=== mult4_4_ctrl ===
Figure 1. M3 wires (mult4_4_ctrl).
Drawn at 10 px/um.
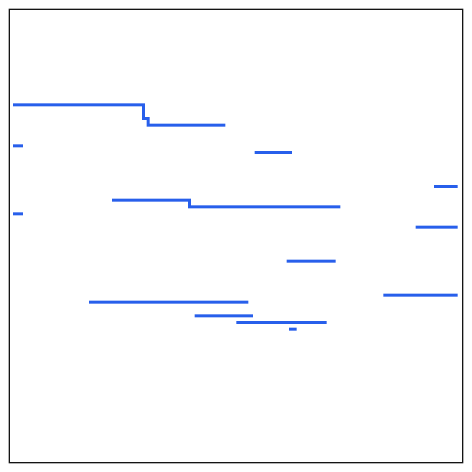
Figure 2. Cell sizes after repair (mult4_4_ctrl).
Drawn at 8 px/um.
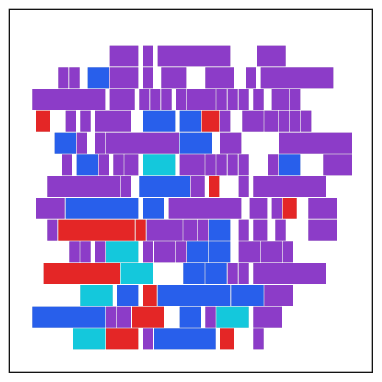
## config.mk

```make
export PLATFORM = sky130hd
export DESIGN_NAME = mult4_4_ctrl
export DESIGN_NICKNAME = d
export VERILOG_FILES = /design/src/rtl/mult_ctrl_pkg.sv /design/src/rtl/mult4_4_ctrl.sv
export SDC_FILE = /design/constraint.sdc
export NUM_CORES = 1
export LEC_CHECK = 0
export ABC_AREA = 1
export CORE_MARGIN = 2
export CORE_UTILIZATION = 41
export DETAILED_ROUTE_END_ITERATION = 10
export PLACE_DENSITY = 0.8
export SLEW_MARGIN = 10
export SYNTH_ARGS = -nofsm -noshare
export SYNTH_HDL_FRONTEND = slang
export SYNTH_SLANG_ARGS = --single-unit
```

## constraint.sdc

```tcl
create_clock -name clk -period 1.47 [get_ports clk]
set_input_delay 0.147 -clock clk [delete_from_list [all_inputs] [get_ports clk]]
set_output_delay 0.147 -clock clk [all_outputs]
set_load 0.005 [all_outputs]
```

## src/rtl/mult_ctrl_pkg.sv

```systemverilog
// Shared definitions for the 4x4 shift-and-add multiplier controller:
// FSM state encodings, accumulate-term selects and the partial-product order.
package mult_ctrl_pkg;

   typedef enum logic [2:0] {
      IDLE = 3'd0,
      CLR  = 3'd1,
      P0   = 3'd2,
      P1   = 3'd3,
      P2   = 3'd4,
      P3   = 3'd5,
      DONE = 3'd6
   } state_e;

   localparam logic [1:0] SEL_ZERO = 2'd0;
   localparam logic [1:0] SEL_SHL4 = 2'd1;
   localparam logic [1:0] SEL_SHL2 = 2'd2;
   localparam logic [1:0] SEL_NOSH = 2'd3;

   typedef struct packed {
      logic       a_sel;
      logic       b_sel;
      logic [1:0] ans_sel;
   } pp_step_t;

   // Low-first order LL, LH, HL, HH; the high-first order walks it backwards.
   localparam pp_step_t [0:3] PP_ORDER = {
      1'b0, 1'b0, SEL_NOSH,
      1'b0, 1'b1, SEL_SHL2,
      1'b1, 1'b0, SEL_SHL2,
      1'b1, 1'b1, SEL_SHL4
   };

endpackage

```

## src/rtl/mult4_4_ctrl.sv

```systemverilog
// Sequencer for a 2-bit-slice 4x4 multiplier: clears the accumulator, then
// steps through the four partial products and pulses done.
module mult4_4_ctrl
   import mult_ctrl_pkg::*;
#(
   parameter bit HI_FIRST = 1'b0
) (
   input  logic       clk,
   input  logic       rst,
   input  logic       start,
   input  logic       abort,
   output logic       Asel,
   output logic       Bsel,
   output logic [1:0] ans_sel,
   output logic       acc_clr,
   output logic       busy,
   output logic       done,
   output logic [7:0] ops_done
);

   state_e     state_q, state_d;
   logic [7:0] ops_done_q, ops_done_d;
   logic       in_pp;
   logic [1:0] pp_idx;
   pp_step_t   step;

   function automatic pp_step_t order_step(input logic [1:0] idx);
      return HI_FIRST ? PP_ORDER[2'd3 - idx] : PP_ORDER[idx];
   endfunction

   // NOTE: state registers use non-blocking assignments so every flop samples
   // the pre-edge value of its neighbours, independent of process order.
   always_ff @(posedge clk or negedge rst) begin
      if (!rst) begin
         state_q    <= IDLE;
         ops_done_q <= '0;
      end else begin
         state_q    <= state_d;
         ops_done_q <= ops_done_d;
      end
   end

   // NOTE: every signal written here gets a default first, so no path through
   // the case leaves a value unassigned and no latch is inferred.
   always_comb begin
      state_d    = state_q;
      ops_done_d = ops_done_q;
      in_pp      = 1'b0;
      pp_idx     = 2'd0;
      step       = '0;
      Asel       = 1'b0;
      Bsel       = 1'b0;
      ans_sel    = SEL_ZERO;
      acc_clr    = 1'b0;
      busy       = 1'b0;
      done       = 1'b0;

      unique case (state_q)
         IDLE: if (start) state_d = CLR;
         CLR: begin
            acc_clr = 1'b1;
            busy    = 1'b1;
            state_d = abort ? IDLE : P0;
         end
         P0: begin in_pp = 1'b1; pp_idx = 2'd0; state_d = abort ? IDLE : P1;   end
         P1: begin in_pp = 1'b1; pp_idx = 2'd1; state_d = abort ? IDLE : P2;   end
         P2: begin in_pp = 1'b1; pp_idx = 2'd2; state_d = abort ? IDLE : P3;   end
         P3: begin in_pp = 1'b1; pp_idx = 2'd3; state_d = abort ? IDLE : DONE; end
         DONE: begin
            done       = 1'b1;
            ops_done_d = ops_done_q + 8'd1;
            state_d    = IDLE;
         end
         default: state_d = IDLE;
      endcase

      // Abort only changes the next state; outputs stay a pure decode of state.
      if (in_pp) begin
         step    = order_step(pp_idx);
         Asel    = step.a_sel;
         Bsel    = step.b_sel;
         ans_sel = step.ans_sel;
         busy    = 1'b1;
      end
   end

   assign ops_done = ops_done_q;

endmodule

```

==> metrics.log <==
[report] extracting results
[metrics] outcome: complete, but fails checks
[metrics] failing checks: negative setup slack
[metrics] Final setup violation count: 5
[metrics] total number of nets in the final design: 135
[metrics] Leakage Power: 0.569 nW
[metrics] die width: 45.2 um
[metrics] least setup slack across all paths after layout: -0.369 ns
[metrics] global placement routability congestion: 0.750
[metrics] overall die area: 2040 sq um
[metrics] combined flip-flop and latch cell area: 278 sq um
[metrics] slack of the worst reg-to-reg path: 0.16 ns
[metrics] clock tree from TritonCTS: built
[metrics] post-detailed-route DRC marker count: 0
[metrics] Flop+latch power: 381 uW
[metrics] first-pass GRT wire length: 2.82 mm
[metrics] total half-perimeter wirelength after legalization and detailed placement: 1.19 mm
[metrics] final period demand of the worst path: 1.84 ns
[metrics] cell area after technology mapping: 696 sq um
[metrics] part of the power in the clock network: 18.2%
[metrics] combinational gate power: 601 uW
[metrics] cell group occupying the most layout area: combinational gates
[metrics] Top-Level Pins: 19
[metrics] FF+latch count, synth: 11
[metrics] clock buffer count from CTS: 3
[metrics] most common logic cells in the final layout: 26 x sky130_fd_sc_hd__nand2_1, 15 x sky130_fd_sc_hd__inv_1, 11 x sky130_fd_sc_hd__clkdlybuf4s50_1
Notes on Figure 1 above:
- longest straight run: 15.6 um
- share of all routed wire: 5.7%
- main direction: horizontal
count of vias placed by the detailed router: 692
final WL: 1.72 mm
met3 GRT Util: 7.20%

Notes on Figure 2 above:
- _0 and _1 cells: purple (cells 87)
- _2 cells: red (cells 11)
- _6 and larger: cyan (cells 6)
- _3 and _4 cells: blue (cells 21)
Layout Cell Area excl Fill: 1090 sq um
number of signal-net buffers in the layout: 32
least setup slack across all paths after layout: -0.369 ns

-- flip-flops by register name (all words and copies together) (netlist names) --
name	cells
ops_done	8
state_q	3
-- metrics by stage --
stage	setup slack [ns]	instance area [sq um]	utilization, %	total power, mW	TNS [ns]
floorplan	-0.0129	697	-	0.603	-0.0129
global placement	-0.389	965	62.6	0.860	-0.747
detailed placement	-0.435	965	62.6	0.879	-0.894
CTS	-0.397	1040	67.3	1.13	-1.04
global route	-0.412	1090	70.9	1.27	-1.43
finish	-0.369	1090	70.9	1.20	-1.11

=== rom_arb ===
**config.mk**
```make
export PLATFORM = sky130hd
export DESIGN_NAME = rom_arb
export DESIGN_NICKNAME = d
export VERILOG_FILES = /design/src/rtl/rom_arb_pkg.sv /design/src/rtl/rom_arb.sv
export SDC_FILE = /design/constraint.sdc
export NUM_CORES = 1
export LEC_CHECK = 0
export CAP_MARGIN = 20
export CELL_PAD_IN_SITES_DETAIL_PLACEMENT = 0
export CELL_PAD_IN_SITES_GLOBAL_PLACEMENT = 1
export CORE_MARGIN = 10
export CORE_UTILIZATION = 24
export DETAILED_ROUTE_END_ITERATION = 7
export GPL_TIMING_DRIVEN = 0
export MAX_ROUTING_LAYER = met4
export PLACE_DENSITY_LB_ADDON = 0.1
export RECOVER_POWER = 50
export SLEW_MARGIN = 20
export SYNTH_ARGS = -nofsm -noshare
export SYNTH_HDL_FRONTEND = slang
export SYNTH_SLANG_ARGS = --single-unit
```
**constraint.sdc**
```tcl
create_clock -name clk_i -period 2.8 [get_ports clk_i]
set_input_delay 0.42 -clock clk_i [delete_from_list [all_inputs] [get_ports clk_i]]
set_output_delay 0.42 -clock clk_i [all_outputs]
set_load 0.01 [all_outputs]
```
**src/rtl/rom_arb_pkg.sv**
```systemverilog
// Shared constants and state types for the cartridge ROM arbiter.
// Header byte offsets and size-unit shifts follow the iNES layout.
package rom_arb_pkg;

    localparam int PRG_SIZE_BYTE  = 4;
    localparam int CHR_SIZE_BYTE  = 5;
    localparam int PRG_UNIT_SHIFT = 14;
    localparam int CHR_UNIT_SHIFT = 13;

    typedef enum logic [1:0] {
        IDLE,
        MEM,
        OOBACK,
        ACK
    } state_e;

    typedef enum logic {
        CLIENT_PRG,
        CLIENT_CHR
    } client_e;

endpackage

```
**src/rtl/rom_arb.sv**
```systemverilog
// Serves the PRG and CHR ROM read streams from one external memory port,
// alternating on contention and answering out-of-range reads locally.
module rom_arb
    import rom_arb_pkg::*;
#(
    parameter int         RAMAW   = 23,
    parameter logic [7:0] OOBDATA = 8'hFF
) (
    input  logic             clk_i,
    input  logic             rst_ni,
    input  logic [127:0]     header_i,
    input  logic [20:0]      promaddr_i,
    input  logic             promreq_i,
    output logic [7:0]       promdata_o,
    output logic             promack_o,
    input  logic [20:0]      cromaddr_i,
    input  logic             cromreq_i,
    output logic [7:0]       cromdata_o,
    output logic             cromack_o,
    output logic [RAMAW-1:0] ramaddr_o,
    output logic             ramreq_o,
    input  logic [7:0]       ramrdata_i,
    input  logic             ramack_i,
    output logic [1:0]       oob_o
);

    logic [RAMAW-1:0] prgLen_d, prgLen_q;
    logic [RAMAW-1:0] chrLen_d, chrLen_q;
    logic [RAMAW-1:0] prgAddr, chrAddr, selAddr;
    logic             prgOob, chrOob, selOob;
    logic             anyReq, ackBusy;
    client_e          selClient;
    logic             unusedHeader;

    state_e           state_q;
    client_e          client_q;
    client_e          last_q;
    logic             ramreq_q;
    logic [RAMAW-1:0] ramaddr_q;
    logic [7:0]       data_q;
    logic             promack_q;
    logic             cromack_q;
    logic [1:0]       oob_q;

    assign unusedHeader = ^{header_i[127:8*CHR_SIZE_BYTE+8], header_i[8*PRG_SIZE_BYTE-1:0]};

    assign prgLen_d = RAMAW'(header_i[8*PRG_SIZE_BYTE +: 8]) << PRG_UNIT_SHIFT;
    assign chrLen_d = RAMAW'(header_i[8*CHR_SIZE_BYTE +: 8]) << CHR_UNIT_SHIFT;

    // Sizes track the header every cycle, so they are already valid while reset is held.
    always_ff @(posedge clk_i) begin
        prgLen_q <= prgLen_d;
        chrLen_q <= chrLen_d;
    end

    // CHR ROM sits directly after PRG ROM, so its base equals the PRG length.
    assign prgAddr = RAMAW'(promaddr_i);
    assign chrAddr = prgLen_q + RAMAW'(cromaddr_i);
    assign prgOob  = RAMAW'(promaddr_i) >= prgLen_q;
    assign chrOob  = RAMAW'(cromaddr_i) >= chrLen_q;

    assign anyReq  = promreq_i | cromreq_i;
    // During the ack cycle the client's req is still its old request.
    assign ackBusy = promack_q | cromack_q;

    always_comb begin
        selClient = CLIENT_PRG;
        if (cromreq_i && (!promreq_i || last_q == CLIENT_PRG)) begin
            selClient = CLIENT_CHR;
        end
        selOob  = (selClient == CLIENT_CHR) ? chrOob : prgOob;
        selAddr = (selClient == CLIENT_CHR) ? chrAddr : prgAddr;
    end

    always_ff @(posedge clk_i or negedge rst_ni) begin
        if (!rst_ni) begin
            state_q   <= IDLE;
            client_q  <= CLIENT_PRG;
            last_q    <= CLIENT_CHR;
            ramreq_q  <= 1'b0;
            ramaddr_q <= '0;
            data_q    <= '0;
            promack_q <= 1'b0;
            cromack_q <= 1'b0;
            oob_q     <= '0;
        end else begin
            promack_q <= 1'b0;
            cromack_q <= 1'b0;
            case (state_q)
                IDLE: begin
                    if (anyReq && !ackBusy) begin
                        client_q <= selClient;
                        if (selOob) begin
                            if (selClient == CLIENT_CHR) begin
                                oob_q[1] <= 1'b1;
                            end else begin
                                oob_q[0] <= 1'b1;
                            end
                            state_q <= OOBACK;
                        end else begin
                            ramaddr_q <= selAddr;
                            ramreq_q  <= 1'b1;
                            state_q   <= MEM;
                        end
                    end
                end
                MEM: begin
                    if (ramack_i) begin
                        data_q   <= ramrdata_i;
                        ramreq_q <= 1'b0;
                        state_q  <= ACK;
                    end
                end
                OOBACK: begin
                    data_q  <= OOBDATA;
                    state_q <= ACK;
                end
                ACK: begin
                    if (client_q == CLIENT_CHR) begin
                        cromack_q <= 1'b1;
                    end else begin
                        promack_q <= 1'b1;
                    end
                    last_q  <= client_q;
                    state_q <= IDLE;
                end
                default: state_q <= IDLE;
            endcase
        end
    end

    assign promdata_o = data_q;
    assign cromdata_o = data_q;
    assign promack_o  = promack_q;
    assign cromack_o  = cromack_q;
    assign ramaddr_o  = ramaddr_q;
    assign ramreq_o   = ramreq_q;
    assign oob_o      = oob_q;

endmodule

```
==> metrics.log <==
[report] extracting results
[metrics] placement row count: 41
[metrics] fraction of synthesized cell area taken by the top area cell type: 31.5%
[metrics] Crit Reg-Reg Endpoint: ramaddr_o[3]
[metrics] internal power component: 2.56 mW
[metrics] first-pass GRT wire length: 15.8 mm
[metrics] Final Max Slew Viols: 0
[metrics] Die Height: 134 um
[metrics] Max Clock Skew: 0.00749 ns
[metrics] part of the power in the clock network: 19.0%
[metrics] Top-Level Pins: 227
[metrics] Synth top cells by count: 57 x sky130_fd_sc_hd__nand2_1, 39 x sky130_fd_sc_hd__dfrtp_1, 26 x sky130_fd_sc_hd__ha_1, 23 x sky130_fd_sc_hd__inv_1, 19 x sky130_fd_sc_hd__mux2_4
[metrics] global placement routability congestion: 0.829
[metrics] violation count after the first detailed-route iteration: 104
[metrics] biggest combinational cell group after synthesis: simple AND/OR/NAND/NOR gates
[metrics] Fin. Hold Viols: 0
[metrics] cell group occupying the most layout area: combinational gates
[metrics] class of the most critical hold timing path: in2async
[metrics] Root Buffer: sky130_fd_sc_hd__clkbuf_16
[metrics] Worst R2R Path Depth: 10
[metrics] met1 routing resource usage after global routing: 14.8%
[metrics] transition time at the pin with the least slew margin: 1.19 ns
[metrics] outcome: finished clean
-- through the flow --
stage               utilization [%]  TNS [ns]  setup slack [ns]  std cells
global route                   37.6   -0.0112          -0.00341        618
CTS                            36.9         0            0.0175        612
global placement               35.2     -7.88            -0.391        601
floorplan                         -         0             0.367        316
detailed placement             35.4     -7.40            -0.367        602
finish                         37.6         0            0.0812        618
-- worst max-delay path, delay by kind of cell --
family | cells | cell delay [ns]
AND-OR/OR-AND | 2 | 0.36
adder cells (fa/ha/maj) | 1 | 0.33
buffers and inverters | 3 | 0.76
multiplexers | 1 | 0.29
AND/OR/NAND/NOR | 3 | 0.75
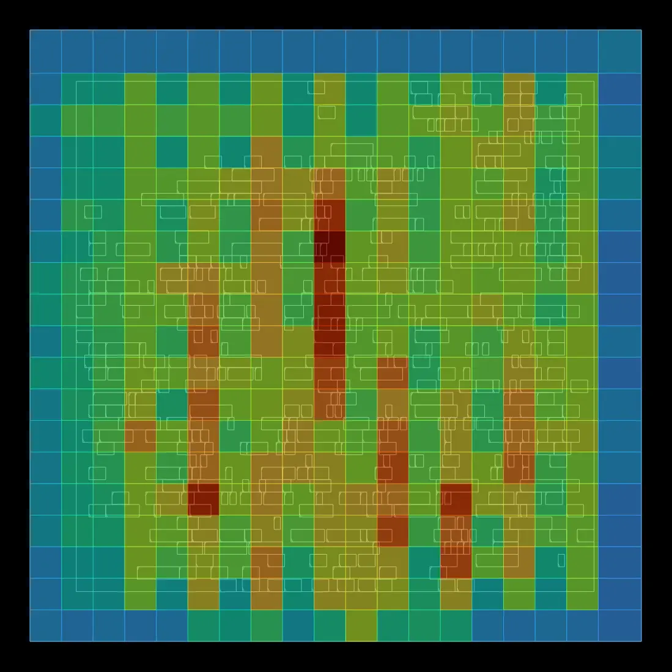
Figure 3: rom_arb, routing congestion.
Total Routing Usage GR: 11.6%
grt met2 use: 17.8%

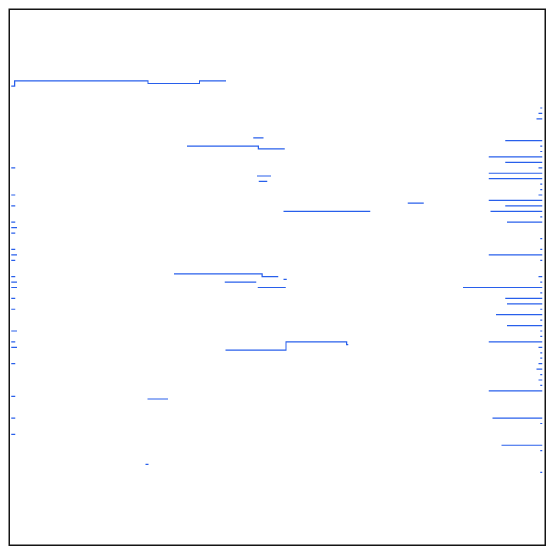
Figure 4: rom_arb, M3 wires.
Drawn at 4 px/um.
- share of all routed wire: 4.3%
- nets with wire on the layer: 79
- longest straight run: 33.4 um
- wire length on this layer: 441 um
met3 GRT Util: 3.27%
final WL: 10.3 mm
count of vias placed by the detailed router: 2,630


=== seq_muldiv_unit ===
### config.mk
export PLATFORM = sky130hd
export DESIGN_NAME = seq_muldiv_unit
export DESIGN_NICKNAME = d
export VERILOG_FILES = /design/src/rtl/seq_muldiv_unit.sv
export SDC_FILE = /design/constraint.sdc
export NUM_CORES = 1
export LEC_CHECK = 0
export CORE_MARGIN = 3
export CORE_UTILIZATION = 45
export DETAILED_ROUTE_END_ITERATION = 6
export RECOVER_POWER = 100
export SLEW_MARGIN = 40
export SYNTH_ARGS = -nofsm -noshare
export SYNTH_HDL_FRONTEND = slang
export SYNTH_SLANG_ARGS = --single-unit
### constraint.sdc
create_clock -name clock -period 9.8 [get_ports clock]
set_input_delay 2.45 -clock clock [delete_from_list [all_inputs] [get_ports clock]]
set_output_delay 2.45 -clock clock [all_outputs]
set_load 0.02 [all_outputs]
### src/rtl/seq_muldiv_unit.sv
// seq_muldiv_unit
//   Iterative multiply/divide unit for the HI/LO path. Operands are captured
//   when a request is accepted. One multiplier or quotient bit is processed
//   per cycle. A final FIX cycle applies sign correction and registers the
//   result.
//
// Ports
//   clock        : rising-edge clock
//   clear        : synchronous active-high reset
//   start        : request, sampled only while idle
//   op[1:0]      : 00 MUL (signed), 01 MULU, 10 DIV (signed), 11 DIVU
//   a, b         : multiplicand/dividend and multiplier/divisor
//   hi, lo       : product high/low half, or remainder/quotient
//   busy         : high whenever the unit is not idle
//   done         : one-cycle completion pulse; hi/lo/div_by_zero valid from here
//   div_by_zero  : set together with done for a divide whose divisor was zero
//   dbg_state    : current FSM state (0 IDLE, 1 CALC, 2 FIX, 3 DONE)
//
// Handshake: a request is accepted on a rising edge where start=1 and the
// unit is idle. Nothing is queued. Any start seen while busy is dropped. The
// result appears on hi/lo when done pulses, and it holds until the next
// operation finishes.
module seq_muldiv_unit #(
  parameter int WIDTH = 32
) (
  input  logic             clock,
  input  logic             clear,
  input  logic             start,
  input  logic [1:0]       op,
  input  logic [WIDTH-1:0] a,
  input  logic [WIDTH-1:0] b,
  output logic [WIDTH-1:0] hi,
  output logic [WIDTH-1:0] lo,
  output logic             busy,
  output logic             done,
  output logic             div_by_zero,
  output logic [1:0]       dbg_state
);

  typedef enum logic [1:0] {
    S_IDLE = 2'd0,
    S_CALC = 2'd1,
    S_FIX  = 2'd2,
    S_DONE = 2'd3
  } state_t;

  localparam int            CW       = $clog2(WIDTH);
  localparam logic [CW-1:0] CNT_LOAD = CW'(WIDTH - 1);

  state_t state, state_next;

  // Captured operation context
  logic [1:0]         op_q;
  logic               neg_a, neg_b;
  logic [WIDTH-1:0]   mag_a, mag_b;
  logic               dbz_q;
  logic [CW-1:0]      cnt;

  // Multiply accumulator: upper half is the running sum. The lower half
  // starts as the multiplier and is shifted out one bit per cycle.
  logic [2*WIDTH-1:0] acc;

  // Divide state: rem is the partial remainder. quo starts as the dividend
  // and fills with quotient bits from the right as dividend bits shift out.
  logic [WIDTH:0]     rem;
  logic [WIDTH-1:0]   quo;

  // Input-side magnitude capture. Only the signed ops take magnitudes.
  logic               a_neg_in, b_neg_in;
  logic [WIDTH-1:0]   a_mag_in, b_mag_in;

  assign a_neg_in = ~op[0] & a[WIDTH-1];
  assign b_neg_in = ~op[0] & b[WIDTH-1];
  assign a_mag_in = a_neg_in ? (~a + 1'b1) : a;
  assign b_mag_in = b_neg_in ? (~b + 1'b1) : b;

  // One shift-add step
  logic [WIDTH:0]     mul_sum;
  assign mul_sum = {1'b0, acc[2*WIDTH-1:WIDTH]} + (acc[0] ? {1'b0, mag_a} : {(WIDTH+1){1'b0}});

  // One restoring-division step
  logic [WIDTH+1:0]   div_shift;
  logic               div_ok;
  logic [WIDTH:0]     div_diff;
  assign div_shift = {rem, quo[WIDTH-1]};
  assign div_ok    = (div_shift >= {2'b00, mag_b});
  assign div_diff  = div_shift[WIDTH:0] - {1'b0, mag_b};

  // Sign correction applied in FIX
  logic               is_signed_q;
  logic [2*WIDTH-1:0] prod_fix;
  logic [WIDTH-1:0]   quo_fix, rem_fix, a_restored;

  assign is_signed_q = ~op_q[0];
  assign prod_fix    = (is_signed_q && (neg_a ^ neg_b)) ? (~acc + 1'b1) : acc;
  assign quo_fix     = (is_signed_q && (neg_a ^ neg_b)) ? (~quo + 1'b1) : quo;
  assign rem_fix     = (is_signed_q && neg_a) ? (~rem[WIDTH-1:0] + 1'b1) : rem[WIDTH-1:0];
  // Divide-by-zero returns the original dividend. Re-negating the magnitude
  // gives it back, and MIN maps to itself.
  assign a_restored  = neg_a ? (~mag_a + 1'b1) : mag_a;

  assign dbg_state = state;

  // FSM state register
  always_ff @(posedge clock) begin
    if (clear) state <= S_IDLE;
    else       state <= state_next;
  end

  // FSM next-state logic
  always_comb begin
    state_next = state;
    case (state)
      S_IDLE: if (start) state_next = (op[1] && (b == '0)) ? S_FIX : S_CALC;
      S_CALC: if (cnt == '0) state_next = S_FIX;
      S_FIX:  state_next = S_DONE;
      S_DONE: state_next = S_IDLE;
      default: state_next = S_IDLE;
    endcase
  end

  // Datapath and registered outputs
  always_ff @(posedge clock) begin
    if (clear) begin
      op_q        <= '0;
      neg_a       <= 1'b0;
      neg_b       <= 1'b0;
      mag_a       <= '0;
      mag_b       <= '0;
      dbz_q       <= 1'b0;
      cnt         <= '0;
      acc         <= '0;
      rem         <= '0;
      quo         <= '0;
      hi          <= '0;
      lo          <= '0;
      busy        <= 1'b0;
      done        <= 1'b0;
      div_by_zero <= 1'b0;
    end else begin
      // busy and done are flopped from the next state, so they line up with
      // the state register and have no input-to-output path.
      busy <= (state_next != S_IDLE);
      done <= (state_next == S_DONE);
      case (state)
        S_IDLE: begin
          if (start) begin
            op_q  <= op;
            neg_a <= a_neg_in;
            neg_b <= b_neg_in;
            mag_a <= a_mag_in;
            mag_b <= b_mag_in;
            dbz_q <= op[1] && (b == '0);
            cnt   <= CNT_LOAD;
            acc   <= {{WIDTH{1'b0}}, b_mag_in};
            rem   <= '0;
            quo   <= a_mag_in;
          end
        end
        S_CALC: begin
          if (cnt != '0) cnt <= cnt - 1'b1;
          if (op_q[1]) begin
            rem <= div_ok ? div_diff : div_shift[WIDTH:0];
            quo <= {quo[WIDTH-2:0], div_ok};
          end else begin
            acc <= {mul_sum, acc[WIDTH-1:1]};
          end
        end
        S_FIX: begin
          div_by_zero <= dbz_q;
          if (dbz_q) begin
            hi <= a_restored;
            lo <= '1;
          end else if (op_q[1]) begin
            hi <= rem_fix;
            lo <= quo_fix;
          end else begin
            hi <= prod_fix[2*WIDTH-1:WIDTH];
            lo <= prod_fix[WIDTH-1:0];
          end
        end
        default: ;
      endcase
    end
  end

endmodule

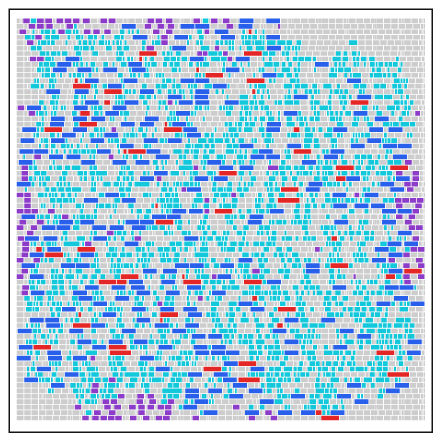
Figure 5: seq_muldiv_unit, placed cells, one colour a class.
Drawn at 2 px/um. Fill, decap, tap and diode cells in grey.
- other buffers and delay cells: purple (cells 163)
- combinational and other logic: cyan (cells 2,068)
- flops: blue (cells 272)
- clock drivers and dummy loads: red (cells 61)
core region area: 41,100 sq um
Layout Cell Area excl Fill: 21,700 sq um
fraction of area in registers: 25.2%
Final Core Density: 52.7%
placement row count: 74

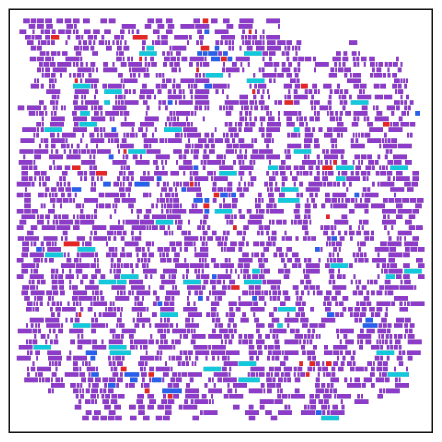
Figure 6: seq_muldiv_unit, cell sizes after repair.
Drawn at 2 px/um.
- _3 and _4 cells: blue (cells 44)
- _0 and _1 cells: purple (cells 2,437)
- _2 cells: red (cells 34)
- _6 and larger: cyan (cells 49)
least setup slack across all paths after layout: 2.71 ns
number of signal-net buffers in the layout: 163
area growth from synthesis to layout: 14.7%

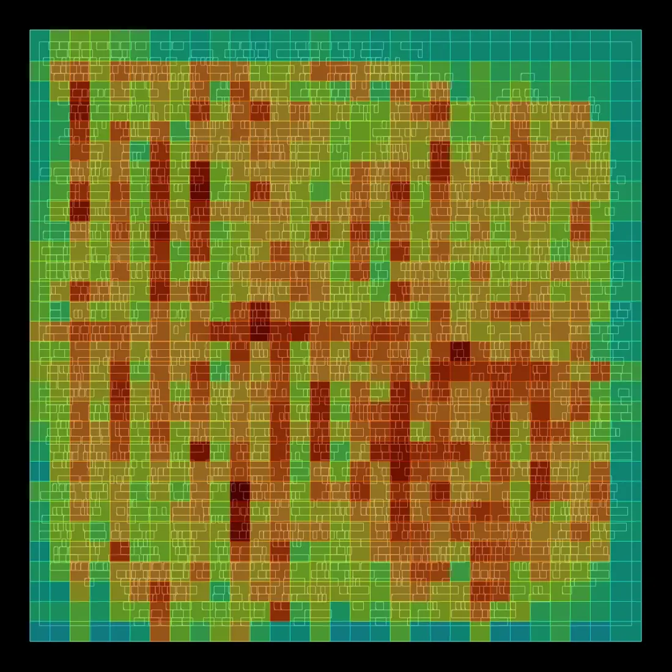
Figure 7: seq_muldiv_unit, routing congestion.
mean routed wirelength per cell: 21.1 um
routing layer with the top usage in global route: met2
Total Routing Usage GR: 28.5%

==> metrics.log <==
[report] extracting results
[metrics] adder share: 4.92%
[metrics] fraction of synthesized cell area taken by the top area cell type: 28.8%
[metrics] post-detailed-route DRC marker count: 0
[metrics] outcome: complete, but fails checks
[metrics] reported max-cap violation count: 1
[metrics] multi-input gate share of total cell area: 58.0%
[metrics] XOR/XNOR Fraction of Synth Area: 11.7%
[metrics] mean cell area of the mapped netlist: 7.56 sq um
[metrics] number of flops mapped to enable cells by yosys: 0
[metrics] number of standard cells in the layout, taps in and fillers out: 3,096
[metrics] level count of the clock H-tree: 2
[metrics] Clock Pin Slew Worst Setup and Hold Paths: 0.06 ns
[metrics] Fin. Hold Viols: 0
[metrics] clock buffer count from CTS: 35
[metrics] share of synthesized cell area in and-or and or-and compound cells: 26.2%
[metrics] switching portion of total power: 34.8%
[metrics] Final Max Slew Viols: 75
[metrics] multi-input gates: 2,000
[metrics] failing checks: max-capacitance violations, max-slew violations
[metrics] clock latency on the worst-skew pair: 0.55 ns
[metrics] MUX share of area: 1.23%
[metrics] comb. cell area: 12,600 sq um
==> critical path, cell delays in order <==
cell and delay (ns):
sky130_fd_sc_hd__clkbuf_1 2.47, sky130_fd_sc_hd__buf_4 0.89, sky130_fd_sc_hd__buf_6 0.55, sky130_fd_sc_hd__nor2_1 0.45, sky130_fd_sc_hd__buf_8 0.29, sky130_fd_sc_hd__a21oi_1 0.14
sky130_fd_sc_hd__o21ai_0 0.09
==> final timing paths <==
path | slack, ns | start | endpoint
max | 2.71 | clear | rem[30]
min | 0.44 | hi[6] | hi[6]
max reg2reg | 5.85 | acc[0] | acc[61]
min reg2reg | 0.44 | hi[6] | hi[6]

=== top ===
Figure 8. Routing congestion (top).
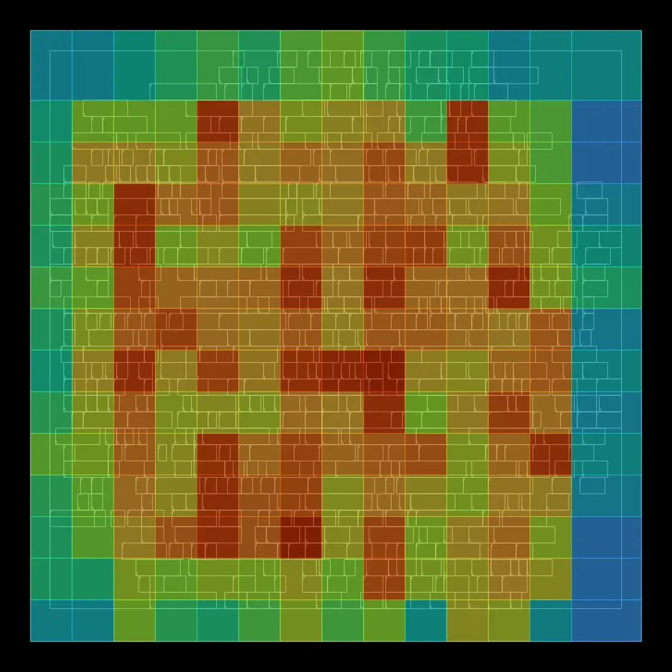
Figure 9. Placed cells, one colour a class (top).
Drawn at 4 px/um. Fill, decap, tap and diode cells in grey.
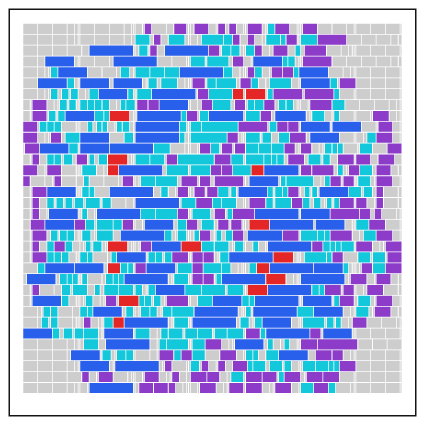
**config.mk**
```make
export PLATFORM = sky130hd
export DESIGN_NAME = top
export DESIGN_NICKNAME = d
export VERILOG_FILES = /design/src/rtl/apb_pkg.sv /design/src/rtl/fsm_pkg.sv /design/src/rtl/ni_pkg.sv /design/src/rtl/apb_master.sv /design/src/rtl/top.sv
export SDC_FILE = /design/constraint.sdc
export NUM_CORES = 1
export LEC_CHECK = 0
export CAP_MARGIN = 15
export CORE_MARGIN = 3
export CORE_UTILIZATION = 45
export DETAILED_ROUTE_END_ITERATION = 12
export GPL_TIMING_DRIVEN = 1
export PLACE_DENSITY = 0.74
export SYNTH_ARGS = -nofsm -noshare
export SYNTH_HDL_FRONTEND = slang
export SYNTH_SLANG_ARGS = --single-unit
```
**constraint.sdc**
```tcl
create_clock -name clk -period 1.89 [get_ports clk]
set_input_delay 0.378 -clock clk [delete_from_list [all_inputs] [get_ports clk]]
set_output_delay 0.378 -clock clk [all_outputs]
set_load 0.005 [all_outputs]
```
**src/rtl/apb_pkg.sv**
```systemverilog
// APB request/response bundles exchanged with the slave.
package apb_pkg;

  typedef struct packed {
    logic        psel;
    logic        penable;
    logic        pwrite;
    logic [15:0] paddr;
    logic [15:0] pwdata;
  } apb_req_s;

  typedef struct packed {
    logic        pready;
    logic [15:0] prdata;
    logic        pslverr;
  } apb_resp_s;

endpackage

```
**src/rtl/fsm_pkg.sv**
```systemverilog
// Network-interface controller states.
package fsm_pkg;

  typedef enum logic [2:0] {
    IDLE,
    RECV,
    APB_SETUP,
    APB_ACCESS,
    RESP
  } ni_state_e;

endpackage

```
**src/rtl/ni_pkg.sv**
```systemverilog
// Network-interface packet constants and the request packet layout.
package ni_pkg;

  localparam int FLIT_W      = 16;
  localparam int TOTAL_FLITS = 4;

  // Head flit, TOTAL_FLITS-2 body flits (paddr, pwdata, ...), tail tag.
  typedef struct packed {
    logic [FLIT_W-1:0]                    head_flit;
    logic [TOTAL_FLITS-3:0][FLIT_W-1:0]   body_flit;
    logic [FLIT_W-1:0]                    tail_flit;
  } req_packet_s;

endpackage

```
**src/rtl/apb_master.sv**
```systemverilog
// APB phase driver: turns the controller's SETUP/ACCESS phases into bus
// signals and latches the slave's read data and error on completion.
module apb_master
  import apb_pkg::*;
(
  input  logic        clk,
  input  logic        reset,
  input  logic        setup,
  input  logic        access,
  input  logic        write,
  input  logic [15:0] addr,
  input  logic [15:0] wdata,
  output apb_req_s    apb_req,
  input  apb_resp_s   apb_resp,
  output logic        done,
  output logic [15:0] rdata,
  output logic        slverr
);

  // Bus signals follow the phase; address/data are zero outside a transfer.
  always_comb begin
    apb_req = '0;
    if (setup || access) begin
      apb_req.psel    = 1'b1;
      apb_req.penable = access;
      apb_req.pwrite  = write;
      apb_req.paddr   = addr;
      apb_req.pwdata  = wdata;
    end
  end

  // The transfer completes on the ACCESS edge where the slave is ready.
  assign done = access && apb_resp.pready;

  // Capture read data and error status on the completing edge.
  always_ff @(posedge clk) begin
    if (reset) begin
      rdata  <= '0;
      slverr <= 1'b0;
    end else if (done) begin
      rdata  <= apb_resp.prdata;
      slverr <= apb_resp.pslverr;
    end
  end

endmodule

```
**src/rtl/top.sv**
```systemverilog
// NoC-to-APB network interface: receives a request packet, runs one APB
// transfer, and returns a response packet.
// Handshake: a request flit moves on a rising edge where enable and ready are
// both 1; response flits are presented with valid_out=1 and no backpressure.
// TOTAL_FLITS must be at least 4 (head, paddr, pwdata, tail).
module top
  import ni_pkg::*;
  import apb_pkg::*;
  import fsm_pkg::*;
#(
  parameter int TOTAL_FLITS = ni_pkg::TOTAL_FLITS
) (
  input  logic              clk,
  input  logic              reset,
  input  logic [FLIT_W-1:0] i_flit,
  input  logic              enable,
  output logic              ready,
  output logic [FLIT_W-1:0] o_flit,
  output logic              valid_out,
  output apb_req_s          apb_req_signals,
  input  apb_resp_s         apb_resp_signals
);

  localparam int CNT_W = $clog2(TOTAL_FLITS);
  localparam logic [CNT_W-1:0] RX_TAIL_IDX = CNT_W'(TOTAL_FLITS - 2);
  localparam logic [CNT_W-1:0] TX_LAST_IDX = CNT_W'(TOTAL_FLITS - 1);

  ni_state_e         state_q, state_d;
  logic [CNT_W-1:0]  cnt_q, cnt_d;

  logic              write_q;
  logic [5:0]        dest_q, src_q;
  logic [FLIT_W-1:0] body_q [TOTAL_FLITS-2];
  logic [FLIT_W-1:0] tag_q;

  logic              capture;
  logic              apb_done;
  logic [15:0]       rdata;
  logic              slverr;

  assign ready   = (state_q == IDLE) || (state_q == RECV);
  assign capture = enable && ready;

  // State and flit counter registers.
  always_ff @(posedge clk) begin
    if (reset) begin
      state_q <= IDLE;
      cnt_q   <= '0;
    end else begin
      state_q <= state_d;
      cnt_q   <= cnt_d;
    end
  end

  // Next state: the counter indexes body/tail on receive and flits on send.
  always_comb begin
    state_d = state_q;
    cnt_d   = cnt_q;
    case (state_q)
      IDLE: begin
        if (capture) begin
          state_d = RECV;
          cnt_d   = '0;
        end
      end
      RECV: begin
        if (capture) begin
          if (cnt_q == RX_TAIL_IDX) begin
            state_d = APB_SETUP;
            cnt_d   = '0;
          end else begin
            cnt_d = cnt_q + CNT_W'(1);
          end
        end
      end
      APB_SETUP: state_d = APB_ACCESS;
      APB_ACCESS: begin
        if (apb_done) begin
          state_d = RESP;
          cnt_d   = '0;
        end
      end
      RESP: begin
        if (cnt_q == TX_LAST_IDX) begin
          state_d = IDLE;
          cnt_d   = '0;
        end else begin
          cnt_d = cnt_q + CNT_W'(1);
        end
      end
      default: begin
        state_d = IDLE;
        cnt_d   = '0;
      end
    endcase
  end

  // Request packet capture; reserved head bits are not kept.
  always_ff @(posedge clk) begin
    if (reset) begin
      write_q <= 1'b0;
      dest_q  <= '0;
      src_q   <= '0;
      tag_q   <= '0;
      for (int k = 0; k < TOTAL_FLITS - 2; k++) body_q[k] <= '0;
    end else if (capture) begin
      if (state_q == IDLE) begin
        write_q <= i_flit[15];
        dest_q  <= i_flit[11:6];
        src_q   <= i_flit[5:0];
      end else if (cnt_q == RX_TAIL_IDX) begin
        tag_q <= i_flit;
      end else begin
        for (int k = 0; k < TOTAL_FLITS - 2; k++)
          if (cnt_q == CNT_W'(k)) body_q[k] <= i_flit;
      end
    end
  end

  apb_master u_apb_master (
    .clk      (clk),
    .reset    (reset),
    .setup    (state_q == APB_SETUP),
    .access   (state_q == APB_ACCESS),
    .write    (write_q),
    .addr     (body_q[0]),
    .wdata    (body_q[1]),
    .apb_req  (apb_req_signals),
    .apb_resp (apb_resp_signals),
    .done     (apb_done),
    .rdata    (rdata),
    .slverr   (slverr)
  );

  // Response flit mux: head with swapped ids, body (read data replaces
  // body1 on reads), then the request tag; zero when not sending.
  always_comb begin
    valid_out = (state_q == RESP);
    o_flit    = '0;
    if (valid_out) begin
      if (cnt_q == '0) begin
        o_flit = {write_q, slverr, 2'b00, src_q, dest_q};
      end else if (cnt_q == TX_LAST_IDX) begin
        o_flit = tag_q;
      end else begin
        for (int k = 0; k < TOTAL_FLITS - 2; k++)
          if (cnt_q == CNT_W'(k + 1))
            o_flit = (k == 1 && !write_q) ? rdata : body_q[k];
      end
    end
  end

endmodule

```
==> metrics.log <==
[report] extracting results
[metrics] outcome: complete, but fails checks
[metrics] sequential area share after synthesis: 48.5%
[metrics] startpoint of the most critical setup path: write_q
[metrics] FF+latch count, synth: 83
[metrics] multi-input gate share of total cell area: 33.9%
[metrics] cell depth of the worst min-delay path: 2
[metrics] global placement routability congestion: 0.882
[metrics] total half-perimeter wirelength after legalization and detailed placement: 9.45 mm
[metrics] grt met2 use: 44.9%
[metrics] overall die area: 10,300 sq um
[metrics] Well Taps: 108
[metrics] least setup slack across all paths after layout: -0.426 ns
[metrics] Fmax achieved: 432 MHz
[metrics] failing checks: negative setup slack
[metrics] vias per cell: 5.70
[metrics] Synth Flop Type: sky130_fd_sc_hd__dfxtp_1
[metrics] count of vias placed by the detailed router: 3,919
[metrics] non-clock inverter count in the final layout: 5
[metrics] Final setup violation count: 37
[metrics] count of buffers from port buffering: 89
[metrics] number of buffers between clock root and the deepest sink: 2
[metrics] Max Clock Skew: 0.00837 ns
[metrics] post-detailed-route DRC marker count: 0
[metrics] via count of the first global-routing pass: 3,800
## Picture notes: Figure 8
mean routed wirelength per cell: 20.3 um
met1 routing resource usage after global routing: 37.8%
routing layer with the top usage in global route: met2
Final Core Density: 69.3%

## Picture notes: Figure 9
- combinational and other logic: cyan (cells 301)
- clock drivers and dummy loads: red (cells 16)
- other buffers and delay cells: purple (cells 180)
- flops: blue (cells 83)
fraction of area in registers: 32.9%
core region area: 8760 sq um
placement row count: 34
Layout Cell Area excl Fill: 6070 sq um

power breakdown:
part	switching (mW)	internal (mW)	total [mW]	leakage [nW]
combinational	0.183	0.193	0.375	1.66
clock	0.667	0.521	1.19	0.0851
sequential	0.0500	1.92	1.97	0.749
total	0.899	2.63	3.53	2.50
per-stage QoR:
step	setup TNS, ns	hold WS [ns]	instance area, sq um
2_1_floorplan	0	0.434	4130
3_3_place_gp	-11.77	0.445	5480
3_5_place_dp	-12.94	0.450	5480
4_1_cts	-8.28	0.284	5950
5_1_grt	-9.85	0.293	6070
6_report	-8.26	0.291	6070

=== hash_state_reg ===
### config.mk
export PLATFORM = sky130hd
export DESIGN_NAME = hash_state_reg
export DESIGN_NICKNAME = d
export VERILOG_FILES = /design/src/rtl/hash_pkg.sv /design/src/rtl/hash_word_add.sv /design/src/rtl/hash_state_reg.sv
export SDC_FILE = /design/constraint.sdc
export NUM_CORES = 1
export LEC_CHECK = 0
export CORE_MARGIN = 2
export CORE_UTILIZATION = 40
export CTS_BUF_LIST = sky130_fd_sc_hd__clkbuf_16
export DETAILED_ROUTE_END_ITERATION = 6
export PLACE_DENSITY = 0.74
export SLEW_MARGIN = 20
export SYNTH_ARGS = -nofsm -noshare
export SYNTH_HDL_FRONTEND = slang
export SYNTH_SLANG_ARGS = --single-unit
### constraint.sdc
create_clock -name clk -period 8.4 [get_ports clk]
set_clock_uncertainty 0.05 [all_clocks]
set_input_delay 1.68 -clock clk [delete_from_list [all_inputs] [get_ports clk]]
set_output_delay 1.68 -clock clk [all_outputs]
set_load 0.01 [all_outputs]
### src/rtl/hash_pkg.sv
// Shared definitions for the hash chaining-state register: FSM encoding,
// readout word counts and the SHA-2 initial hash values.
package hash_pkg;

  typedef enum logic [1:0] {
    ST_EMPTY   = 2'd0,
    ST_HOLD    = 2'd1,
    ST_READOUT = 2'd2
  } hash_state_e;

  localparam logic [3:0] CNT_FULL    = 4'd8;
  localparam logic [3:0] CNT_TRUNC32 = 4'd7;
  localparam logic [3:0] CNT_TRUNC64 = 4'd6;

  // H0 sits in the MSBs of every table.
  localparam logic [255:0] IV_SHA256 = {
    32'h6a09e667, 32'hbb67ae85, 32'h3c6ef372, 32'ha54ff53a,
    32'h510e527f, 32'h9b05688c, 32'h1f83d9ab, 32'h5be0cd19};

  localparam logic [255:0] IV_SHA224 = {
    32'hc1059ed8, 32'h367cd507, 32'h3070dd17, 32'hf70e5939,
    32'hffc00b31, 32'h68581511, 32'h64f98fa7, 32'hbefa4fa4};

  localparam logic [511:0] IV_SHA512 = {
    64'h6a09e667f3bcc908, 64'hbb67ae8584caa73b, 64'h3c6ef372fe94f82b, 64'ha54ff53a5f1d36f1,
    64'h510e527fade682d1, 64'h9b05688c2b3e6c1f, 64'h1f83d9abfb41bd6b, 64'h5be0cd19137e2179};

  localparam logic [511:0] IV_SHA384 = {
    64'hcbbb9d5dc1059ed8, 64'h629a292a367cd507, 64'h9159015a3070dd17, 64'h152fecd8f70e5939,
    64'h67332667ffc00b31, 64'h8eb44a8768581511, 64'hdb0c2e0d64f98fa7, 64'h47b5481dbefa4fa4};

  function automatic logic [63:0] iv_word(input int word_w, input logic mode, input int idx);
    logic [63:0] w;
    if (word_w == 64) begin
      w = mode ? IV_SHA384[(7-idx)*64 +: 64] : IV_SHA512[(7-idx)*64 +: 64];
    end else begin
      w = {32'h0, (mode ? IV_SHA224[(7-idx)*32 +: 32] : IV_SHA256[(7-idx)*32 +: 32])};
    end
    return w;
  endfunction

  function automatic logic [3:0] word_count(input int word_w, input logic mode);
    if (!mode) return CNT_FULL;
    return (word_w == 64) ? CNT_TRUNC64 : CNT_TRUNC32;
  endfunction

endpackage

### src/rtl/hash_word_add.sv
// One chaining word update: WORD_W-bit add, carry out discarded.
module hash_word_add #(
  parameter int WORD_W = 32
) (
  input  logic [WORD_W-1:0] a,
  input  logic [WORD_W-1:0] b,
  output logic [WORD_W-1:0] sum
);

  assign sum = a + b;

endmodule

### src/rtl/hash_state_reg.sv
// SHA-2 chaining-state register: IV load, per-word accumulate after each
// compression, and a ready/valid digest readout.
//
// state      | meaning
// -----------+---------------------------------------------
// ST_EMPTY   | no IV loaded since reset, accumulates ignored
// ST_HOLD    | H0..H7 valid, accepts accumulate / rd_start
// ST_READOUT | streaming H[idx] out, H frozen
module hash_state_reg #(
  parameter int WORD_W    = 32,
  parameter int NUM_WORDS = 8
) (
  input  logic                        clk,
  input  logic                        rst_n,
  input  logic                        init_req,
  input  logic                        mode,
  input  logic                        acc_valid,
  input  logic [NUM_WORDS*WORD_W-1:0] acc_data,
  input  logic                        rd_start,
  output logic [NUM_WORDS*WORD_W-1:0] state_out,
  output logic                        out_valid,
  input  logic                        out_ready,
  output logic [WORD_W-1:0]           out_word,
  output logic                        out_last,
  output logic                        busy
);
  import hash_pkg::*;

  if (WORD_W != 32 && WORD_W != 64) begin : g_bad_word_w
    $error("hash_state_reg: WORD_W must be 32 or 64");
  end
  if (NUM_WORDS != 8) begin : g_bad_num_words
    $error("hash_state_reg: NUM_WORDS must be 8");
  end

  logic [WORD_W-1:0] h_q   [NUM_WORDS];
  logic [WORD_W-1:0] h_d   [NUM_WORDS];
  logic [WORD_W-1:0] h_sum [NUM_WORDS];
  hash_state_e       state_q, state_d;
  logic [2:0]        idx_q, idx_d;
  logic              mode_q, mode_d;
  logic              out_valid_q, out_valid_d;
  logic [2:0]        last_idx;

  for (genvar i = 0; i < NUM_WORDS; i++) begin : g_word
    hash_word_add #(.WORD_W(WORD_W)) u_add (
      .a   (h_q[i]),
      .b   (acc_data[(NUM_WORDS-1-i)*WORD_W +: WORD_W]),
      .sum (h_sum[i])
    );
    assign state_out[(NUM_WORDS-1-i)*WORD_W +: WORD_W] = h_q[i];
  end

  // Readout length follows the mode latched at init, not the live input.
  assign last_idx = 3'(word_count(WORD_W, mode_q) - 4'd1);

  always_comb begin
    state_d     = state_q;
    idx_d       = idx_q;
    mode_d      = mode_q;
    out_valid_d = out_valid_q;
    for (int i = 0; i < NUM_WORDS; i++) h_d[i] = h_q[i];

    if (init_req) begin
      for (int i = 0; i < NUM_WORDS; i++) h_d[i] = WORD_W'(iv_word(WORD_W, mode, i));
      mode_d      = mode;
      state_d     = ST_HOLD;
      idx_d       = 3'd0;
      out_valid_d = 1'b0;
    end else begin
      unique case (state_q)
        ST_HOLD: begin
          if (acc_valid) begin
            for (int i = 0; i < NUM_WORDS; i++) h_d[i] = h_sum[i];
          end
          if (rd_start) begin
            state_d     = ST_READOUT;
            idx_d       = 3'd0;
            out_valid_d = 1'b1;
          end
        end
        ST_READOUT: begin
          if (out_ready) begin
            if (idx_q == last_idx) begin
              state_d     = ST_HOLD;
              idx_d       = 3'd0;
              out_valid_d = 1'b0;
            end else begin
              idx_d = idx_q + 3'd1;
            end
          end
        end
        default: ;
      endcase
    end
  end

  always_ff @(posedge clk or negedge rst_n) begin
    if (!rst_n) begin
      for (int i = 0; i < NUM_WORDS; i++) h_q[i] <= '0;
      state_q     <= ST_EMPTY;
      idx_q       <= 3'd0;
      mode_q      <= 1'b0;
      out_valid_q <= 1'b0;
    end else begin
      for (int i = 0; i < NUM_WORDS; i++) h_q[i] <= h_d[i];
      state_q     <= state_d;
      idx_q       <= idx_d;
      mode_q      <= mode_d;
      out_valid_q <= out_valid_d;
    end
  end

  // H is frozen during readout, so the word and last flag hold across stalls.
  assign out_valid = out_valid_q;
  assign out_word  = out_valid_q ? h_q[idx_q] : '0;
  assign out_last  = out_valid_q && (idx_q == last_idx);
  assign busy      = (state_q == ST_READOUT);

endmodule

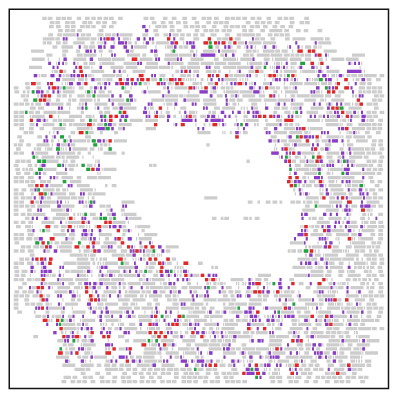
Figure 10: hash_state_reg, logic cells by family.
Drawn at 1.5 px/um.
- AND and OR gates: green (cells 87; most used and3_1; where all over the die)
- AND-OR and OR-AND gates: red (cells 220; most used a21o_1; where all over the die)
- inverting AOI/OAI gates: purple (cells 813; most used a21oi_1; where all over the die)
number of standard cells in the layout, taps in and fillers out: 4,139
multi-input gate share of total cell area: 54.0%
Commonest Layout Cell: sky130_fd_sc_hd__clkdlybuf4s50_1

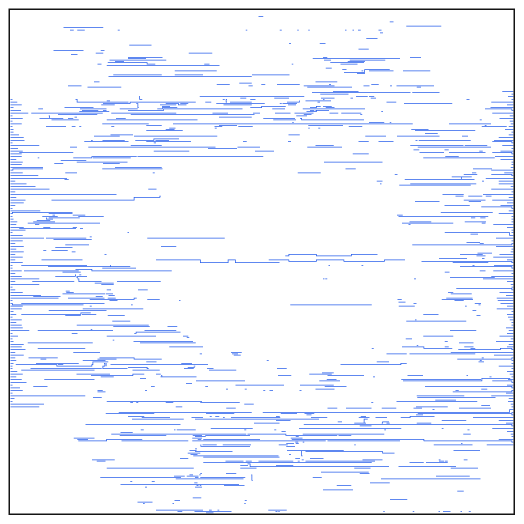
Figure 11: hash_state_reg, M3 wires.
Drawn at 2 px/um.
- longest straight run: 123 um
- nets with wire on the layer: 616
- share of all routed wire: 10%
- main direction: horizontal
- wire length on this layer: 10,000 um
final WL: 99.8 mm
count of vias placed by the detailed router: 25,500
met3 GRT Util: 6.30%

==> metrics.log <==
[report] extracting results
[metrics] share of synthesized cell area in and-or and or-and compound cells: 27.0%
[metrics] mean cell area of the mapped netlist: 8.59 sq um
[metrics] Final Max Slew Viols: 0
[metrics] number of instances in the synthesized netlist: 2,859
[metrics] Total Routing Usage GR: 30.4%
[metrics] Distinct lib cells used: 86
[metrics] Synth top cells by count: 336 x sky130_fd_sc_hd__a21oi_1, 326 x sky130_fd_sc_hd__nand2_1, 262 x sky130_fd_sc_hd__dfrtp_1, 249 x sky130_fd_sc_hd__ha_1, 185 x sky130_fd_sc_hd__o21ai_0
[metrics] Async SR Flop Fraction: 100%
[metrics] launching element type of the critical path: register
[metrics] clock buffer count from CTS: 36
[metrics] number of signal-net buffers in the layout: 575
[metrics] unrepaired setup endpoints after global routing: false
[metrics] Root Buffer: sky130_fd_sc_hd__clkbuf_16
[metrics] sw power: 2.43 mW
[metrics] clock network contribution to total cell area: 3.34%
[metrics] number of nets with antenna violations after routing: 0
[metrics] cell types occupying the most area after synthesis: sky130_fd_sc_hd__dfrtp_1 27%, sky130_fd_sc_hd__ha_1 13%, sky130_fd_sc_hd__a21oi_1 6.8%
[metrics] die width: 252 um
[metrics] non-clock buffer area fraction after layout: 18.0%
[metrics] number of setup buffers added after CTS: 0
[metrics] combined flip-flop and latch cell area: 6570 sq um
[metrics] Worst R2R Path Depth: 12
[metrics] outcome: finished clean
[metrics] part of the power in the clock network: 24.2%
routing by layer:
layer	track usage, %	up-vias	share of wire, %
li1	-	11600	-
met1	39.9	12200	40
met4	16.3	10	5.8
met2	47.0	1404	45
met5	0	-	0.061
met3	6.30	277	10
final timing paths:
kind | to | from
min | mode_q | mode_q
max | out_word[16] | idx_q[0]
min reg2reg | mode_q | mode_q
min in group asynchronous | state_out[142] | rst_n
max reg2reg | state_out[158] | state_out[128]
max in group asynchronous | idx_q[0] | rst_n
registers in the layout, summed over array words and instances (netlist names):
register / count
state_out: 256
mode_q: 1
state_q: 2
idx_q: 3

=== set_cmd_scheduler ===
===== src/rtl/set_cmd_scheduler.sv =====
// Buffers host circle-query commands, runs them one at a time on the SET engine and returns tagged results.
// Illegal modes are answered with an error without starting the engine; a watchdog turns a silent engine into an error result.
module set_cmd_scheduler #(
  parameter int CMD_DEPTH   = 4,
  parameter int TAG_W       = 4,
  parameter int TIMEOUT_CYC = 512
) (
  input  logic             clk,
  input  logic             rst,
  input  logic             cmd_valid,
  output logic             cmd_ready,
  input  logic [23:0]      cmd_central,
  input  logic [11:0]      cmd_radius,
  input  logic [1:0]       cmd_mode,
  input  logic [TAG_W-1:0] cmd_tag,
  output logic             set_en,
  output logic [23:0]      set_central,
  output logic [11:0]      set_radius,
  output logic [1:0]       set_mode,
  input  logic             set_busy,
  input  logic             set_valid,
  input  logic [7:0]       set_candidate,
  output logic             res_valid,
  input  logic             res_ready,
  output logic [7:0]       res_candidate,
  output logic [TAG_W-1:0] res_tag,
  output logic [1:0]       res_mode,
  output logic             res_err,
  output logic [15:0]      done_cnt
);
  localparam int AW = $clog2(CMD_DEPTH);
  localparam int WW = $clog2(TIMEOUT_CYC) + 1;

  typedef enum logic [1:0] {IDLE, CHECK, ISSUE, WAIT} state_t;

  logic [23:0]      cen_mem [CMD_DEPTH];
  logic [11:0]      rad_mem [CMD_DEPTH];
  logic [1:0]       mode_mem[CMD_DEPTH];
  logic [TAG_W-1:0] tag_mem [CMD_DEPTH];

  logic [AW-1:0]    wr_ptr_q, rd_ptr_q;
  logic [AW:0]      cnt_q, cnt_d;
  state_t           state_q;
  logic [WW-1:0]    wd_q;
  logic [TAG_W-1:0] fl_tag_q, head_tag;
  logic [1:0]       fl_mode_q;
  logic             res_valid_q, res_err_q;
  logic [7:0]       res_cand_q;
  logic [TAG_W-1:0] res_tag_q;
  logic [1:0]       res_mode_q;
  logic [15:0]      done_q;
  logic             push, pop, illegal_pop;

  assign cmd_ready   = (cnt_q != (AW+1)'(CMD_DEPTH));
  assign push        = cmd_valid && cmd_ready;
  assign set_central = cen_mem[rd_ptr_q];
  assign set_radius  = rad_mem[rd_ptr_q];
  assign set_mode    = mode_mem[rd_ptr_q];
  assign head_tag    = tag_mem[rd_ptr_q];
  assign set_en      = (state_q == ISSUE) && !set_busy;
  assign illegal_pop = (state_q == CHECK) && (set_mode == 2'd3);
  assign pop         = illegal_pop || set_en;

  always_comb begin
    cnt_d = cnt_q;
    case ({push, pop})
      2'b10:   cnt_d = cnt_q + (AW+1)'(1);
      2'b01:   cnt_d = cnt_q - (AW+1)'(1);
      default: cnt_d = cnt_q;
    endcase
  end

  always_ff @(posedge clk) begin
    if (push) begin
      cen_mem[wr_ptr_q]  <= cmd_central;
      rad_mem[wr_ptr_q]  <= cmd_radius;
      mode_mem[wr_ptr_q] <= cmd_mode;
      tag_mem[wr_ptr_q]  <= cmd_tag;
    end
  end

  always_ff @(posedge clk or posedge rst) begin
    if (rst) begin
      wr_ptr_q <= '0;
      rd_ptr_q <= '0;
      cnt_q    <= '0;
    end else begin
      if (push) wr_ptr_q <= wr_ptr_q + AW'(1);
      if (pop)  rd_ptr_q <= rd_ptr_q + AW'(1);
      cnt_q <= cnt_d;
    end
  end

  always_ff @(posedge clk or posedge rst) begin
    if (rst) begin
      state_q     <= IDLE;
      wd_q        <= '0;
      fl_tag_q    <= '0;
      fl_mode_q   <= '0;
      res_valid_q <= 1'b0;
      res_cand_q  <= '0;
      res_tag_q   <= '0;
      res_mode_q  <= '0;
      res_err_q   <= 1'b0;
      done_q      <= '0;
    end else begin
      if (res_valid_q && res_ready) begin
        res_valid_q <= 1'b0;
        if (done_q != 16'hFFFF) done_q <= done_q + 16'd1;
      end
      case (state_q)
        IDLE: if (cnt_q != '0 && !res_valid_q) state_q <= CHECK;
        CHECK: begin
          if (set_mode == 2'd3) begin
            res_valid_q <= 1'b1;
            res_cand_q  <= '0;
            res_err_q   <= 1'b1;
            res_tag_q   <= head_tag;
            res_mode_q  <= set_mode;
            state_q     <= IDLE;
          end else begin
            state_q <= ISSUE;
          end
        end
        ISSUE: begin
          if (set_en) begin
            fl_tag_q  <= head_tag;
            fl_mode_q <= set_mode;
            wd_q      <= '0;
            state_q   <= WAIT;
          end
        end
        WAIT: begin
          // A result arriving on the expiry cycle still counts as a success.
          if (set_valid) begin
            res_valid_q <= 1'b1;
            res_cand_q  <= set_candidate;
            res_err_q   <= 1'b0;
            res_tag_q   <= fl_tag_q;
            res_mode_q  <= fl_mode_q;
            state_q     <= IDLE;
          end else if (wd_q == WW'(TIMEOUT_CYC - 2)) begin
            res_valid_q <= 1'b1;
            res_cand_q  <= '0;
            res_err_q   <= 1'b1;
            res_tag_q   <= fl_tag_q;
            res_mode_q  <= fl_mode_q;
            state_q     <= IDLE;
          end else begin
            wd_q <= wd_q + WW'(1);
          end
        end
        default: state_q <= IDLE;
      endcase
    end
  end

  assign res_valid     = res_valid_q;
  assign res_candidate = res_cand_q;
  assign res_tag       = res_tag_q;
  assign res_mode      = res_mode_q;
  assign res_err       = res_err_q;
  assign done_cnt      = done_q;
endmodule


===== config.mk =====
export PLATFORM = sky130hd
export DESIGN_NAME = set_cmd_scheduler
export DESIGN_NICKNAME = d
export VERILOG_FILES = /design/src/rtl/set_cmd_scheduler.sv
export SDC_FILE = /design/constraint.sdc
export NUM_CORES = 1
export LEC_CHECK = 0
export ABC_AREA = 1
export CAP_MARGIN = 0
export CELL_PAD_IN_SITES_DETAIL_PLACEMENT = 0
export CELL_PAD_IN_SITES_GLOBAL_PLACEMENT = 2
export CORE_UTILIZATION = 40
export CTS_BUF_LIST = sky130_fd_sc_hd__clkbuf_8
export CTS_CLUSTER_DIAMETER = 200
export CTS_CLUSTER_SIZE = 14
export DETAILED_ROUTE_END_ITERATION = 10
export MAX_ROUTING_LAYER = met4
export PLACE_DENSITY = 0.86
export SETUP_SLACK_MARGIN = 0.05
export SLEW_MARGIN = 30
export SYNTH_ARGS = -nofsm -noshare
export SYNTH_HDL_FRONTEND = slang
export SYNTH_SLANG_ARGS = --single-unit

===== constraint.sdc =====
create_clock -name clk -period 8.13 [get_ports clk]
set_input_delay 0.813 -clock clk [delete_from_list [all_inputs] [get_ports clk]]
set_output_delay 0.813 -clock clk [all_outputs]
set_load 0.02 [all_outputs]

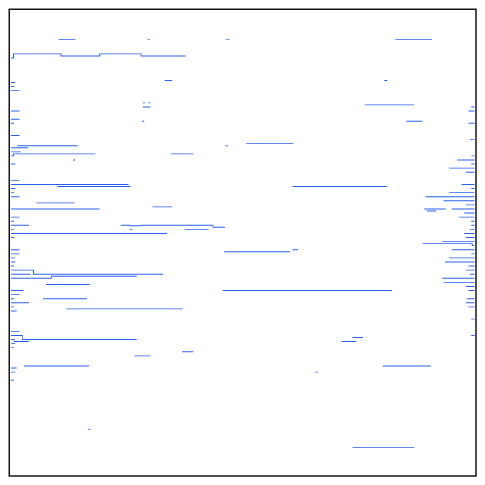
Figure 12: set_cmd_scheduler, M3 wires.
Drawn at 3 px/um.
- share of all routed wire: 5.2%
- longest straight run: 56.1 um
- nets with wire on the layer: 107
- wire length on this layer: 1,050 um
- main direction: horizontal
final WL: 20.2 mm
count of vias placed by the detailed router: 6,305

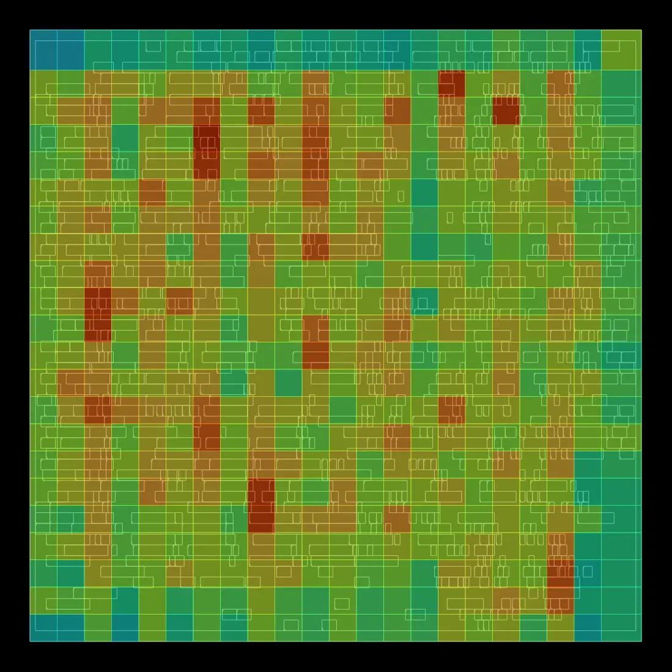
Figure 13: set_cmd_scheduler, routing congestion.
Total Routing Usage GR: 17.8%
grt met2 use: 28.4%
met1 routing resource usage after global routing: 23.4%
mean routed wirelength per cell: 15.8 um
Final Core Density: 49.6%

[final cells by class]
cell class | instances | area, sq um | share of cell area [%]
Tap cell | 313 | 392 | 3.47
Timing Repair Buffer | 137 | 1350 | 11.9
Sequential cell | 225 | 6470 | 57.3
Inverter | 41 | 154 | 1.36
Multi-Input combinational cell | 533 | 2570 | 22.8
Clock inverter | 15 | 81.3 | 0.720
Clock buffer | 20 | 275 | 2.44
[per-stage QoR]
step | utilization [%] | hold slack, ns
after CTS | 49.6 | 0.474
after global routing | 49.6 | 0.501
after detailed placement | 48.0 | 0.457
after floorplan | - | 0.437
final | 49.6 | 0.479
after global placement | 48.0 | 0.454
==> metrics.log <==
[report] extracting results
[metrics] total tool warning count: 30
[metrics] Async SR Flop Fraction: 25.3%
[metrics] antenna violations before repair: 0
[metrics] fraction of final layout cells sized beyond drive strength 1: 5.56%
[metrics] Placement Cell Area: 10,900 sq um
[metrics] dpl cells: 1,249
[metrics] internal power component: 2.32 mW
[metrics] placement row count: 55
[metrics] most frequent cell on the critical path: sky130_fd_sc_hd__buf_4
[metrics] Yosys chip area: 9370 sq um
[metrics] normalized max-slew margin: 41.7%
[metrics] transition time at the pin with the least slew margin: 0.874 ns
[metrics] switching portion of total power: 38.7%
[metrics] Worst EP arrival: 2.92 ns
[metrics] die width: 155 um
[metrics] Root Buffer: sky130_fd_sc_hd__clkbuf_8
[metrics] class of the most critical hold timing path: reg2reg
[metrics] vias per cell: 4.91
[metrics] worst min-delay path endpoint: cnt_q[0]
[metrics] crit path buf inv count: 4
[metrics] outcome: finished clean
[metrics] Top delay family on crit path: buffers and inverters
[metrics] DR WL met2: 9.24 mm
[metrics] setup TNS after final layout: 0 ns
[metrics] most common cell in the synthesized netlist: sky130_fd_sc_hd__nand2_1
[metrics] largest net degree at the start of global routing: 87
[metrics] cell types occupying the most area after synthesis: sky130_fd_sc_hd__edfxtp_1 54%, sky130_fd_sc_hd__dfrtp_1 15%, sky130_fd_sc_hd__nand2_1 7.5%
[metrics] power density normalized to cell area: 336 nW/um^2
[metrics] sequential area share after synthesis: 69.1%

=== object_motion_engine ===
Figure 14. Routing congestion (object_motion_engine).
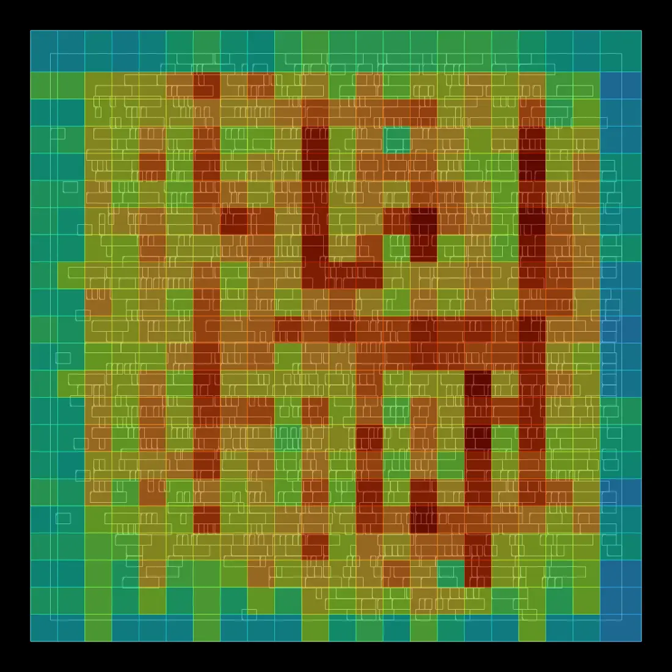
Figure 15. Logic cells by family (object_motion_engine).
Drawn at 2 px/um.
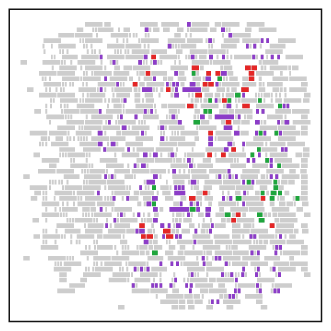
## src/rtl/object_motion_engine.sv

```systemverilog
`timescale 1ns/1ps
// -----------------------------------------------------------------------------
// object_motion_engine
//
// Fixed-point kinematics store for the Asteroids game. Holds position
// (integer + sub-pixel fraction), signed velocity and an active flag for
// NUM_OBJ object slots. A step request sweeps all slots, one slot per cycle,
// adding velocity to position on both axes with toroidal screen wrap.
//
// Build option:
//   EDGE_CLAMP_EN - when defined, out-of-range results clamp to the screen
//                   edge per axis and that axis's velocity is zeroed instead
//                   of wrapping around.
//
// Ports:
//   move_clk     in   game clock
//   reset_n      in   asynchronous reset, asserted when high
//   step         in   one-cycle request to advance all objects
//   busy         out  sweep in progress (SWEEP or DONE)
//   done         out  one-cycle pulse after the last slot is updated
//   spawn_valid  in   spawn request
//   spawn_ready  out  spawn accepted when spawn_valid && spawn_ready
//   spawn_idx    in   target slot for spawn
//   spawn_x/y    in   initial integer position (fraction cleared)
//   spawn_vx/vy  in   signed velocity, sub-pixel units per step
//   kill_valid   in   deactivate slot kill_idx at the next edge
//   kill_idx     in   slot to kill
//   rd_idx       in   read select
//   rd_x/rd_y    out  integer position of slot rd_idx (1-cycle latency)
//   rd_active    out  active flag of slot rd_idx (1-cycle latency)
//   dbg_state    out  current FSM state (0 IDLE, 1 SWEEP, 2 DONE)
// -----------------------------------------------------------------------------
module object_motion_engine #(
    parameter int NUM_OBJ  = 4,
    parameter int IDX_W    = 2,
    parameter int SCREEN_W = 320,
    parameter int SCREEN_H = 240,
    parameter int POS_W    = 9,
    parameter int FRAC_W   = 4,
    parameter int VEL_W    = 8
) (
    input  logic             move_clk,
    input  logic             reset_n,
    input  logic             step,
    output logic             busy,
    output logic             done,
    input  logic             spawn_valid,
    output logic             spawn_ready,
    input  logic [IDX_W-1:0] spawn_idx,
    input  logic [POS_W-1:0] spawn_x,
    input  logic [POS_W-1:0] spawn_y,
    input  logic [VEL_W-1:0] spawn_vx,
    input  logic [VEL_W-1:0] spawn_vy,
    input  logic             kill_valid,
    input  logic [IDX_W-1:0] kill_idx,
    input  logic [IDX_W-1:0] rd_idx,
    output logic [POS_W-1:0] rd_x,
    output logic [POS_W-1:0] rd_y,
    output logic             rd_active,
    output logic [1:0]       dbg_state
);

    localparam int PW = POS_W + FRAC_W;  // stored position width
    localparam int SW = PW + 1;          // signed working width for the sum

    localparam logic signed [SW-1:0] LIM_X = SW'(SCREEN_W << FRAC_W);
    localparam logic signed [SW-1:0] LIM_Y = SW'(SCREEN_H << FRAC_W);

    typedef enum logic [1:0] {
        S_IDLE  = 2'd0,
        S_SWEEP = 2'd1,
        S_DONE  = 2'd2
    } state_t;

    state_t              r_state;
    state_t              w_next_state;
    logic [IDX_W-1:0]    r_cnt;

    logic [PW-1:0]       r_px  [NUM_OBJ];
    logic [PW-1:0]       r_py  [NUM_OBJ];
    logic [VEL_W-1:0]    r_vx  [NUM_OBJ];
    logic [VEL_W-1:0]    r_vy  [NUM_OBJ];
    logic [NUM_OBJ-1:0]  r_act;

    logic [POS_W-1:0]    r_rd_x;
    logic [POS_W-1:0]    r_rd_y;
    logic                r_rd_active;

    logic                w_spawn_fire;
    logic                w_sweep_en;
    logic [PW:0]         w_x_res;   // {edge_hit, new_position}
    logic [PW:0]         w_y_res;

    // One axis of the update. The sum is formed one bit wider than the stored
    // position so an underflow shows up as a negative value; a single
    // correction is enough because |velocity| is always smaller than the limit.
    // Bit PW of the result flags an edge clamp (always 0 in wrap mode).
    function automatic logic [PW:0] axis_step(
        input logic [PW-1:0]        pos,
        input logic [VEL_W-1:0]     vel,
        input logic signed [SW-1:0] lim
    );
        logic signed [SW-1:0] sum;
        logic                 hit;
        sum = $signed({1'b0, pos}) + $signed({{(SW-VEL_W){vel[VEL_W-1]}}, vel});
        hit = 1'b0;
`ifdef EDGE_CLAMP_EN
        if (sum[SW-1]) begin
            sum = '0;
            hit = 1'b1;
        end else if (sum >= lim) begin
            sum = lim - SW'(1 << FRAC_W);
            hit = 1'b1;
        end
`else
        if (sum[SW-1]) begin
            sum = sum + lim;
        end else if (sum >= lim) begin
            sum = sum - lim;
        end
`endif
        return {hit, sum[PW-1:0]};
    endfunction

    assign w_x_res = axis_step(r_px[r_cnt], r_vx[r_cnt], LIM_X);
    assign w_y_res = axis_step(r_py[r_cnt], r_vy[r_cnt], LIM_Y);

    // Spawn handshake: a request transfers in any cycle where spawn_valid and
    // spawn_ready are both high. spawn_ready is only offered in IDLE when no
    // step is being requested, so step always wins over spawn, and it is held
    // low while reset is asserted.
    always_comb begin
        w_next_state = r_state;
        busy         = 1'b0;
        done         = 1'b0;
        spawn_ready  = 1'b0;
        w_sweep_en   = 1'b0;
        case (r_state)
            S_IDLE: begin
                spawn_ready = ~step & ~reset_n;
                if (step) w_next_state = S_SWEEP;
            end
            S_SWEEP: begin
                busy       = 1'b1;
                w_sweep_en = 1'b1;
                if (r_cnt == IDX_W'(NUM_OBJ - 1)) w_next_state = S_DONE;
            end
            S_DONE: begin
                busy         = 1'b1;
                done         = 1'b1;
                w_next_state = S_IDLE;
            end
            default: w_next_state = S_IDLE;
        endcase
    end

    assign w_spawn_fire = spawn_valid & spawn_ready;

    always_ff @(posedge move_clk or posedge reset_n) begin
        if (reset_n) begin
            r_state <= S_IDLE;
            r_cnt   <= '0;
        end else begin
            r_state <= w_next_state;
            if (r_state == S_IDLE) r_cnt <= '0;
            else if (r_state == S_SWEEP) r_cnt <= r_cnt + 1'b1;
        end
    end

    // Slot storage. Inactive slots are skipped but still take their sweep
    // cycle. A kill to the slot being swept (or spawned) in the same cycle
    // wins: the slot goes inactive and the swept position is not written.
    always_ff @(posedge move_clk or posedge reset_n) begin
        if (reset_n) begin
            for (int i = 0; i < NUM_OBJ; i++) begin
                r_px[i] <= '0;
                r_py[i] <= '0;
                r_vx[i] <= '0;
                r_vy[i] <= '0;
            end
            r_act <= '0;
        end else begin
            for (int i = 0; i < NUM_OBJ; i++) begin
                if (w_spawn_fire && spawn_idx == IDX_W'(i)) begin
                    r_px[i]  <= {spawn_x, {FRAC_W{1'b0}}};
                    r_py[i]  <= {spawn_y, {FRAC_W{1'b0}}};
                    r_vx[i]  <= spawn_vx;
                    r_vy[i]  <= spawn_vy;
                    r_act[i] <= 1'b1;
                end else if (w_sweep_en && r_cnt == IDX_W'(i) && r_act[i] &&
                             !(kill_valid && kill_idx == IDX_W'(i))) begin
                    r_px[i] <= w_x_res[PW-1:0];
                    r_py[i] <= w_y_res[PW-1:0];
                    if (w_x_res[PW]) r_vx[i] <= '0;
                    if (w_y_res[PW]) r_vy[i] <= '0;
                end
                if (kill_valid && kill_idx == IDX_W'(i)) r_act[i] <= 1'b0;
            end
        end
    end

    // Read port samples the pre-edge slot contents every cycle.
    always_ff @(posedge move_clk or posedge reset_n) begin
        if (reset_n) begin
            r_rd_x      <= '0;
            r_rd_y      <= '0;
            r_rd_active <= 1'b0;
        end else begin
            r_rd_x      <= r_px[rd_idx][PW-1:FRAC_W];
            r_rd_y      <= r_py[rd_idx][PW-1:FRAC_W];
            r_rd_active <= r_act[rd_idx];
        end
    end

    assign rd_x      = r_rd_x;
    assign rd_y      = r_rd_y;
    assign rd_active = r_rd_active;
    assign dbg_state = r_state;

endmodule
```

## config.mk

```make
export PLATFORM = sky130hd
export DESIGN_NAME = object_motion_engine
export DESIGN_NICKNAME = d
export VERILOG_FILES = /design/src/rtl/object_motion_engine.sv
export SDC_FILE = /design/constraint.sdc
export NUM_CORES = 1
export LEC_CHECK = 0
export ABC_AREA = 0
export CAP_MARGIN = 20
export CORE_MARGIN = 5
export CORE_UTILIZATION = 53
export CTS_CLUSTER_SIZE = 12
export DETAILED_ROUTE_END_ITERATION = 16
export PLACE_DENSITY = 0.72
export SLEW_MARGIN = 0
export SYNTH_ARGS = -nofsm -noshare
export SYNTH_HDL_FRONTEND = slang
export SYNTH_SLANG_ARGS = --single-unit
```

## constraint.sdc

```tcl
create_clock -name move_clk -period 15.15 [get_ports move_clk]
set_clock_uncertainty 0.2 [all_clocks]
set_input_delay 3.03 -clock move_clk [delete_from_list [all_inputs] [get_ports move_clk]]
set_output_delay 3.03 -clock move_clk [all_outputs]
set_load 0.1 [all_outputs]
```

==> metrics.log <==
[report] extracting results
[metrics] Top-Level Pins: 69
[metrics] first-pass GRT wire length: 49.4 mm
[metrics] Synth top cells by count: 325 x sky130_fd_sc_hd__nand2_1, 195 x sky130_fd_sc_hd__dfrtp_1, 92 x sky130_fd_sc_hd__nor2_1, 86 x sky130_fd_sc_hd__a21oi_1, 62 x sky130_fd_sc_hd__clkbuf_1
[metrics] largest net degree at the start of global routing: 125
[metrics] end point of the critical path: spawn_ready
[metrics] element type at the critical path end: output port
[metrics] outcome: finished clean
[metrics] most common logic cells in the final layout: 325 x sky130_fd_sc_hd__nand2_1, 193 x sky130_fd_sc_hd__dfrtp_1, 91 x sky130_fd_sc_hd__nor2_1
[metrics] Synth Flop Type: sky130_fd_sc_hd__dfrtp_1
[metrics] number of fill cells in the layout: 1,812
[metrics] length of the first detailed-routing pass in iterations: 5
[metrics] worst min-delay path endpoint: r_vx[26]
[metrics] mean cell area of the mapped netlist: 9.54 sq um
[metrics] number of signal-net buffers in the layout: 82
Notes on Figure 14 above:
Total Routing Usage GR: 25.8%
Final Core Density: 60.5%
grt met2 use: 41.3%
met3 GRT Util: 5.76%

Notes on Figure 15 above:
- AND and OR gates: green (cells 32; most used and3_1; where middle right)
- inverting AOI/OAI gates: purple (cells 197; most used a21oi_1)
- AND-OR and OR-AND gates: red (cells 34; most used a21o_1)
number of standard cells in the layout, taps in and fillers out: 1,494
Commonest Layout Cell: sky130_fd_sc_hd__nand2_1
multi-input gate share of total cell area: 47.1%

logic make-up (layout without fill, tap and decap cells):
kind of cell / after synthesis / in the layout / synth area share (%)
compound gates: 231 / 231 / 13.4
xor+xnor: 25 / 25 / 2.02
fa+ha+maj: 41 / 41 / 4.71
buf+inv: 97 / 141 / 3.33
flops: 195 / 195 / 43.5
mux: 72 / 72 / 13.4
simple gates: 514 / 514 / 19.6
flip-flops by register name (all words and copies together) (netlist names):
register,flops
rd_x,9
r_px,52
r_vy,32
dbg_state,2
r_cnt,2
rd_y,9
r_vx,32
rd_active,1
r_py,52
r_act,4

=== lut_gate_seq_flat ===
### src/rtl/lut_gate_pkg.sv
// Shared types and helpers for the programmable N-input LUT gate (lut_gate_seq).
package lut_gate_pkg;

  typedef enum logic [1:0] {
    IDLE  = 2'd0,
    LOAD  = 2'd1,
    SWEEP = 2'd2
  } state_e;

  localparam int N_IN_DEFAULT = 3;

  function automatic int depth_of(input int n);
    return 32'sd1 <<< n;
  endfunction

endpackage

### src/rtl/lut_gate_seq_if.sv
// Configuration, evaluation and sweep signals of lut_gate_seq.
// ones_cnt exists only when LUT_GATE_ONES_COUNT_EN is defined.
interface lut_gate_seq_if
  import lut_gate_pkg::*;
#(
  parameter int N_IN = N_IN_DEFAULT
) ();

  logic            cfg_start;
  logic            pos_mode;
  logic            cfg_bit_valid;
  logic            cfg_bit;
  logic            cfg_done;
  logic            tt_valid;
  logic            in_valid;
  logic [N_IN-1:0] in_vec;
  logic            in_ready;
  logic            sweep_start;
  logic            sweep_busy;
  logic            sweep_done;
  logic            out_valid;
  logic [N_IN-1:0] out_vec;
  logic            out_f;
`ifdef LUT_GATE_ONES_COUNT_EN
  logic [N_IN:0]   ones_cnt;
`endif

  modport master (
    output cfg_start, pos_mode, cfg_bit_valid, cfg_bit, in_valid, in_vec, sweep_start,
    input
`ifdef LUT_GATE_ONES_COUNT_EN
          ones_cnt,
`endif
          cfg_done, tt_valid, in_ready, sweep_busy, sweep_done, out_valid, out_vec, out_f
  );

  modport slave (
    input  cfg_start, pos_mode, cfg_bit_valid, cfg_bit, in_valid, in_vec, sweep_start,
    output
`ifdef LUT_GATE_ONES_COUNT_EN
           ones_cnt,
`endif
           cfg_done, tt_valid, in_ready, sweep_busy, sweep_done, out_valid, out_vec, out_f
  );

endinterface

### src/rtl/lut_gate_eval.sv
// Combinational truth-table lookup: a listed term gives F=1 in SOP mode, F=0 in POS mode.
module lut_gate_eval
  import lut_gate_pkg::*;
#(
  parameter  int N_IN  = N_IN_DEFAULT,
  localparam int DEPTH = depth_of(N_IN)
) (
  input  logic [DEPTH-1:0] mask,
  input  logic             pos,
  input  logic [N_IN-1:0]  vec,
  output logic             f
);

  assign f = mask[vec] ^ pos;

endmodule

### src/rtl/lut_gate_seq.sv
// Programmable N-input gate: serial mask load, single-vector evaluation and full-table sweep.
// Optional ones counter over sweep rows enabled by LUT_GATE_ONES_COUNT_EN.
module lut_gate_seq
  import lut_gate_pkg::*;
#(
  parameter int N_IN = N_IN_DEFAULT
) (
  input logic         clk,
  input logic         rst,
  lut_gate_seq_if.slave bus
);

  localparam int            DEPTH = depth_of(N_IN);
  localparam logic [N_IN:0] LAST  = (N_IN+1)'(DEPTH - 1);

  state_e           state_r;
  logic [DEPTH-1:0] mask_r;
  logic             pos_r;
  logic [N_IN:0]    cnt_r;
  logic [N_IN:0]    row_r;
  logic             wrap_r;
  logic             tt_valid_r;
  logic             cfg_done_r;
  logic             sweep_busy_r;
  logic             sweep_done_r;
  logic             out_valid_r;
  logic [N_IN-1:0]  out_vec_r;
  logic             out_f_r;
`ifdef LUT_GATE_ONES_COUNT_EN
  logic [N_IN:0]    ones_r;
`endif

  logic             sweep_go_s;
  logic             accept_s;
  logic [N_IN-1:0]  eval_vec_s;
  logic             f_s;

  // Command decode; row_r is 0 in IDLE, so a starting sweep looks up row 0.
  always_comb begin
    sweep_go_s = 1'b0;
    accept_s   = 1'b0;
    eval_vec_s = bus.in_vec;
    if (state_r == IDLE) begin
      sweep_go_s = bus.sweep_start & tt_valid_r & ~bus.cfg_start;
      accept_s   = bus.in_valid & tt_valid_r & ~bus.cfg_start & ~bus.sweep_start;
    end else begin
      sweep_go_s = 1'b0;
      accept_s   = 1'b0;
    end
    if ((state_r == SWEEP) || sweep_go_s) begin
      eval_vec_s = row_r[N_IN-1:0];
    end else begin
      eval_vec_s = bus.in_vec;
    end
  end

  lut_gate_eval #(.N_IN(N_IN)) u_eval (
    .mask (mask_r),
    .pos  (pos_r),
    .vec  (eval_vec_s),
    .f    (f_s)
  );

  // Control FSM with registered outputs; cfg_start overrides every state.
  always_ff @(posedge clk) begin
    if (rst) begin
      state_r      <= IDLE;
      mask_r       <= '0;
      pos_r        <= 1'b0;
      cnt_r        <= '0;
      row_r        <= '0;
      wrap_r       <= 1'b0;
      tt_valid_r   <= 1'b0;
      cfg_done_r   <= 1'b0;
      sweep_busy_r <= 1'b0;
      sweep_done_r <= 1'b0;
      out_valid_r  <= 1'b0;
      out_vec_r    <= '0;
      out_f_r      <= 1'b0;
`ifdef LUT_GATE_ONES_COUNT_EN
      ones_r       <= '0;
`endif
    end else begin
      cfg_done_r   <= 1'b0;
      sweep_done_r <= 1'b0;
      out_valid_r  <= 1'b0;
      if (bus.cfg_start) begin
        state_r      <= LOAD;
        cnt_r        <= '0;
        row_r        <= '0;
        wrap_r       <= 1'b0;
        tt_valid_r   <= 1'b0;
        pos_r        <= bus.pos_mode;
        sweep_busy_r <= 1'b0;
`ifdef LUT_GATE_ONES_COUNT_EN
        ones_r       <= '0;
`endif
      end else begin
        case (state_r)
          IDLE: begin
            if (sweep_go_s) begin
              state_r      <= SWEEP;
              sweep_busy_r <= 1'b1;
              row_r        <= (N_IN+1)'(1);
              out_valid_r  <= 1'b1;
              out_vec_r    <= eval_vec_s;
              out_f_r      <= f_s;
`ifdef LUT_GATE_ONES_COUNT_EN
              ones_r       <= {{N_IN{1'b0}}, f_s};
`endif
            end else if (accept_s) begin
              out_valid_r <= 1'b1;
              out_vec_r   <= eval_vec_s;
              out_f_r     <= f_s;
            end else begin
              out_valid_r <= 1'b0;
            end
          end
          LOAD: begin
            if (bus.cfg_bit_valid) begin
              mask_r[cnt_r[N_IN-1:0]] <= bus.cfg_bit;
              if (cnt_r == LAST) begin
                cnt_r      <= '0;
                cfg_done_r <= 1'b1;
                tt_valid_r <= 1'b1;
                state_r    <= IDLE;
              end else begin
                cnt_r <= cnt_r + (N_IN+1)'(1);
              end
            end else begin
              cnt_r <= cnt_r;
            end
          end
          SWEEP: begin
            // wrap_r marks the cycle after the last row has been emitted
            if (wrap_r) begin
              wrap_r       <= 1'b0;
              sweep_busy_r <= 1'b0;
              sweep_done_r <= 1'b1;
              state_r      <= IDLE;
            end else begin
              out_valid_r <= 1'b1;
              out_vec_r   <= eval_vec_s;
              out_f_r     <= f_s;
`ifdef LUT_GATE_ONES_COUNT_EN
              ones_r      <= ones_r + {{N_IN{1'b0}}, f_s};
`endif
              if (row_r == LAST) begin
                row_r  <= '0;
                wrap_r <= 1'b1;
              end else begin
                row_r <= row_r + (N_IN+1)'(1);
              end
            end
          end
          default: state_r <= IDLE;
        endcase
      end
    end
  end

  assign bus.in_ready   = accept_s;
  assign bus.cfg_done   = cfg_done_r;
  assign bus.tt_valid   = tt_valid_r;
  assign bus.sweep_busy = sweep_busy_r;
  assign bus.sweep_done = sweep_done_r;
  assign bus.out_valid  = out_valid_r;
  assign bus.out_vec    = out_vec_r;
  assign bus.out_f      = out_f_r;
`ifdef LUT_GATE_ONES_COUNT_EN
  assign bus.ones_cnt   = ones_r;
`endif

endmodule

### src/flat_wrapper.sv
// flat-port wrapper written by rule: the top's interface ports become plain ports
module lut_gate_seq_flat import lut_gate_pkg::*;
#(
  parameter int N_IN = N_IN_DEFAULT
)
  (clk, rst, bus_cfg_start, bus_pos_mode, bus_cfg_bit_valid, bus_cfg_bit, bus_in_valid, bus_in_vec, bus_sweep_start, bus_cfg_done, bus_tt_valid, bus_in_ready, bus_sweep_busy, bus_sweep_done, bus_out_valid, bus_out_vec, bus_out_f);
  lut_gate_seq_if #(.N_IN(N_IN)) bus_i ();
  input logic clk;
  input logic rst;
  input wire logic [$bits(bus_i.cfg_start)-1:0] bus_cfg_start;
  input wire logic [$bits(bus_i.pos_mode)-1:0] bus_pos_mode;
  input wire logic [$bits(bus_i.cfg_bit_valid)-1:0] bus_cfg_bit_valid;
  input wire logic [$bits(bus_i.cfg_bit)-1:0] bus_cfg_bit;
  input wire logic [$bits(bus_i.in_valid)-1:0] bus_in_valid;
  input wire logic [$bits(bus_i.in_vec)-1:0] bus_in_vec;
  input wire logic [$bits(bus_i.sweep_start)-1:0] bus_sweep_start;
  output wire logic [$bits(bus_i.cfg_done)-1:0] bus_cfg_done;
  output wire logic [$bits(bus_i.tt_valid)-1:0] bus_tt_valid;
  output wire logic [$bits(bus_i.in_ready)-1:0] bus_in_ready;
  output wire logic [$bits(bus_i.sweep_busy)-1:0] bus_sweep_busy;
  output wire logic [$bits(bus_i.sweep_done)-1:0] bus_sweep_done;
  output wire logic [$bits(bus_i.out_valid)-1:0] bus_out_valid;
  output wire logic [$bits(bus_i.out_vec)-1:0] bus_out_vec;
  output wire logic [$bits(bus_i.out_f)-1:0] bus_out_f;
  assign bus_i.cfg_start = bus_cfg_start;
  assign bus_i.pos_mode = bus_pos_mode;
  assign bus_i.cfg_bit_valid = bus_cfg_bit_valid;
  assign bus_i.cfg_bit = bus_cfg_bit;
  assign bus_i.in_valid = bus_in_valid;
  assign bus_i.in_vec = bus_in_vec;
  assign bus_i.sweep_start = bus_sweep_start;
  assign bus_cfg_done = bus_i.cfg_done;
  assign bus_tt_valid = bus_i.tt_valid;
  assign bus_in_ready = bus_i.in_ready;
  assign bus_sweep_busy = bus_i.sweep_busy;
  assign bus_sweep_done = bus_i.sweep_done;
  assign bus_out_valid = bus_i.out_valid;
  assign bus_out_vec = bus_i.out_vec;
  assign bus_out_f = bus_i.out_f;
  lut_gate_seq #(.N_IN(N_IN)) u_core (.clk(clk), .rst(rst), .bus(bus_i));
endmodule
### config.mk
export PLATFORM = sky130hd
export DESIGN_NAME = lut_gate_seq_flat
export DESIGN_NICKNAME = d
export VERILOG_FILES = /design/src/rtl/lut_gate_pkg.sv /design/src/rtl/lut_gate_seq_if.sv /design/src/rtl/lut_gate_eval.sv /design/src/rtl/lut_gate_seq.sv /design/src/flat_wrapper.sv
export SDC_FILE = /design/constraint.sdc
export NUM_CORES = 1
export LEC_CHECK = 0
export ABC_AREA = 1
export ABC_CLOCK_PERIOD_IN_PS = 5600
export CORE_ASPECT_RATIO = 0.7
export CORE_UTILIZATION = 30
export CTS_CLUSTER_SIZE = 40
export DETAILED_ROUTE_END_ITERATION = 10
export MAX_ROUTING_LAYER = met4
export SLEW_MARGIN = 20
export SYNTH_ARGS = -nofsm -noshare
export SYNTH_HDL_FRONTEND = slang
export SYNTH_HIERARCHICAL = 1
export SYNTH_SLANG_ARGS = --single-unit
### constraint.sdc
create_clock -name clk -period 5.6 [get_ports clk]
set_clock_uncertainty 0.2 [all_clocks]
set_input_delay 0.84 -clock clk [delete_from_list [all_inputs] [get_ports clk]]
set_output_delay 0.84 -clock clk [all_outputs]
set_load 0.02 [all_outputs]
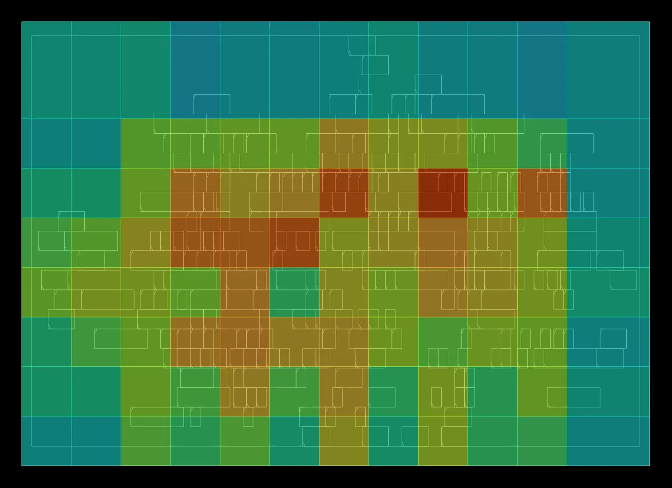
Figure 16: lut_gate_seq_flat, routing congestion.
Final Core Density: 39.6%
mean routed wirelength per cell: 10.1 um
routing layer with the top usage in global route: met2
grt met2 use: 19.8%
Total Routing Usage GR: 14.1%

==> metrics.log <==
[report] extracting results
[metrics] outcome: finished clean
[metrics] clock latency on the worst-skew pair: 0.28 ns
[metrics] Synth Flop Type: sky130_fd_sc_hd__dfxtp_1
[metrics] violation count after the first detailed-route iteration: 67
[metrics] Crit Reg-Reg Endpoint: u_core/bus.out_f
[metrics] minimum hold slack: 0.257 ns
[metrics] sequential area share after synthesis: 37.9%
[metrics] Min-Delay Startpoint: u_core/mask_r[7]
[metrics] Syn Nets: 241
[metrics] die width: 87.4 um
[metrics] level count of the clock H-tree: 2
[metrics] normalized max-slew margin: 64.2%
[metrics] Well Taps: 69
[metrics] # diodes: 0
[metrics] element type at the critical path end: output port
[metrics] cell depth of the worst min-delay path: 2
[metrics] adder share: 1.63%
metal layers:
metal  GRT usage, %  up-vias  wire, um  share of wire (%)
met3           4.76        7       153                4.7
met5              -        -         0                  0
met1           18.2      599      1870                 57
met2           19.8       31      1220                 37
li1               -      764         -                  -
met4           7.03        0        46                1.4
worst max-delay path, stage by stage:
cell                              delay (ns)
sky130_fd_sc_hd__clkdlybuf4s50_1        0.51
sky130_fd_sc_hd__nor2_1                 0.22
sky130_fd_sc_hd__nand3_2                0.16
sky130_fd_sc_hd__inv_1                  0.08
sky130_fd_sc_hd__clkdlybuf4s50_1        0.59

=== data_bus_arbiter_flat ===
Figure 17. Logic cells by family (data_bus_arbiter_flat).
Drawn at 3 px/um.
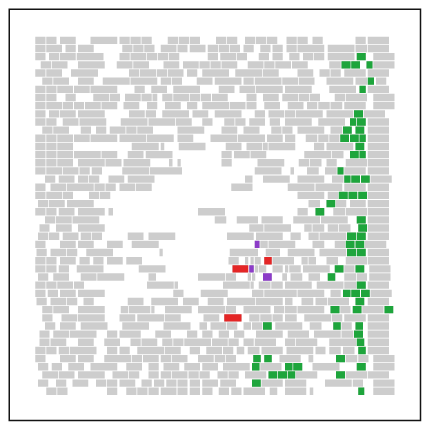
Figure 18. M3 wires (data_bus_arbiter_flat).
Drawn at 3 px/um.
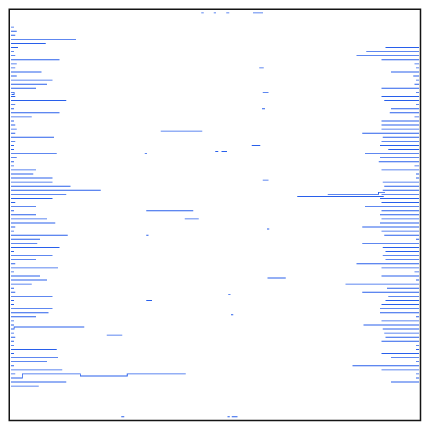
Figure 19. Routing congestion (data_bus_arbiter_flat).
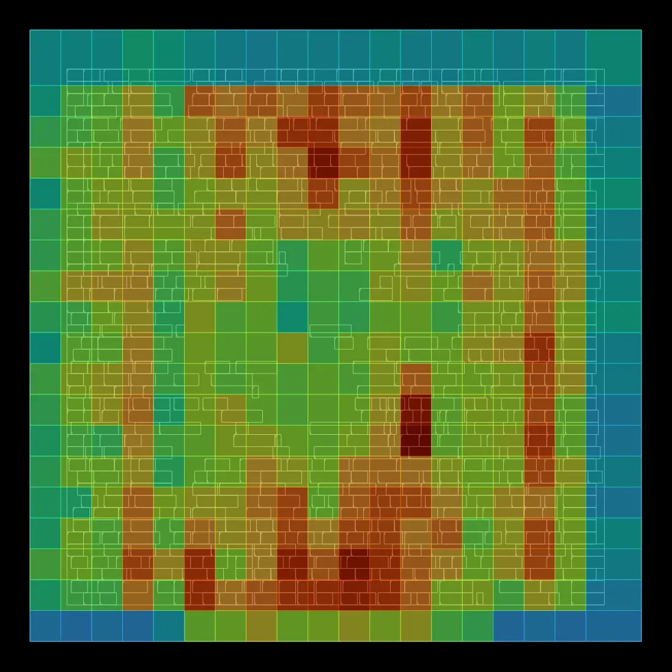
===== config.mk =====
export PLATFORM = sky130hd
export DESIGN_NAME = data_bus_arbiter_flat
export DESIGN_NICKNAME = d
export VERILOG_FILES = /design/src/rtl/dbus_pkg.sv /design/src/rtl/data_bus_arbiter_if.sv /design/src/rtl/dbus_rr_picker.sv /design/src/rtl/data_bus_arbiter.sv /design/src/flat_wrapper.sv
export SDC_FILE = /design/constraint.sdc
export NUM_CORES = 1
export LEC_CHECK = 0
export CAP_MARGIN = 20
export CORE_MARGIN = 8
export CORE_UTILIZATION = 40
export DETAILED_ROUTE_END_ITERATION = 16
export PLACE_DENSITY = 0.82
export RECOVER_POWER = 50
export SLEW_MARGIN = 10
export SYNTH_ARGS = -nofsm -noshare
export SYNTH_HDL_FRONTEND = slang
export SYNTH_SLANG_ARGS = --single-unit

===== constraint.sdc =====
create_clock -name clk -period 1.8 [get_ports clk]
set_input_delay 0.18 -clock clk [delete_from_list [all_inputs] [get_ports clk]]
set_output_delay 0.18 -clock clk [all_outputs]
set_load 0.05 [all_outputs]

===== src/rtl/dbus_pkg.sv =====
// Shared types for the two-port data-bus arbiter: FSM states, requester ids,
// the latched request payload and default sizing.
package dbus_pkg;

    localparam int DBUS_ADDR_W  = 32;
    localparam int DBUS_DATA_W  = 32;
    localparam int DBUS_MASK_W  = DBUS_DATA_W / 8;
    localparam int DBUS_TIMEOUT = 16;

    typedef enum logic [1:0] {
        IDLE   = 2'd0,
        ACCESS = 2'd1,
        RESP   = 2'd2
    } state_t;

    typedef enum logic {
        REQ_C = 1'b0,
        REQ_D = 1'b1
    } req_id_t;

    typedef struct packed {
        logic                   we;
        logic [DBUS_ADDR_W-1:0] addr;
        logic [DBUS_DATA_W-1:0] wdata;
        logic [DBUS_MASK_W-1:0] mask;
    } req_t;

    function automatic req_id_t other_port(req_id_t id);
        return (id == REQ_C) ? REQ_D : REQ_C;
    endfunction

endpackage


===== src/rtl/data_bus_arbiter_if.sv =====
// Bundle of the core, DMA and memory-side signals of data_bus_arbiter.
// slave = arbiter view, master = environment (core, DMA, memory) view.
interface data_bus_arbiter_if
    import dbus_pkg::*;
#(
    parameter int ADDR_W = DBUS_ADDR_W,
    parameter int DATA_W = DBUS_DATA_W
);
    localparam int MASK_W = DATA_W / 8;

    logic              c_req;
    logic              c_we;
    logic [ADDR_W-1:0] c_addr;
    logic [DATA_W-1:0] c_wdata;
    logic [MASK_W-1:0] c_mask;
    logic              c_ack;
    logic [DATA_W-1:0] c_rdata;
    logic              c_stall;

    logic              d_req;
    logic              d_we;
    logic [ADDR_W-1:0] d_addr;
    logic [DATA_W-1:0] d_wdata;
    logic [MASK_W-1:0] d_mask;
    logic              d_ack;
    logic [DATA_W-1:0] d_rdata;

    logic              mem_cs;
    logic              mem_we;
    logic [ADDR_W-1:0] mem_addr;
    logic [DATA_W-1:0] mem_wdata;
    logic [MASK_W-1:0] mem_mask;
    logic [DATA_W-1:0] mem_rdata;
    logic              mem_ready;
    logic              err;

    modport slave (
        input  c_req, c_we, c_addr, c_wdata, c_mask,
        output c_ack, c_rdata, c_stall,
        input  d_req, d_we, d_addr, d_wdata, d_mask,
        output d_ack, d_rdata,
        output mem_cs, mem_we, mem_addr, mem_wdata, mem_mask,
        input  mem_rdata, mem_ready,
        output err
    );

    modport master (
        output c_req, c_we, c_addr, c_wdata, c_mask,
        input  c_ack, c_rdata, c_stall,
        output d_req, d_we, d_addr, d_wdata, d_mask,
        input  d_ack, d_rdata,
        input  mem_cs, mem_we, mem_addr, mem_wdata, mem_mask,
        output mem_rdata, mem_ready,
        input  err
    );

endinterface


===== src/rtl/dbus_rr_picker.sv =====
// Combinational two-way round-robin pick: a lone requester wins, a tie goes
// to the port that did not win last time.
module dbus_rr_picker
    import dbus_pkg::*;
(
    input  logic    c_req,
    input  logic    d_req,
    input  req_id_t last_grant,
    output logic    grant_valid,
    output req_id_t grant_id
);

    always_comb begin
        grant_valid = c_req | d_req;
        grant_id    = REQ_C;
        if (c_req && d_req) begin
            grant_id = other_port(last_grant);
        end else if (d_req) begin
            grant_id = REQ_D;
        end
    end

endmodule


===== src/rtl/data_bus_arbiter.sv =====
// Shares one data-memory port between the core (C) and a DMA/debug master (D).
// Define ARB_TIMEOUT_EN to abort ACCESS after TIMEOUT_CYCLES with an err pulse.
module data_bus_arbiter
    import dbus_pkg::*;
#(
    parameter int ADDR_W         = DBUS_ADDR_W,
    parameter int DATA_W         = DBUS_DATA_W,
    parameter int TIMEOUT_CYCLES = DBUS_TIMEOUT
) (
    input logic               clk,
    input logic               reset,
    data_bus_arbiter_if.slave bus
);

    // The latched payload is a package struct, so bus widths must match it.
    if (ADDR_W != DBUS_ADDR_W || DATA_W != DBUS_DATA_W || TIMEOUT_CYCLES < 1) begin : g_param_check
        $error("data_bus_arbiter: widths must match dbus_pkg and TIMEOUT_CYCLES must be >= 1");
    end

    state_t                 state_q, state_d;
    req_id_t                winner_q, winner_d;
    req_id_t                last_grant_q, last_grant_d;
    logic                   mem_cs_q, mem_cs_d;
    req_t                   req_q, req_d;
    logic [DBUS_DATA_W-1:0] cap_q, cap_d;

    logic    grant_valid;
    req_id_t grant_id;
    req_t    c_pkt, d_pkt;

`ifdef ARB_TIMEOUT_EN
    localparam int CNT_W = $clog2(TIMEOUT_CYCLES + 1);
    logic [CNT_W-1:0] cnt_q, cnt_d;
    logic             abort_q, abort_d;
`endif

    assign c_pkt = '{we: bus.c_we, addr: bus.c_addr, wdata: bus.c_wdata, mask: bus.c_mask};
    assign d_pkt = '{we: bus.d_we, addr: bus.d_addr, wdata: bus.d_wdata, mask: bus.d_mask};

    dbus_rr_picker u_picker (
        .c_req       (bus.c_req),
        .d_req       (bus.d_req),
        .last_grant  (last_grant_q),
        .grant_valid (grant_valid),
        .grant_id    (grant_id)
    );

    always_ff @(posedge clk or negedge reset) begin
        if (!reset) begin
            state_q      <= IDLE;
            winner_q     <= REQ_C;
            last_grant_q <= REQ_D;
            mem_cs_q     <= 1'b0;
            req_q        <= '0;
            cap_q        <= '0;
`ifdef ARB_TIMEOUT_EN
            cnt_q        <= '0;
            abort_q      <= 1'b0;
`endif
        end else begin
            state_q      <= state_d;
            winner_q     <= winner_d;
            last_grant_q <= last_grant_d;
            mem_cs_q     <= mem_cs_d;
            req_q        <= req_d;
            cap_q        <= cap_d;
`ifdef ARB_TIMEOUT_EN
            cnt_q        <= cnt_d;
            abort_q      <= abort_d;
`endif
        end
    end

    always_comb begin
        state_d      = state_q;
        winner_d     = winner_q;
        last_grant_d = last_grant_q;
        mem_cs_d     = mem_cs_q;
        req_d        = req_q;
        cap_d        = cap_q;
`ifdef ARB_TIMEOUT_EN
        cnt_d        = cnt_q;
        abort_d      = abort_q;
`endif
        case (state_q)
            IDLE: begin
                if (grant_valid) begin
                    state_d  = ACCESS;
                    winner_d = grant_id;
                    mem_cs_d = 1'b1;
                    req_d    = (grant_id == REQ_C) ? c_pkt : d_pkt;
`ifdef ARB_TIMEOUT_EN
                    cnt_d    = '0;
                    abort_d  = 1'b0;
`endif
                end
            end
            ACCESS: begin
                // mem_ready beats the watchdog when both land in the same cycle
                if (bus.mem_ready) begin
                    state_d  = RESP;
                    mem_cs_d = 1'b0;
                    req_d.we = 1'b0;
                    cap_d    = bus.mem_rdata;
                end
`ifdef ARB_TIMEOUT_EN
                else if (cnt_q == CNT_W'(TIMEOUT_CYCLES - 1)) begin
                    state_d  = RESP;
                    mem_cs_d = 1'b0;
                    req_d.we = 1'b0;
                    cap_d    = '0;
                    abort_d  = 1'b1;
                end else begin
                    cnt_d = cnt_q + 1'b1;
                end
`endif
            end
            RESP: begin
                state_d      = IDLE;
                last_grant_d = winner_q;
            end
            default: state_d = IDLE;
        endcase
    end

    always_comb begin
        bus.c_ack   = 1'b0;
        bus.c_rdata = '0;
        bus.d_ack   = 1'b0;
        bus.d_rdata = '0;
        bus.err     = 1'b0;
        if (state_q == RESP) begin
            if (winner_q == REQ_C) begin
                bus.c_ack   = 1'b1;
                bus.c_rdata = cap_q;
            end else begin
                bus.d_ack   = 1'b1;
                bus.d_rdata = cap_q;
            end
`ifdef ARB_TIMEOUT_EN
            bus.err = abort_q;
`endif
        end
    end

    assign bus.c_stall   = bus.c_req & ~bus.c_ack;
    assign bus.mem_cs    = mem_cs_q;
    assign bus.mem_we    = req_q.we;
    assign bus.mem_addr  = req_q.addr;
    assign bus.mem_wdata = req_q.wdata;
    assign bus.mem_mask  = req_q.mask;

endmodule


===== src/flat_wrapper.sv =====
// flat-port wrapper written by rule: the top's interface ports become plain ports
module data_bus_arbiter_flat import dbus_pkg::*;
#(
    parameter int ADDR_W         = DBUS_ADDR_W,
    parameter int DATA_W         = DBUS_DATA_W,
    parameter int TIMEOUT_CYCLES = DBUS_TIMEOUT
)
  (clk, reset, bus_c_req, bus_c_we, bus_c_addr, bus_c_wdata, bus_c_mask, bus_c_ack, bus_c_rdata, bus_c_stall, bus_d_req, bus_d_we, bus_d_addr, bus_d_wdata, bus_d_mask, bus_d_ack, bus_d_rdata, bus_mem_cs, bus_mem_we, bus_mem_addr, bus_mem_wdata, bus_mem_mask, bus_mem_rdata, bus_mem_ready, bus_err);
  data_bus_arbiter_if #(.ADDR_W(ADDR_W), .DATA_W(DATA_W)) bus_i ();
  input logic clk;
  input logic reset;
  input wire logic [$bits(bus_i.c_req)-1:0] bus_c_req;
  input wire logic [$bits(bus_i.c_we)-1:0] bus_c_we;
  input wire logic [$bits(bus_i.c_addr)-1:0] bus_c_addr;
  input wire logic [$bits(bus_i.c_wdata)-1:0] bus_c_wdata;
  input wire logic [$bits(bus_i.c_mask)-1:0] bus_c_mask;
  output wire logic [$bits(bus_i.c_ack)-1:0] bus_c_ack;
  output wire logic [$bits(bus_i.c_rdata)-1:0] bus_c_rdata;
  output wire logic [$bits(bus_i.c_stall)-1:0] bus_c_stall;
  input wire logic [$bits(bus_i.d_req)-1:0] bus_d_req;
  input wire logic [$bits(bus_i.d_we)-1:0] bus_d_we;
  input wire logic [$bits(bus_i.d_addr)-1:0] bus_d_addr;
  input wire logic [$bits(bus_i.d_wdata)-1:0] bus_d_wdata;
  input wire logic [$bits(bus_i.d_mask)-1:0] bus_d_mask;
  output wire logic [$bits(bus_i.d_ack)-1:0] bus_d_ack;
  output wire logic [$bits(bus_i.d_rdata)-1:0] bus_d_rdata;
  output wire logic [$bits(bus_i.mem_cs)-1:0] bus_mem_cs;
  output wire logic [$bits(bus_i.mem_we)-1:0] bus_mem_we;
  output wire logic [$bits(bus_i.mem_addr)-1:0] bus_mem_addr;
  output wire logic [$bits(bus_i.mem_wdata)-1:0] bus_mem_wdata;
  output wire logic [$bits(bus_i.mem_mask)-1:0] bus_mem_mask;
  input wire logic [$bits(bus_i.mem_rdata)-1:0] bus_mem_rdata;
  input wire logic [$bits(bus_i.mem_ready)-1:0] bus_mem_ready;
  output wire logic [$bits(bus_i.err)-1:0] bus_err;
  assign bus_i.c_req = bus_c_req;
  assign bus_i.c_we = bus_c_we;
  assign bus_i.c_addr = bus_c_addr;
  assign bus_i.c_wdata = bus_c_wdata;
  assign bus_i.c_mask = bus_c_mask;
  assign bus_c_ack = bus_i.c_ack;
  assign bus_c_rdata = bus_i.c_rdata;
  assign bus_c_stall = bus_i.c_stall;
  assign bus_i.d_req = bus_d_req;
  assign bus_i.d_we = bus_d_we;
  assign bus_i.d_addr = bus_d_addr;
  assign bus_i.d_wdata = bus_d_wdata;
  assign bus_i.d_mask = bus_d_mask;
  assign bus_d_ack = bus_i.d_ack;
  assign bus_d_rdata = bus_i.d_rdata;
  assign bus_mem_cs = bus_i.mem_cs;
  assign bus_mem_we = bus_i.mem_we;
  assign bus_mem_addr = bus_i.mem_addr;
  assign bus_mem_wdata = bus_i.mem_wdata;
  assign bus_mem_mask = bus_i.mem_mask;
  assign bus_i.mem_rdata = bus_mem_rdata;
  assign bus_i.mem_ready = bus_mem_ready;
  assign bus_err = bus_i.err;
  data_bus_arbiter #(.ADDR_W(ADDR_W), .DATA_W(DATA_W), .TIMEOUT_CYCLES(TIMEOUT_CYCLES)) u_core (.clk(clk), .reset(reset), .bus(bus_i));
endmodule

==> metrics.log <==
[report] extracting results
[metrics] outcome: finished clean
[metrics] minimum hold slack: 0.433 ns
[metrics] Post-Place Setup Slack: -0.0487 ns
[metrics] adder share: 0%
[metrics] total number of cells along the worst setup path: 5
[metrics] Worst R2R Path Depth: 4
[metrics] highest metal layer with signal wires: met4
[metrics] Fin. Hold Viols: 0
[metrics] # diodes: 0
[metrics] Flop+latch power: 4.44 mW
[metrics] number of buffers between clock root and the deepest sink: 2
[metrics] total tool warning count: 27
[metrics] top power group: combinational logic
[metrics] clock tree from TritonCTS: built
[metrics] number of fill cells in the layout: 917
[metrics] cell depth of the worst min-delay path: 2
[metrics] core region area: 14,400 sq um
[metrics] largest net degree at the start of global routing: 51
[metrics] share of synthesized cell area in and-or and or-and compound cells: 0.774%
[metrics] least setup slack across all paths after layout: 0.00500 ns
[metrics] multi-input gates: 251
[metrics] grt met2 use: 34.1%
[metrics] level count of the clock H-tree: 3
[metrics] antenna violations before repair: 0
[metrics] global placement routability congestion: 0.785
[metrics] most common cell in the synthesized netlist: sky130_fd_sc_hd__mux2_4
About Figure 17:
- AND and OR gates: green (cells 64; most used and2_4; where a vertical strip on the right)
- inverting AOI/OAI gates: purple (cells 3; most used o21ai_0)
- AND-OR and OR-AND gates: red (cells 3)
number of standard cells in the layout, taps in and fillers out: 892
multi-input gate share of total cell area: 30.0%
Commonest Layout Cell: sky130_fd_sc_hd__clkdlybuf4s50_1

About Figure 18:
- nets with wire on the layer: 181
- share of all routed wire: 9.3%
- longest straight run: 29.7 um
- main direction: horizontal
- wire length on this layer: 1,660 um
met3 GRT Util: 6.46%
final WL: 17.9 mm
count of vias placed by the detailed router: 4,197

About Figure 19:
Total Routing Usage GR: 18.9%
met1 routing resource usage after global routing: 19.8%

placed cells by master (no fill, tap or decap), drive strengths merged, types with 2 or more instances in the layout:
master         Yosys  routed
nor2               3       3
mux2             168     168
dfrtp            105     105
buf               20      87
bufinv             0       2
o21ai              2       2
inv                2       2
mux2i              2       2
and2              64      64
clkbuf             6      21
clkdlybuf4s50      0     235
nand2              3       3
clkinv             0       2
nand2b             2       2
repair_timing:
action                                  in CTS  in global routing
hold buffers                                 1                  0
pin swaps                                    2                  3
setup buffers                                1                  1
gates cloned                                 2                  0
resized                                     18                 41
endpoints found under the setup margin      60                 50
hold endpoints to repair                    27                  0

=== store_buffer_flat ===
===== src/rtl/store_buffer_if.sv =====
// Store buffer bus bundle: core store port, load-forwarding port, memory drain port
// and occupancy status.
//   master : the core/memory side (drives the requests and mem_ready).
//   slave  : the store buffer (drives stall, forwarding, drain and status).
interface store_buffer_if #(
    parameter int unsigned DEPTH = 4,
    parameter int unsigned AW    = 32,
    parameter int unsigned DW    = 32
);
    localparam int unsigned CW = $clog2(DEPTH) + 1;

    // Core store port
    logic          MemWriteM;
    logic [AW-1:0] DataAdrM;
    logic [DW-1:0] WriteDataM;
    logic          StallSB;

    // Load forwarding port
    logic [AW-1:0] LdAdr;
    logic          FwdHit;
    logic [DW-1:0] FwdData;

    // Memory drain port
    logic          mem_valid;
    logic [AW-1:0] mem_adr;
    logic [DW-1:0] mem_wdata;
    logic          mem_ready;

    // Status
    logic [CW-1:0] count;
    logic          empty;
    logic          full;

    modport master (
        output MemWriteM, DataAdrM, WriteDataM, LdAdr, mem_ready,
        input  StallSB, FwdHit, FwdData, mem_valid, mem_adr, mem_wdata,
               count, empty, full
    );

    modport slave (
        input  MemWriteM, DataAdrM, WriteDataM, LdAdr, mem_ready,
        output StallSB, FwdHit, FwdData, mem_valid, mem_adr, mem_wdata,
               count, empty, full
    );
endinterface


===== src/rtl/store_buffer.sv =====
// Posted-write store buffer between the core's Memory stage and data memory.
// Captures stores into a circular FIFO, drains them in order over valid/ready,
// forwards the youngest same-word store to loads, and stalls the core when full.
// Ports:
//   clk   : rising-edge clock
//   reset : asynchronous active-low reset
//   sb    : store_buffer_if.slave (core store port, forwarding port, memory
//           drain port, count/empty/full status)
module store_buffer #(
    parameter int unsigned DEPTH = 4,
    parameter int unsigned AW    = 32,
    parameter int unsigned DW    = 32
) (
    input logic           clk,
    input logic           reset,
    store_buffer_if.slave sb
);
    localparam int unsigned PW = $clog2(DEPTH);
    localparam int unsigned CW = PW + 1;

    typedef struct packed {
        logic [AW-1:0] adr;
        logic [DW-1:0] data;
    } entry_t;

    entry_t        r_mem [DEPTH];
    logic [PW-1:0] r_wr_ptr;
    logic [PW-1:0] r_rd_ptr;
    logic [CW-1:0] r_count;

    logic          w_full;
    logic          w_empty;
    logic          w_enq;
    logic          w_deq;
    logic          w_fwd_hit;
    logic [DW-1:0] w_fwd_data;

    // Occupancy flags and handshake decisions; enqueue uses pre-edge full only
    always_comb begin
        w_full  = (r_count == CW'(DEPTH));
        w_empty = (r_count == '0);
        w_enq   = sb.MemWriteM & ~w_full;
        w_deq   = ~w_empty & sb.mem_ready;
    end

    // Pointer and count registers
    always_ff @(posedge clk or negedge reset) begin
        if (!reset) begin
            r_wr_ptr <= '0;
            r_rd_ptr <= '0;
            r_count  <= '0;
        end else begin
            if (w_enq) begin
                r_wr_ptr <= r_wr_ptr + PW'(1);
            end
            if (w_deq) begin
                r_rd_ptr <= r_rd_ptr + PW'(1);
            end
            case ({w_enq, w_deq})
                2'b10:   r_count <= r_count + CW'(1);
                2'b01:   r_count <= r_count - CW'(1);
                default: r_count <= r_count;
            endcase
        end
    end

    // Entry storage; validity is tracked solely by the pointers and count
    always_ff @(posedge clk) begin
        if (w_enq) begin
            r_mem[r_wr_ptr] <= '{adr: sb.DataAdrM, data: sb.WriteDataM};
        end
    end

    // Forwarding: walk entries oldest to youngest so the last match wins.
    // The head stays visible even while it is being dequeued.
    always_comb begin
        logic [PW-1:0] w_idx;
        w_fwd_hit  = 1'b0;
        w_fwd_data = '0;
        w_idx      = '0;
        for (int unsigned k = 0; k < DEPTH; k++) begin
            w_idx = r_rd_ptr + PW'(k);
            if ((CW'(k) < r_count) &&
                (r_mem[w_idx].adr[AW-1:2] == sb.LdAdr[AW-1:2])) begin
                w_fwd_hit  = 1'b1;
                w_fwd_data = r_mem[w_idx].data;
            end
        end
    end

    // Output mapping
    always_comb begin
        sb.StallSB   = sb.MemWriteM & w_full;
        sb.FwdHit    = w_fwd_hit;
        sb.FwdData   = w_fwd_data;
        sb.mem_valid = ~w_empty;
        sb.mem_adr   = r_mem[r_rd_ptr].adr;
        sb.mem_wdata = r_mem[r_rd_ptr].data;
        sb.count     = r_count;
        sb.empty     = w_empty;
        sb.full      = w_full;
    end
endmodule


===== src/flat_wrapper.sv =====
// flat-port wrapper written by rule: the top's interface ports become plain ports
module store_buffer_flat 
#(
    parameter int unsigned DEPTH = 4,
    parameter int unsigned AW    = 32,
    parameter int unsigned DW    = 32
)
  (clk, reset, sb_MemWriteM, sb_DataAdrM, sb_WriteDataM, sb_LdAdr, sb_mem_ready, sb_StallSB, sb_FwdHit, sb_FwdData, sb_mem_valid, sb_mem_adr, sb_mem_wdata, sb_count, sb_empty, sb_full);
  store_buffer_if #(.DEPTH(DEPTH), .AW(AW), .DW(DW)) sb_i ();
  input logic clk;
  input logic reset;
  input wire logic [$bits(sb_i.MemWriteM)-1:0] sb_MemWriteM;
  input wire logic [$bits(sb_i.DataAdrM)-1:0] sb_DataAdrM;
  input wire logic [$bits(sb_i.WriteDataM)-1:0] sb_WriteDataM;
  input wire logic [$bits(sb_i.LdAdr)-1:0] sb_LdAdr;
  input wire logic [$bits(sb_i.mem_ready)-1:0] sb_mem_ready;
  output wire logic [$bits(sb_i.StallSB)-1:0] sb_StallSB;
  output wire logic [$bits(sb_i.FwdHit)-1:0] sb_FwdHit;
  output wire logic [$bits(sb_i.FwdData)-1:0] sb_FwdData;
  output wire logic [$bits(sb_i.mem_valid)-1:0] sb_mem_valid;
  output wire logic [$bits(sb_i.mem_adr)-1:0] sb_mem_adr;
  output wire logic [$bits(sb_i.mem_wdata)-1:0] sb_mem_wdata;
  output wire logic [$bits(sb_i.count)-1:0] sb_count;
  output wire logic [$bits(sb_i.empty)-1:0] sb_empty;
  output wire logic [$bits(sb_i.full)-1:0] sb_full;
  assign sb_i.MemWriteM = sb_MemWriteM;
  assign sb_i.DataAdrM = sb_DataAdrM;
  assign sb_i.WriteDataM = sb_WriteDataM;
  assign sb_i.LdAdr = sb_LdAdr;
  assign sb_i.mem_ready = sb_mem_ready;
  assign sb_StallSB = sb_i.StallSB;
  assign sb_FwdHit = sb_i.FwdHit;
  assign sb_FwdData = sb_i.FwdData;
  assign sb_mem_valid = sb_i.mem_valid;
  assign sb_mem_adr = sb_i.mem_adr;
  assign sb_mem_wdata = sb_i.mem_wdata;
  assign sb_count = sb_i.count;
  assign sb_empty = sb_i.empty;
  assign sb_full = sb_i.full;
  store_buffer #(.DEPTH(DEPTH), .AW(AW), .DW(DW)) u_core (.clk(clk), .reset(reset), .sb(sb_i));
endmodule

===== config.mk =====
export PLATFORM = sky130hd
export DESIGN_NAME = store_buffer_flat
export DESIGN_NICKNAME = d
export VERILOG_FILES = /design/src/rtl/store_buffer_if.sv /design/src/rtl/store_buffer.sv /design/src/flat_wrapper.sv
export SDC_FILE = /design/constraint.sdc
export NUM_CORES = 1
export LEC_CHECK = 0
export CAP_MARGIN = 10
export CELL_PAD_IN_SITES_DETAIL_PLACEMENT = 0
export CELL_PAD_IN_SITES_GLOBAL_PLACEMENT = 1
export CORE_UTILIZATION = 41
export DETAILED_ROUTE_END_ITERATION = 8
export GPL_ROUTABILITY_DRIVEN = 1
export PLACE_DENSITY = 0.76
export SLEW_MARGIN = 20
export SYNTH_ARGS = -nofsm -noshare
export SYNTH_HDL_FRONTEND = slang
export SYNTH_SLANG_ARGS = --single-unit

===== constraint.sdc =====
create_clock -name clk -period 3.7 [get_ports clk]
set_input_delay 0.555 -clock clk [delete_from_list [all_inputs] [get_ports clk]]
set_output_delay 0.555 -clock clk [all_outputs]
set_load 0.01 [all_outputs]

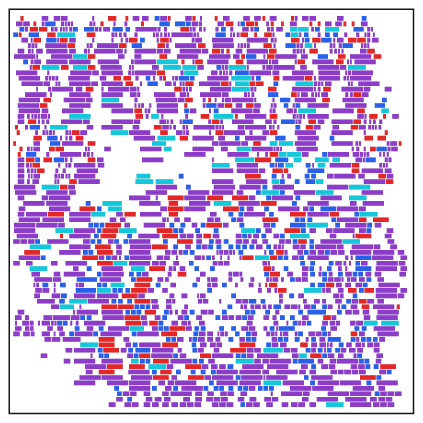
Figure 20: store_buffer_flat, cell sizes after repair.
Drawn at 2 px/um.
- _0 and _1 cells: purple (cells 1,177)
- _6 and larger: cyan (cells 84)
- _2 cells: red (cells 223)
- _3 and _4 cells: blue (cells 341)
number of signal-net buffers in the layout: 533
Layout Cell Area excl Fill: 22,900 sq um
area growth from synthesis to layout: 40.2%

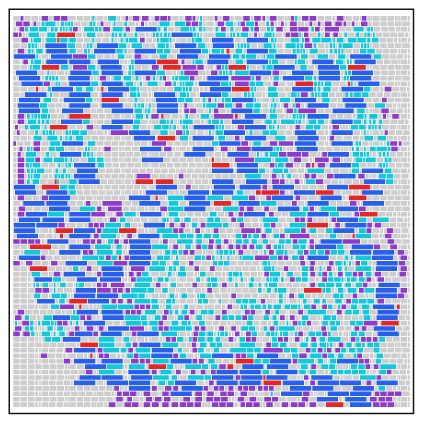
Figure 21: store_buffer_flat, placed cells, one colour a class.
Drawn at 2 px/um. Fill, decap, tap and diode cells in grey.
- combinational and other logic: cyan (cells 974)
- other buffers and delay cells: purple (cells 533)
- flops: blue (cells 263)
- clock drivers and dummy loads: red (cells 55)
core region area: 38,900 sq um
placement row count: 72
fraction of area in registers: 34.4%
Final Core Density: 58.7%

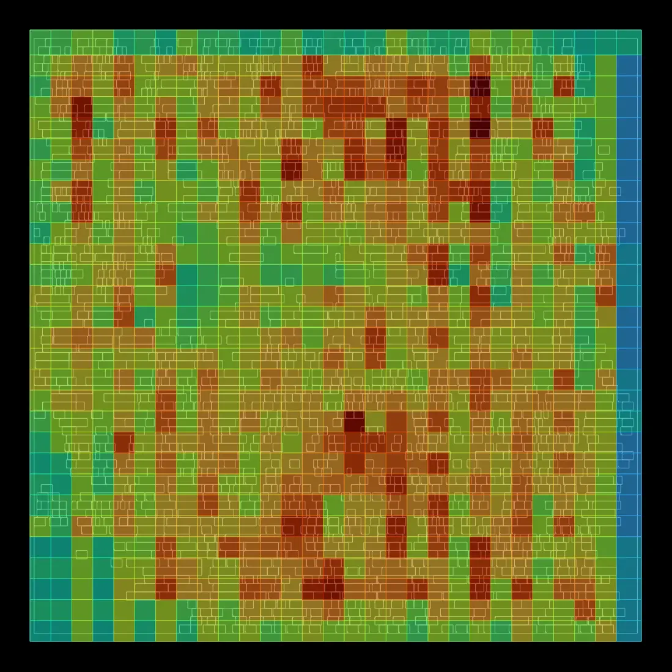
Figure 22: store_buffer_flat, routing congestion.
mean routed wirelength per cell: 21.3 um
routing layer with the top usage in global route: met2

-- sequential cells by signal (all words and copies together) (netlist names) --
name	cells
u_core.r_mem	256
u_core.sb.count	3
u_core.r_rd_ptr	2
u_core.r_wr_ptr	2
-- report_power, final --
part           switching [mW]  internal [mW]  total, mW  leakage (nW)
clock network            1.18           1.76       2.94         0.477
logic                    5.40           5.76       11.2          5.87
registers               0.303           3.95       4.26          2.43
==> metrics.log <==
[report] extracting results
[metrics] reported max-cap violation count: 0
[metrics] kind of critical path: reg2out
[metrics] Final setup violation count: 33
[metrics] failing checks: negative setup slack
[metrics] clock tree sinks: 263
[metrics] layout sequential cell count: 263
[metrics] cell type with the largest total area: sky130_fd_sc_hd__edfxtp_1
[metrics] clock network contribution to total cell area: 4.33%
[metrics] via count of the first global-routing pass: 13,200
[metrics] launching element type of the critical path: register
[metrics] non-clock buffer area fraction after layout: 21.3%
[metrics] largest net degree at the start of global routing: 105
[metrics] total number of nets in the final design: 1,911
[metrics] least setup slack across all paths after layout: -1.18 ns
[metrics] outcome: complete, but fails checks
[metrics] cell area after technology mapping: 16,300 sq um


==> gallery <==
Logic cells by family.
(a)
Drawn at 2 px/um.
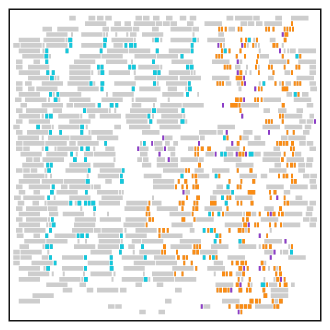
(b)
Drawn at 2 px/um.
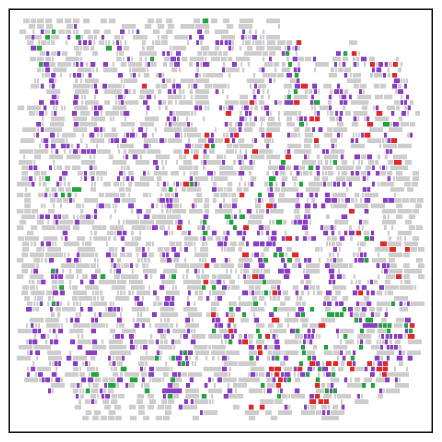
(c)
Drawn at 2 px/um.
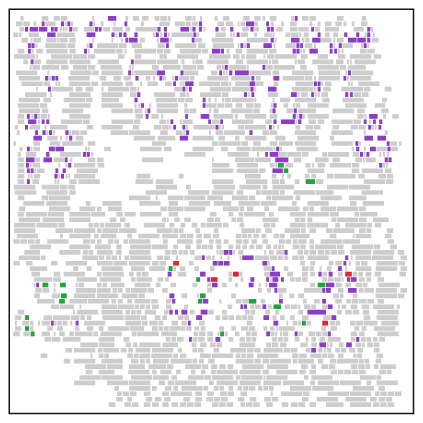
(d)
Drawn at 8 px/um.
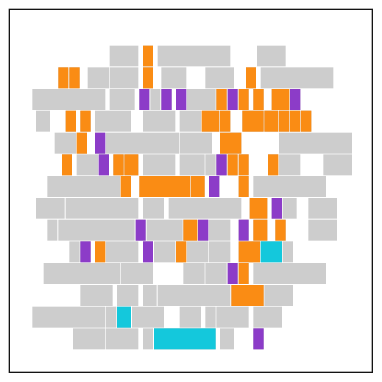
(e)
Drawn at 3 px/um.
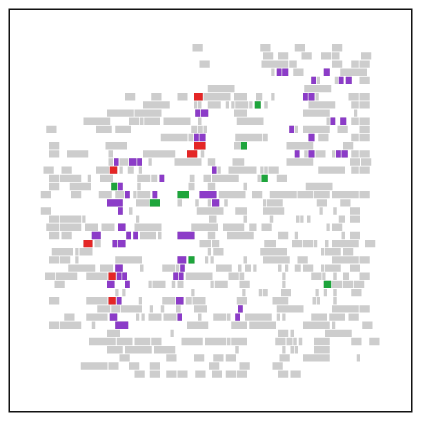
(f)
Drawn at 4 px/um.
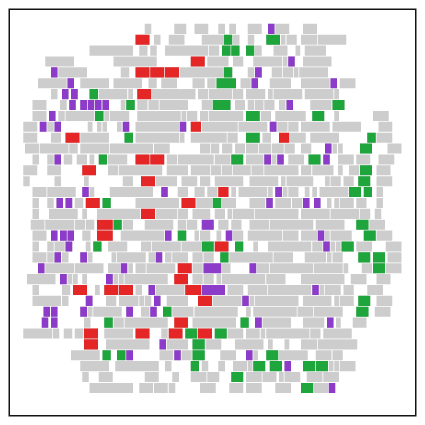
| from | picture |
|---|---|
| rom_arb | (e) |
| seq_muldiv_unit | (b) |
| set_cmd_scheduler | (a) |
| top | (f) |
| mult4_4_ctrl | (d) |
| store_buffer_flat | (c) |
Of these, most cells: (b)
Of these, fewest cells: (d)

Key to (d):
- inverting AOI/OAI gates: cyan (cells 3)
- inverters: purple (cells 17; most used inv_1)
- NAND gates: orange (cells 39; most used nand2_1)


==> notes/layouts.md <==
Pictures saved along the way, in no particular order.

M3 wires.
panel A
Drawn at 3 px/um.
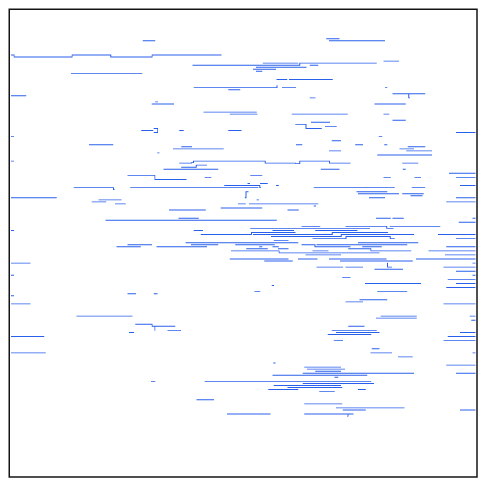
panel B
Drawn at 2 px/um.
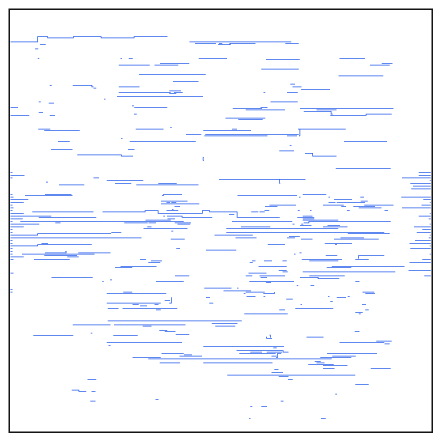
panel C
Drawn at 6 px/um.
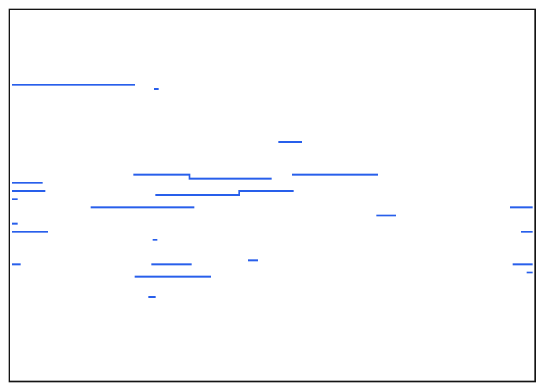
panel D
Drawn at 2 px/um.
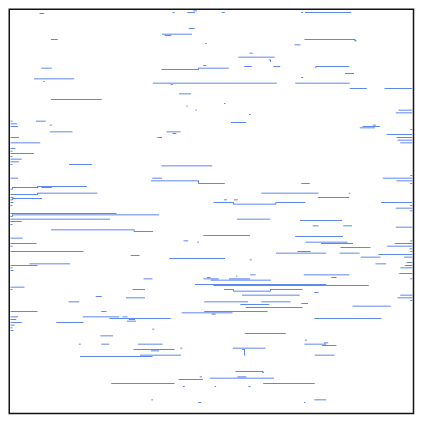
panel E
Drawn at 4 px/um.
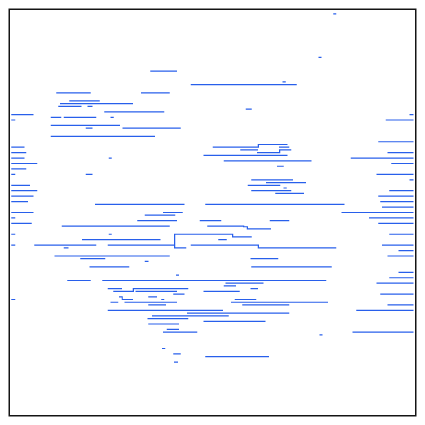
store_buffer_flat -> panel D
top -> panel E
object_motion_engine -> panel A
lut_gate_seq_flat -> panel C
seq_muldiv_unit -> panel B
- smallest die: panel C

Key to panel E:
- share of all routed wire: 8.5%
- longest straight run: 55.7 um
- wire length on this layer: 1,190 um

Power figures rest on the tool's default switching activity, not on a simulated workload.
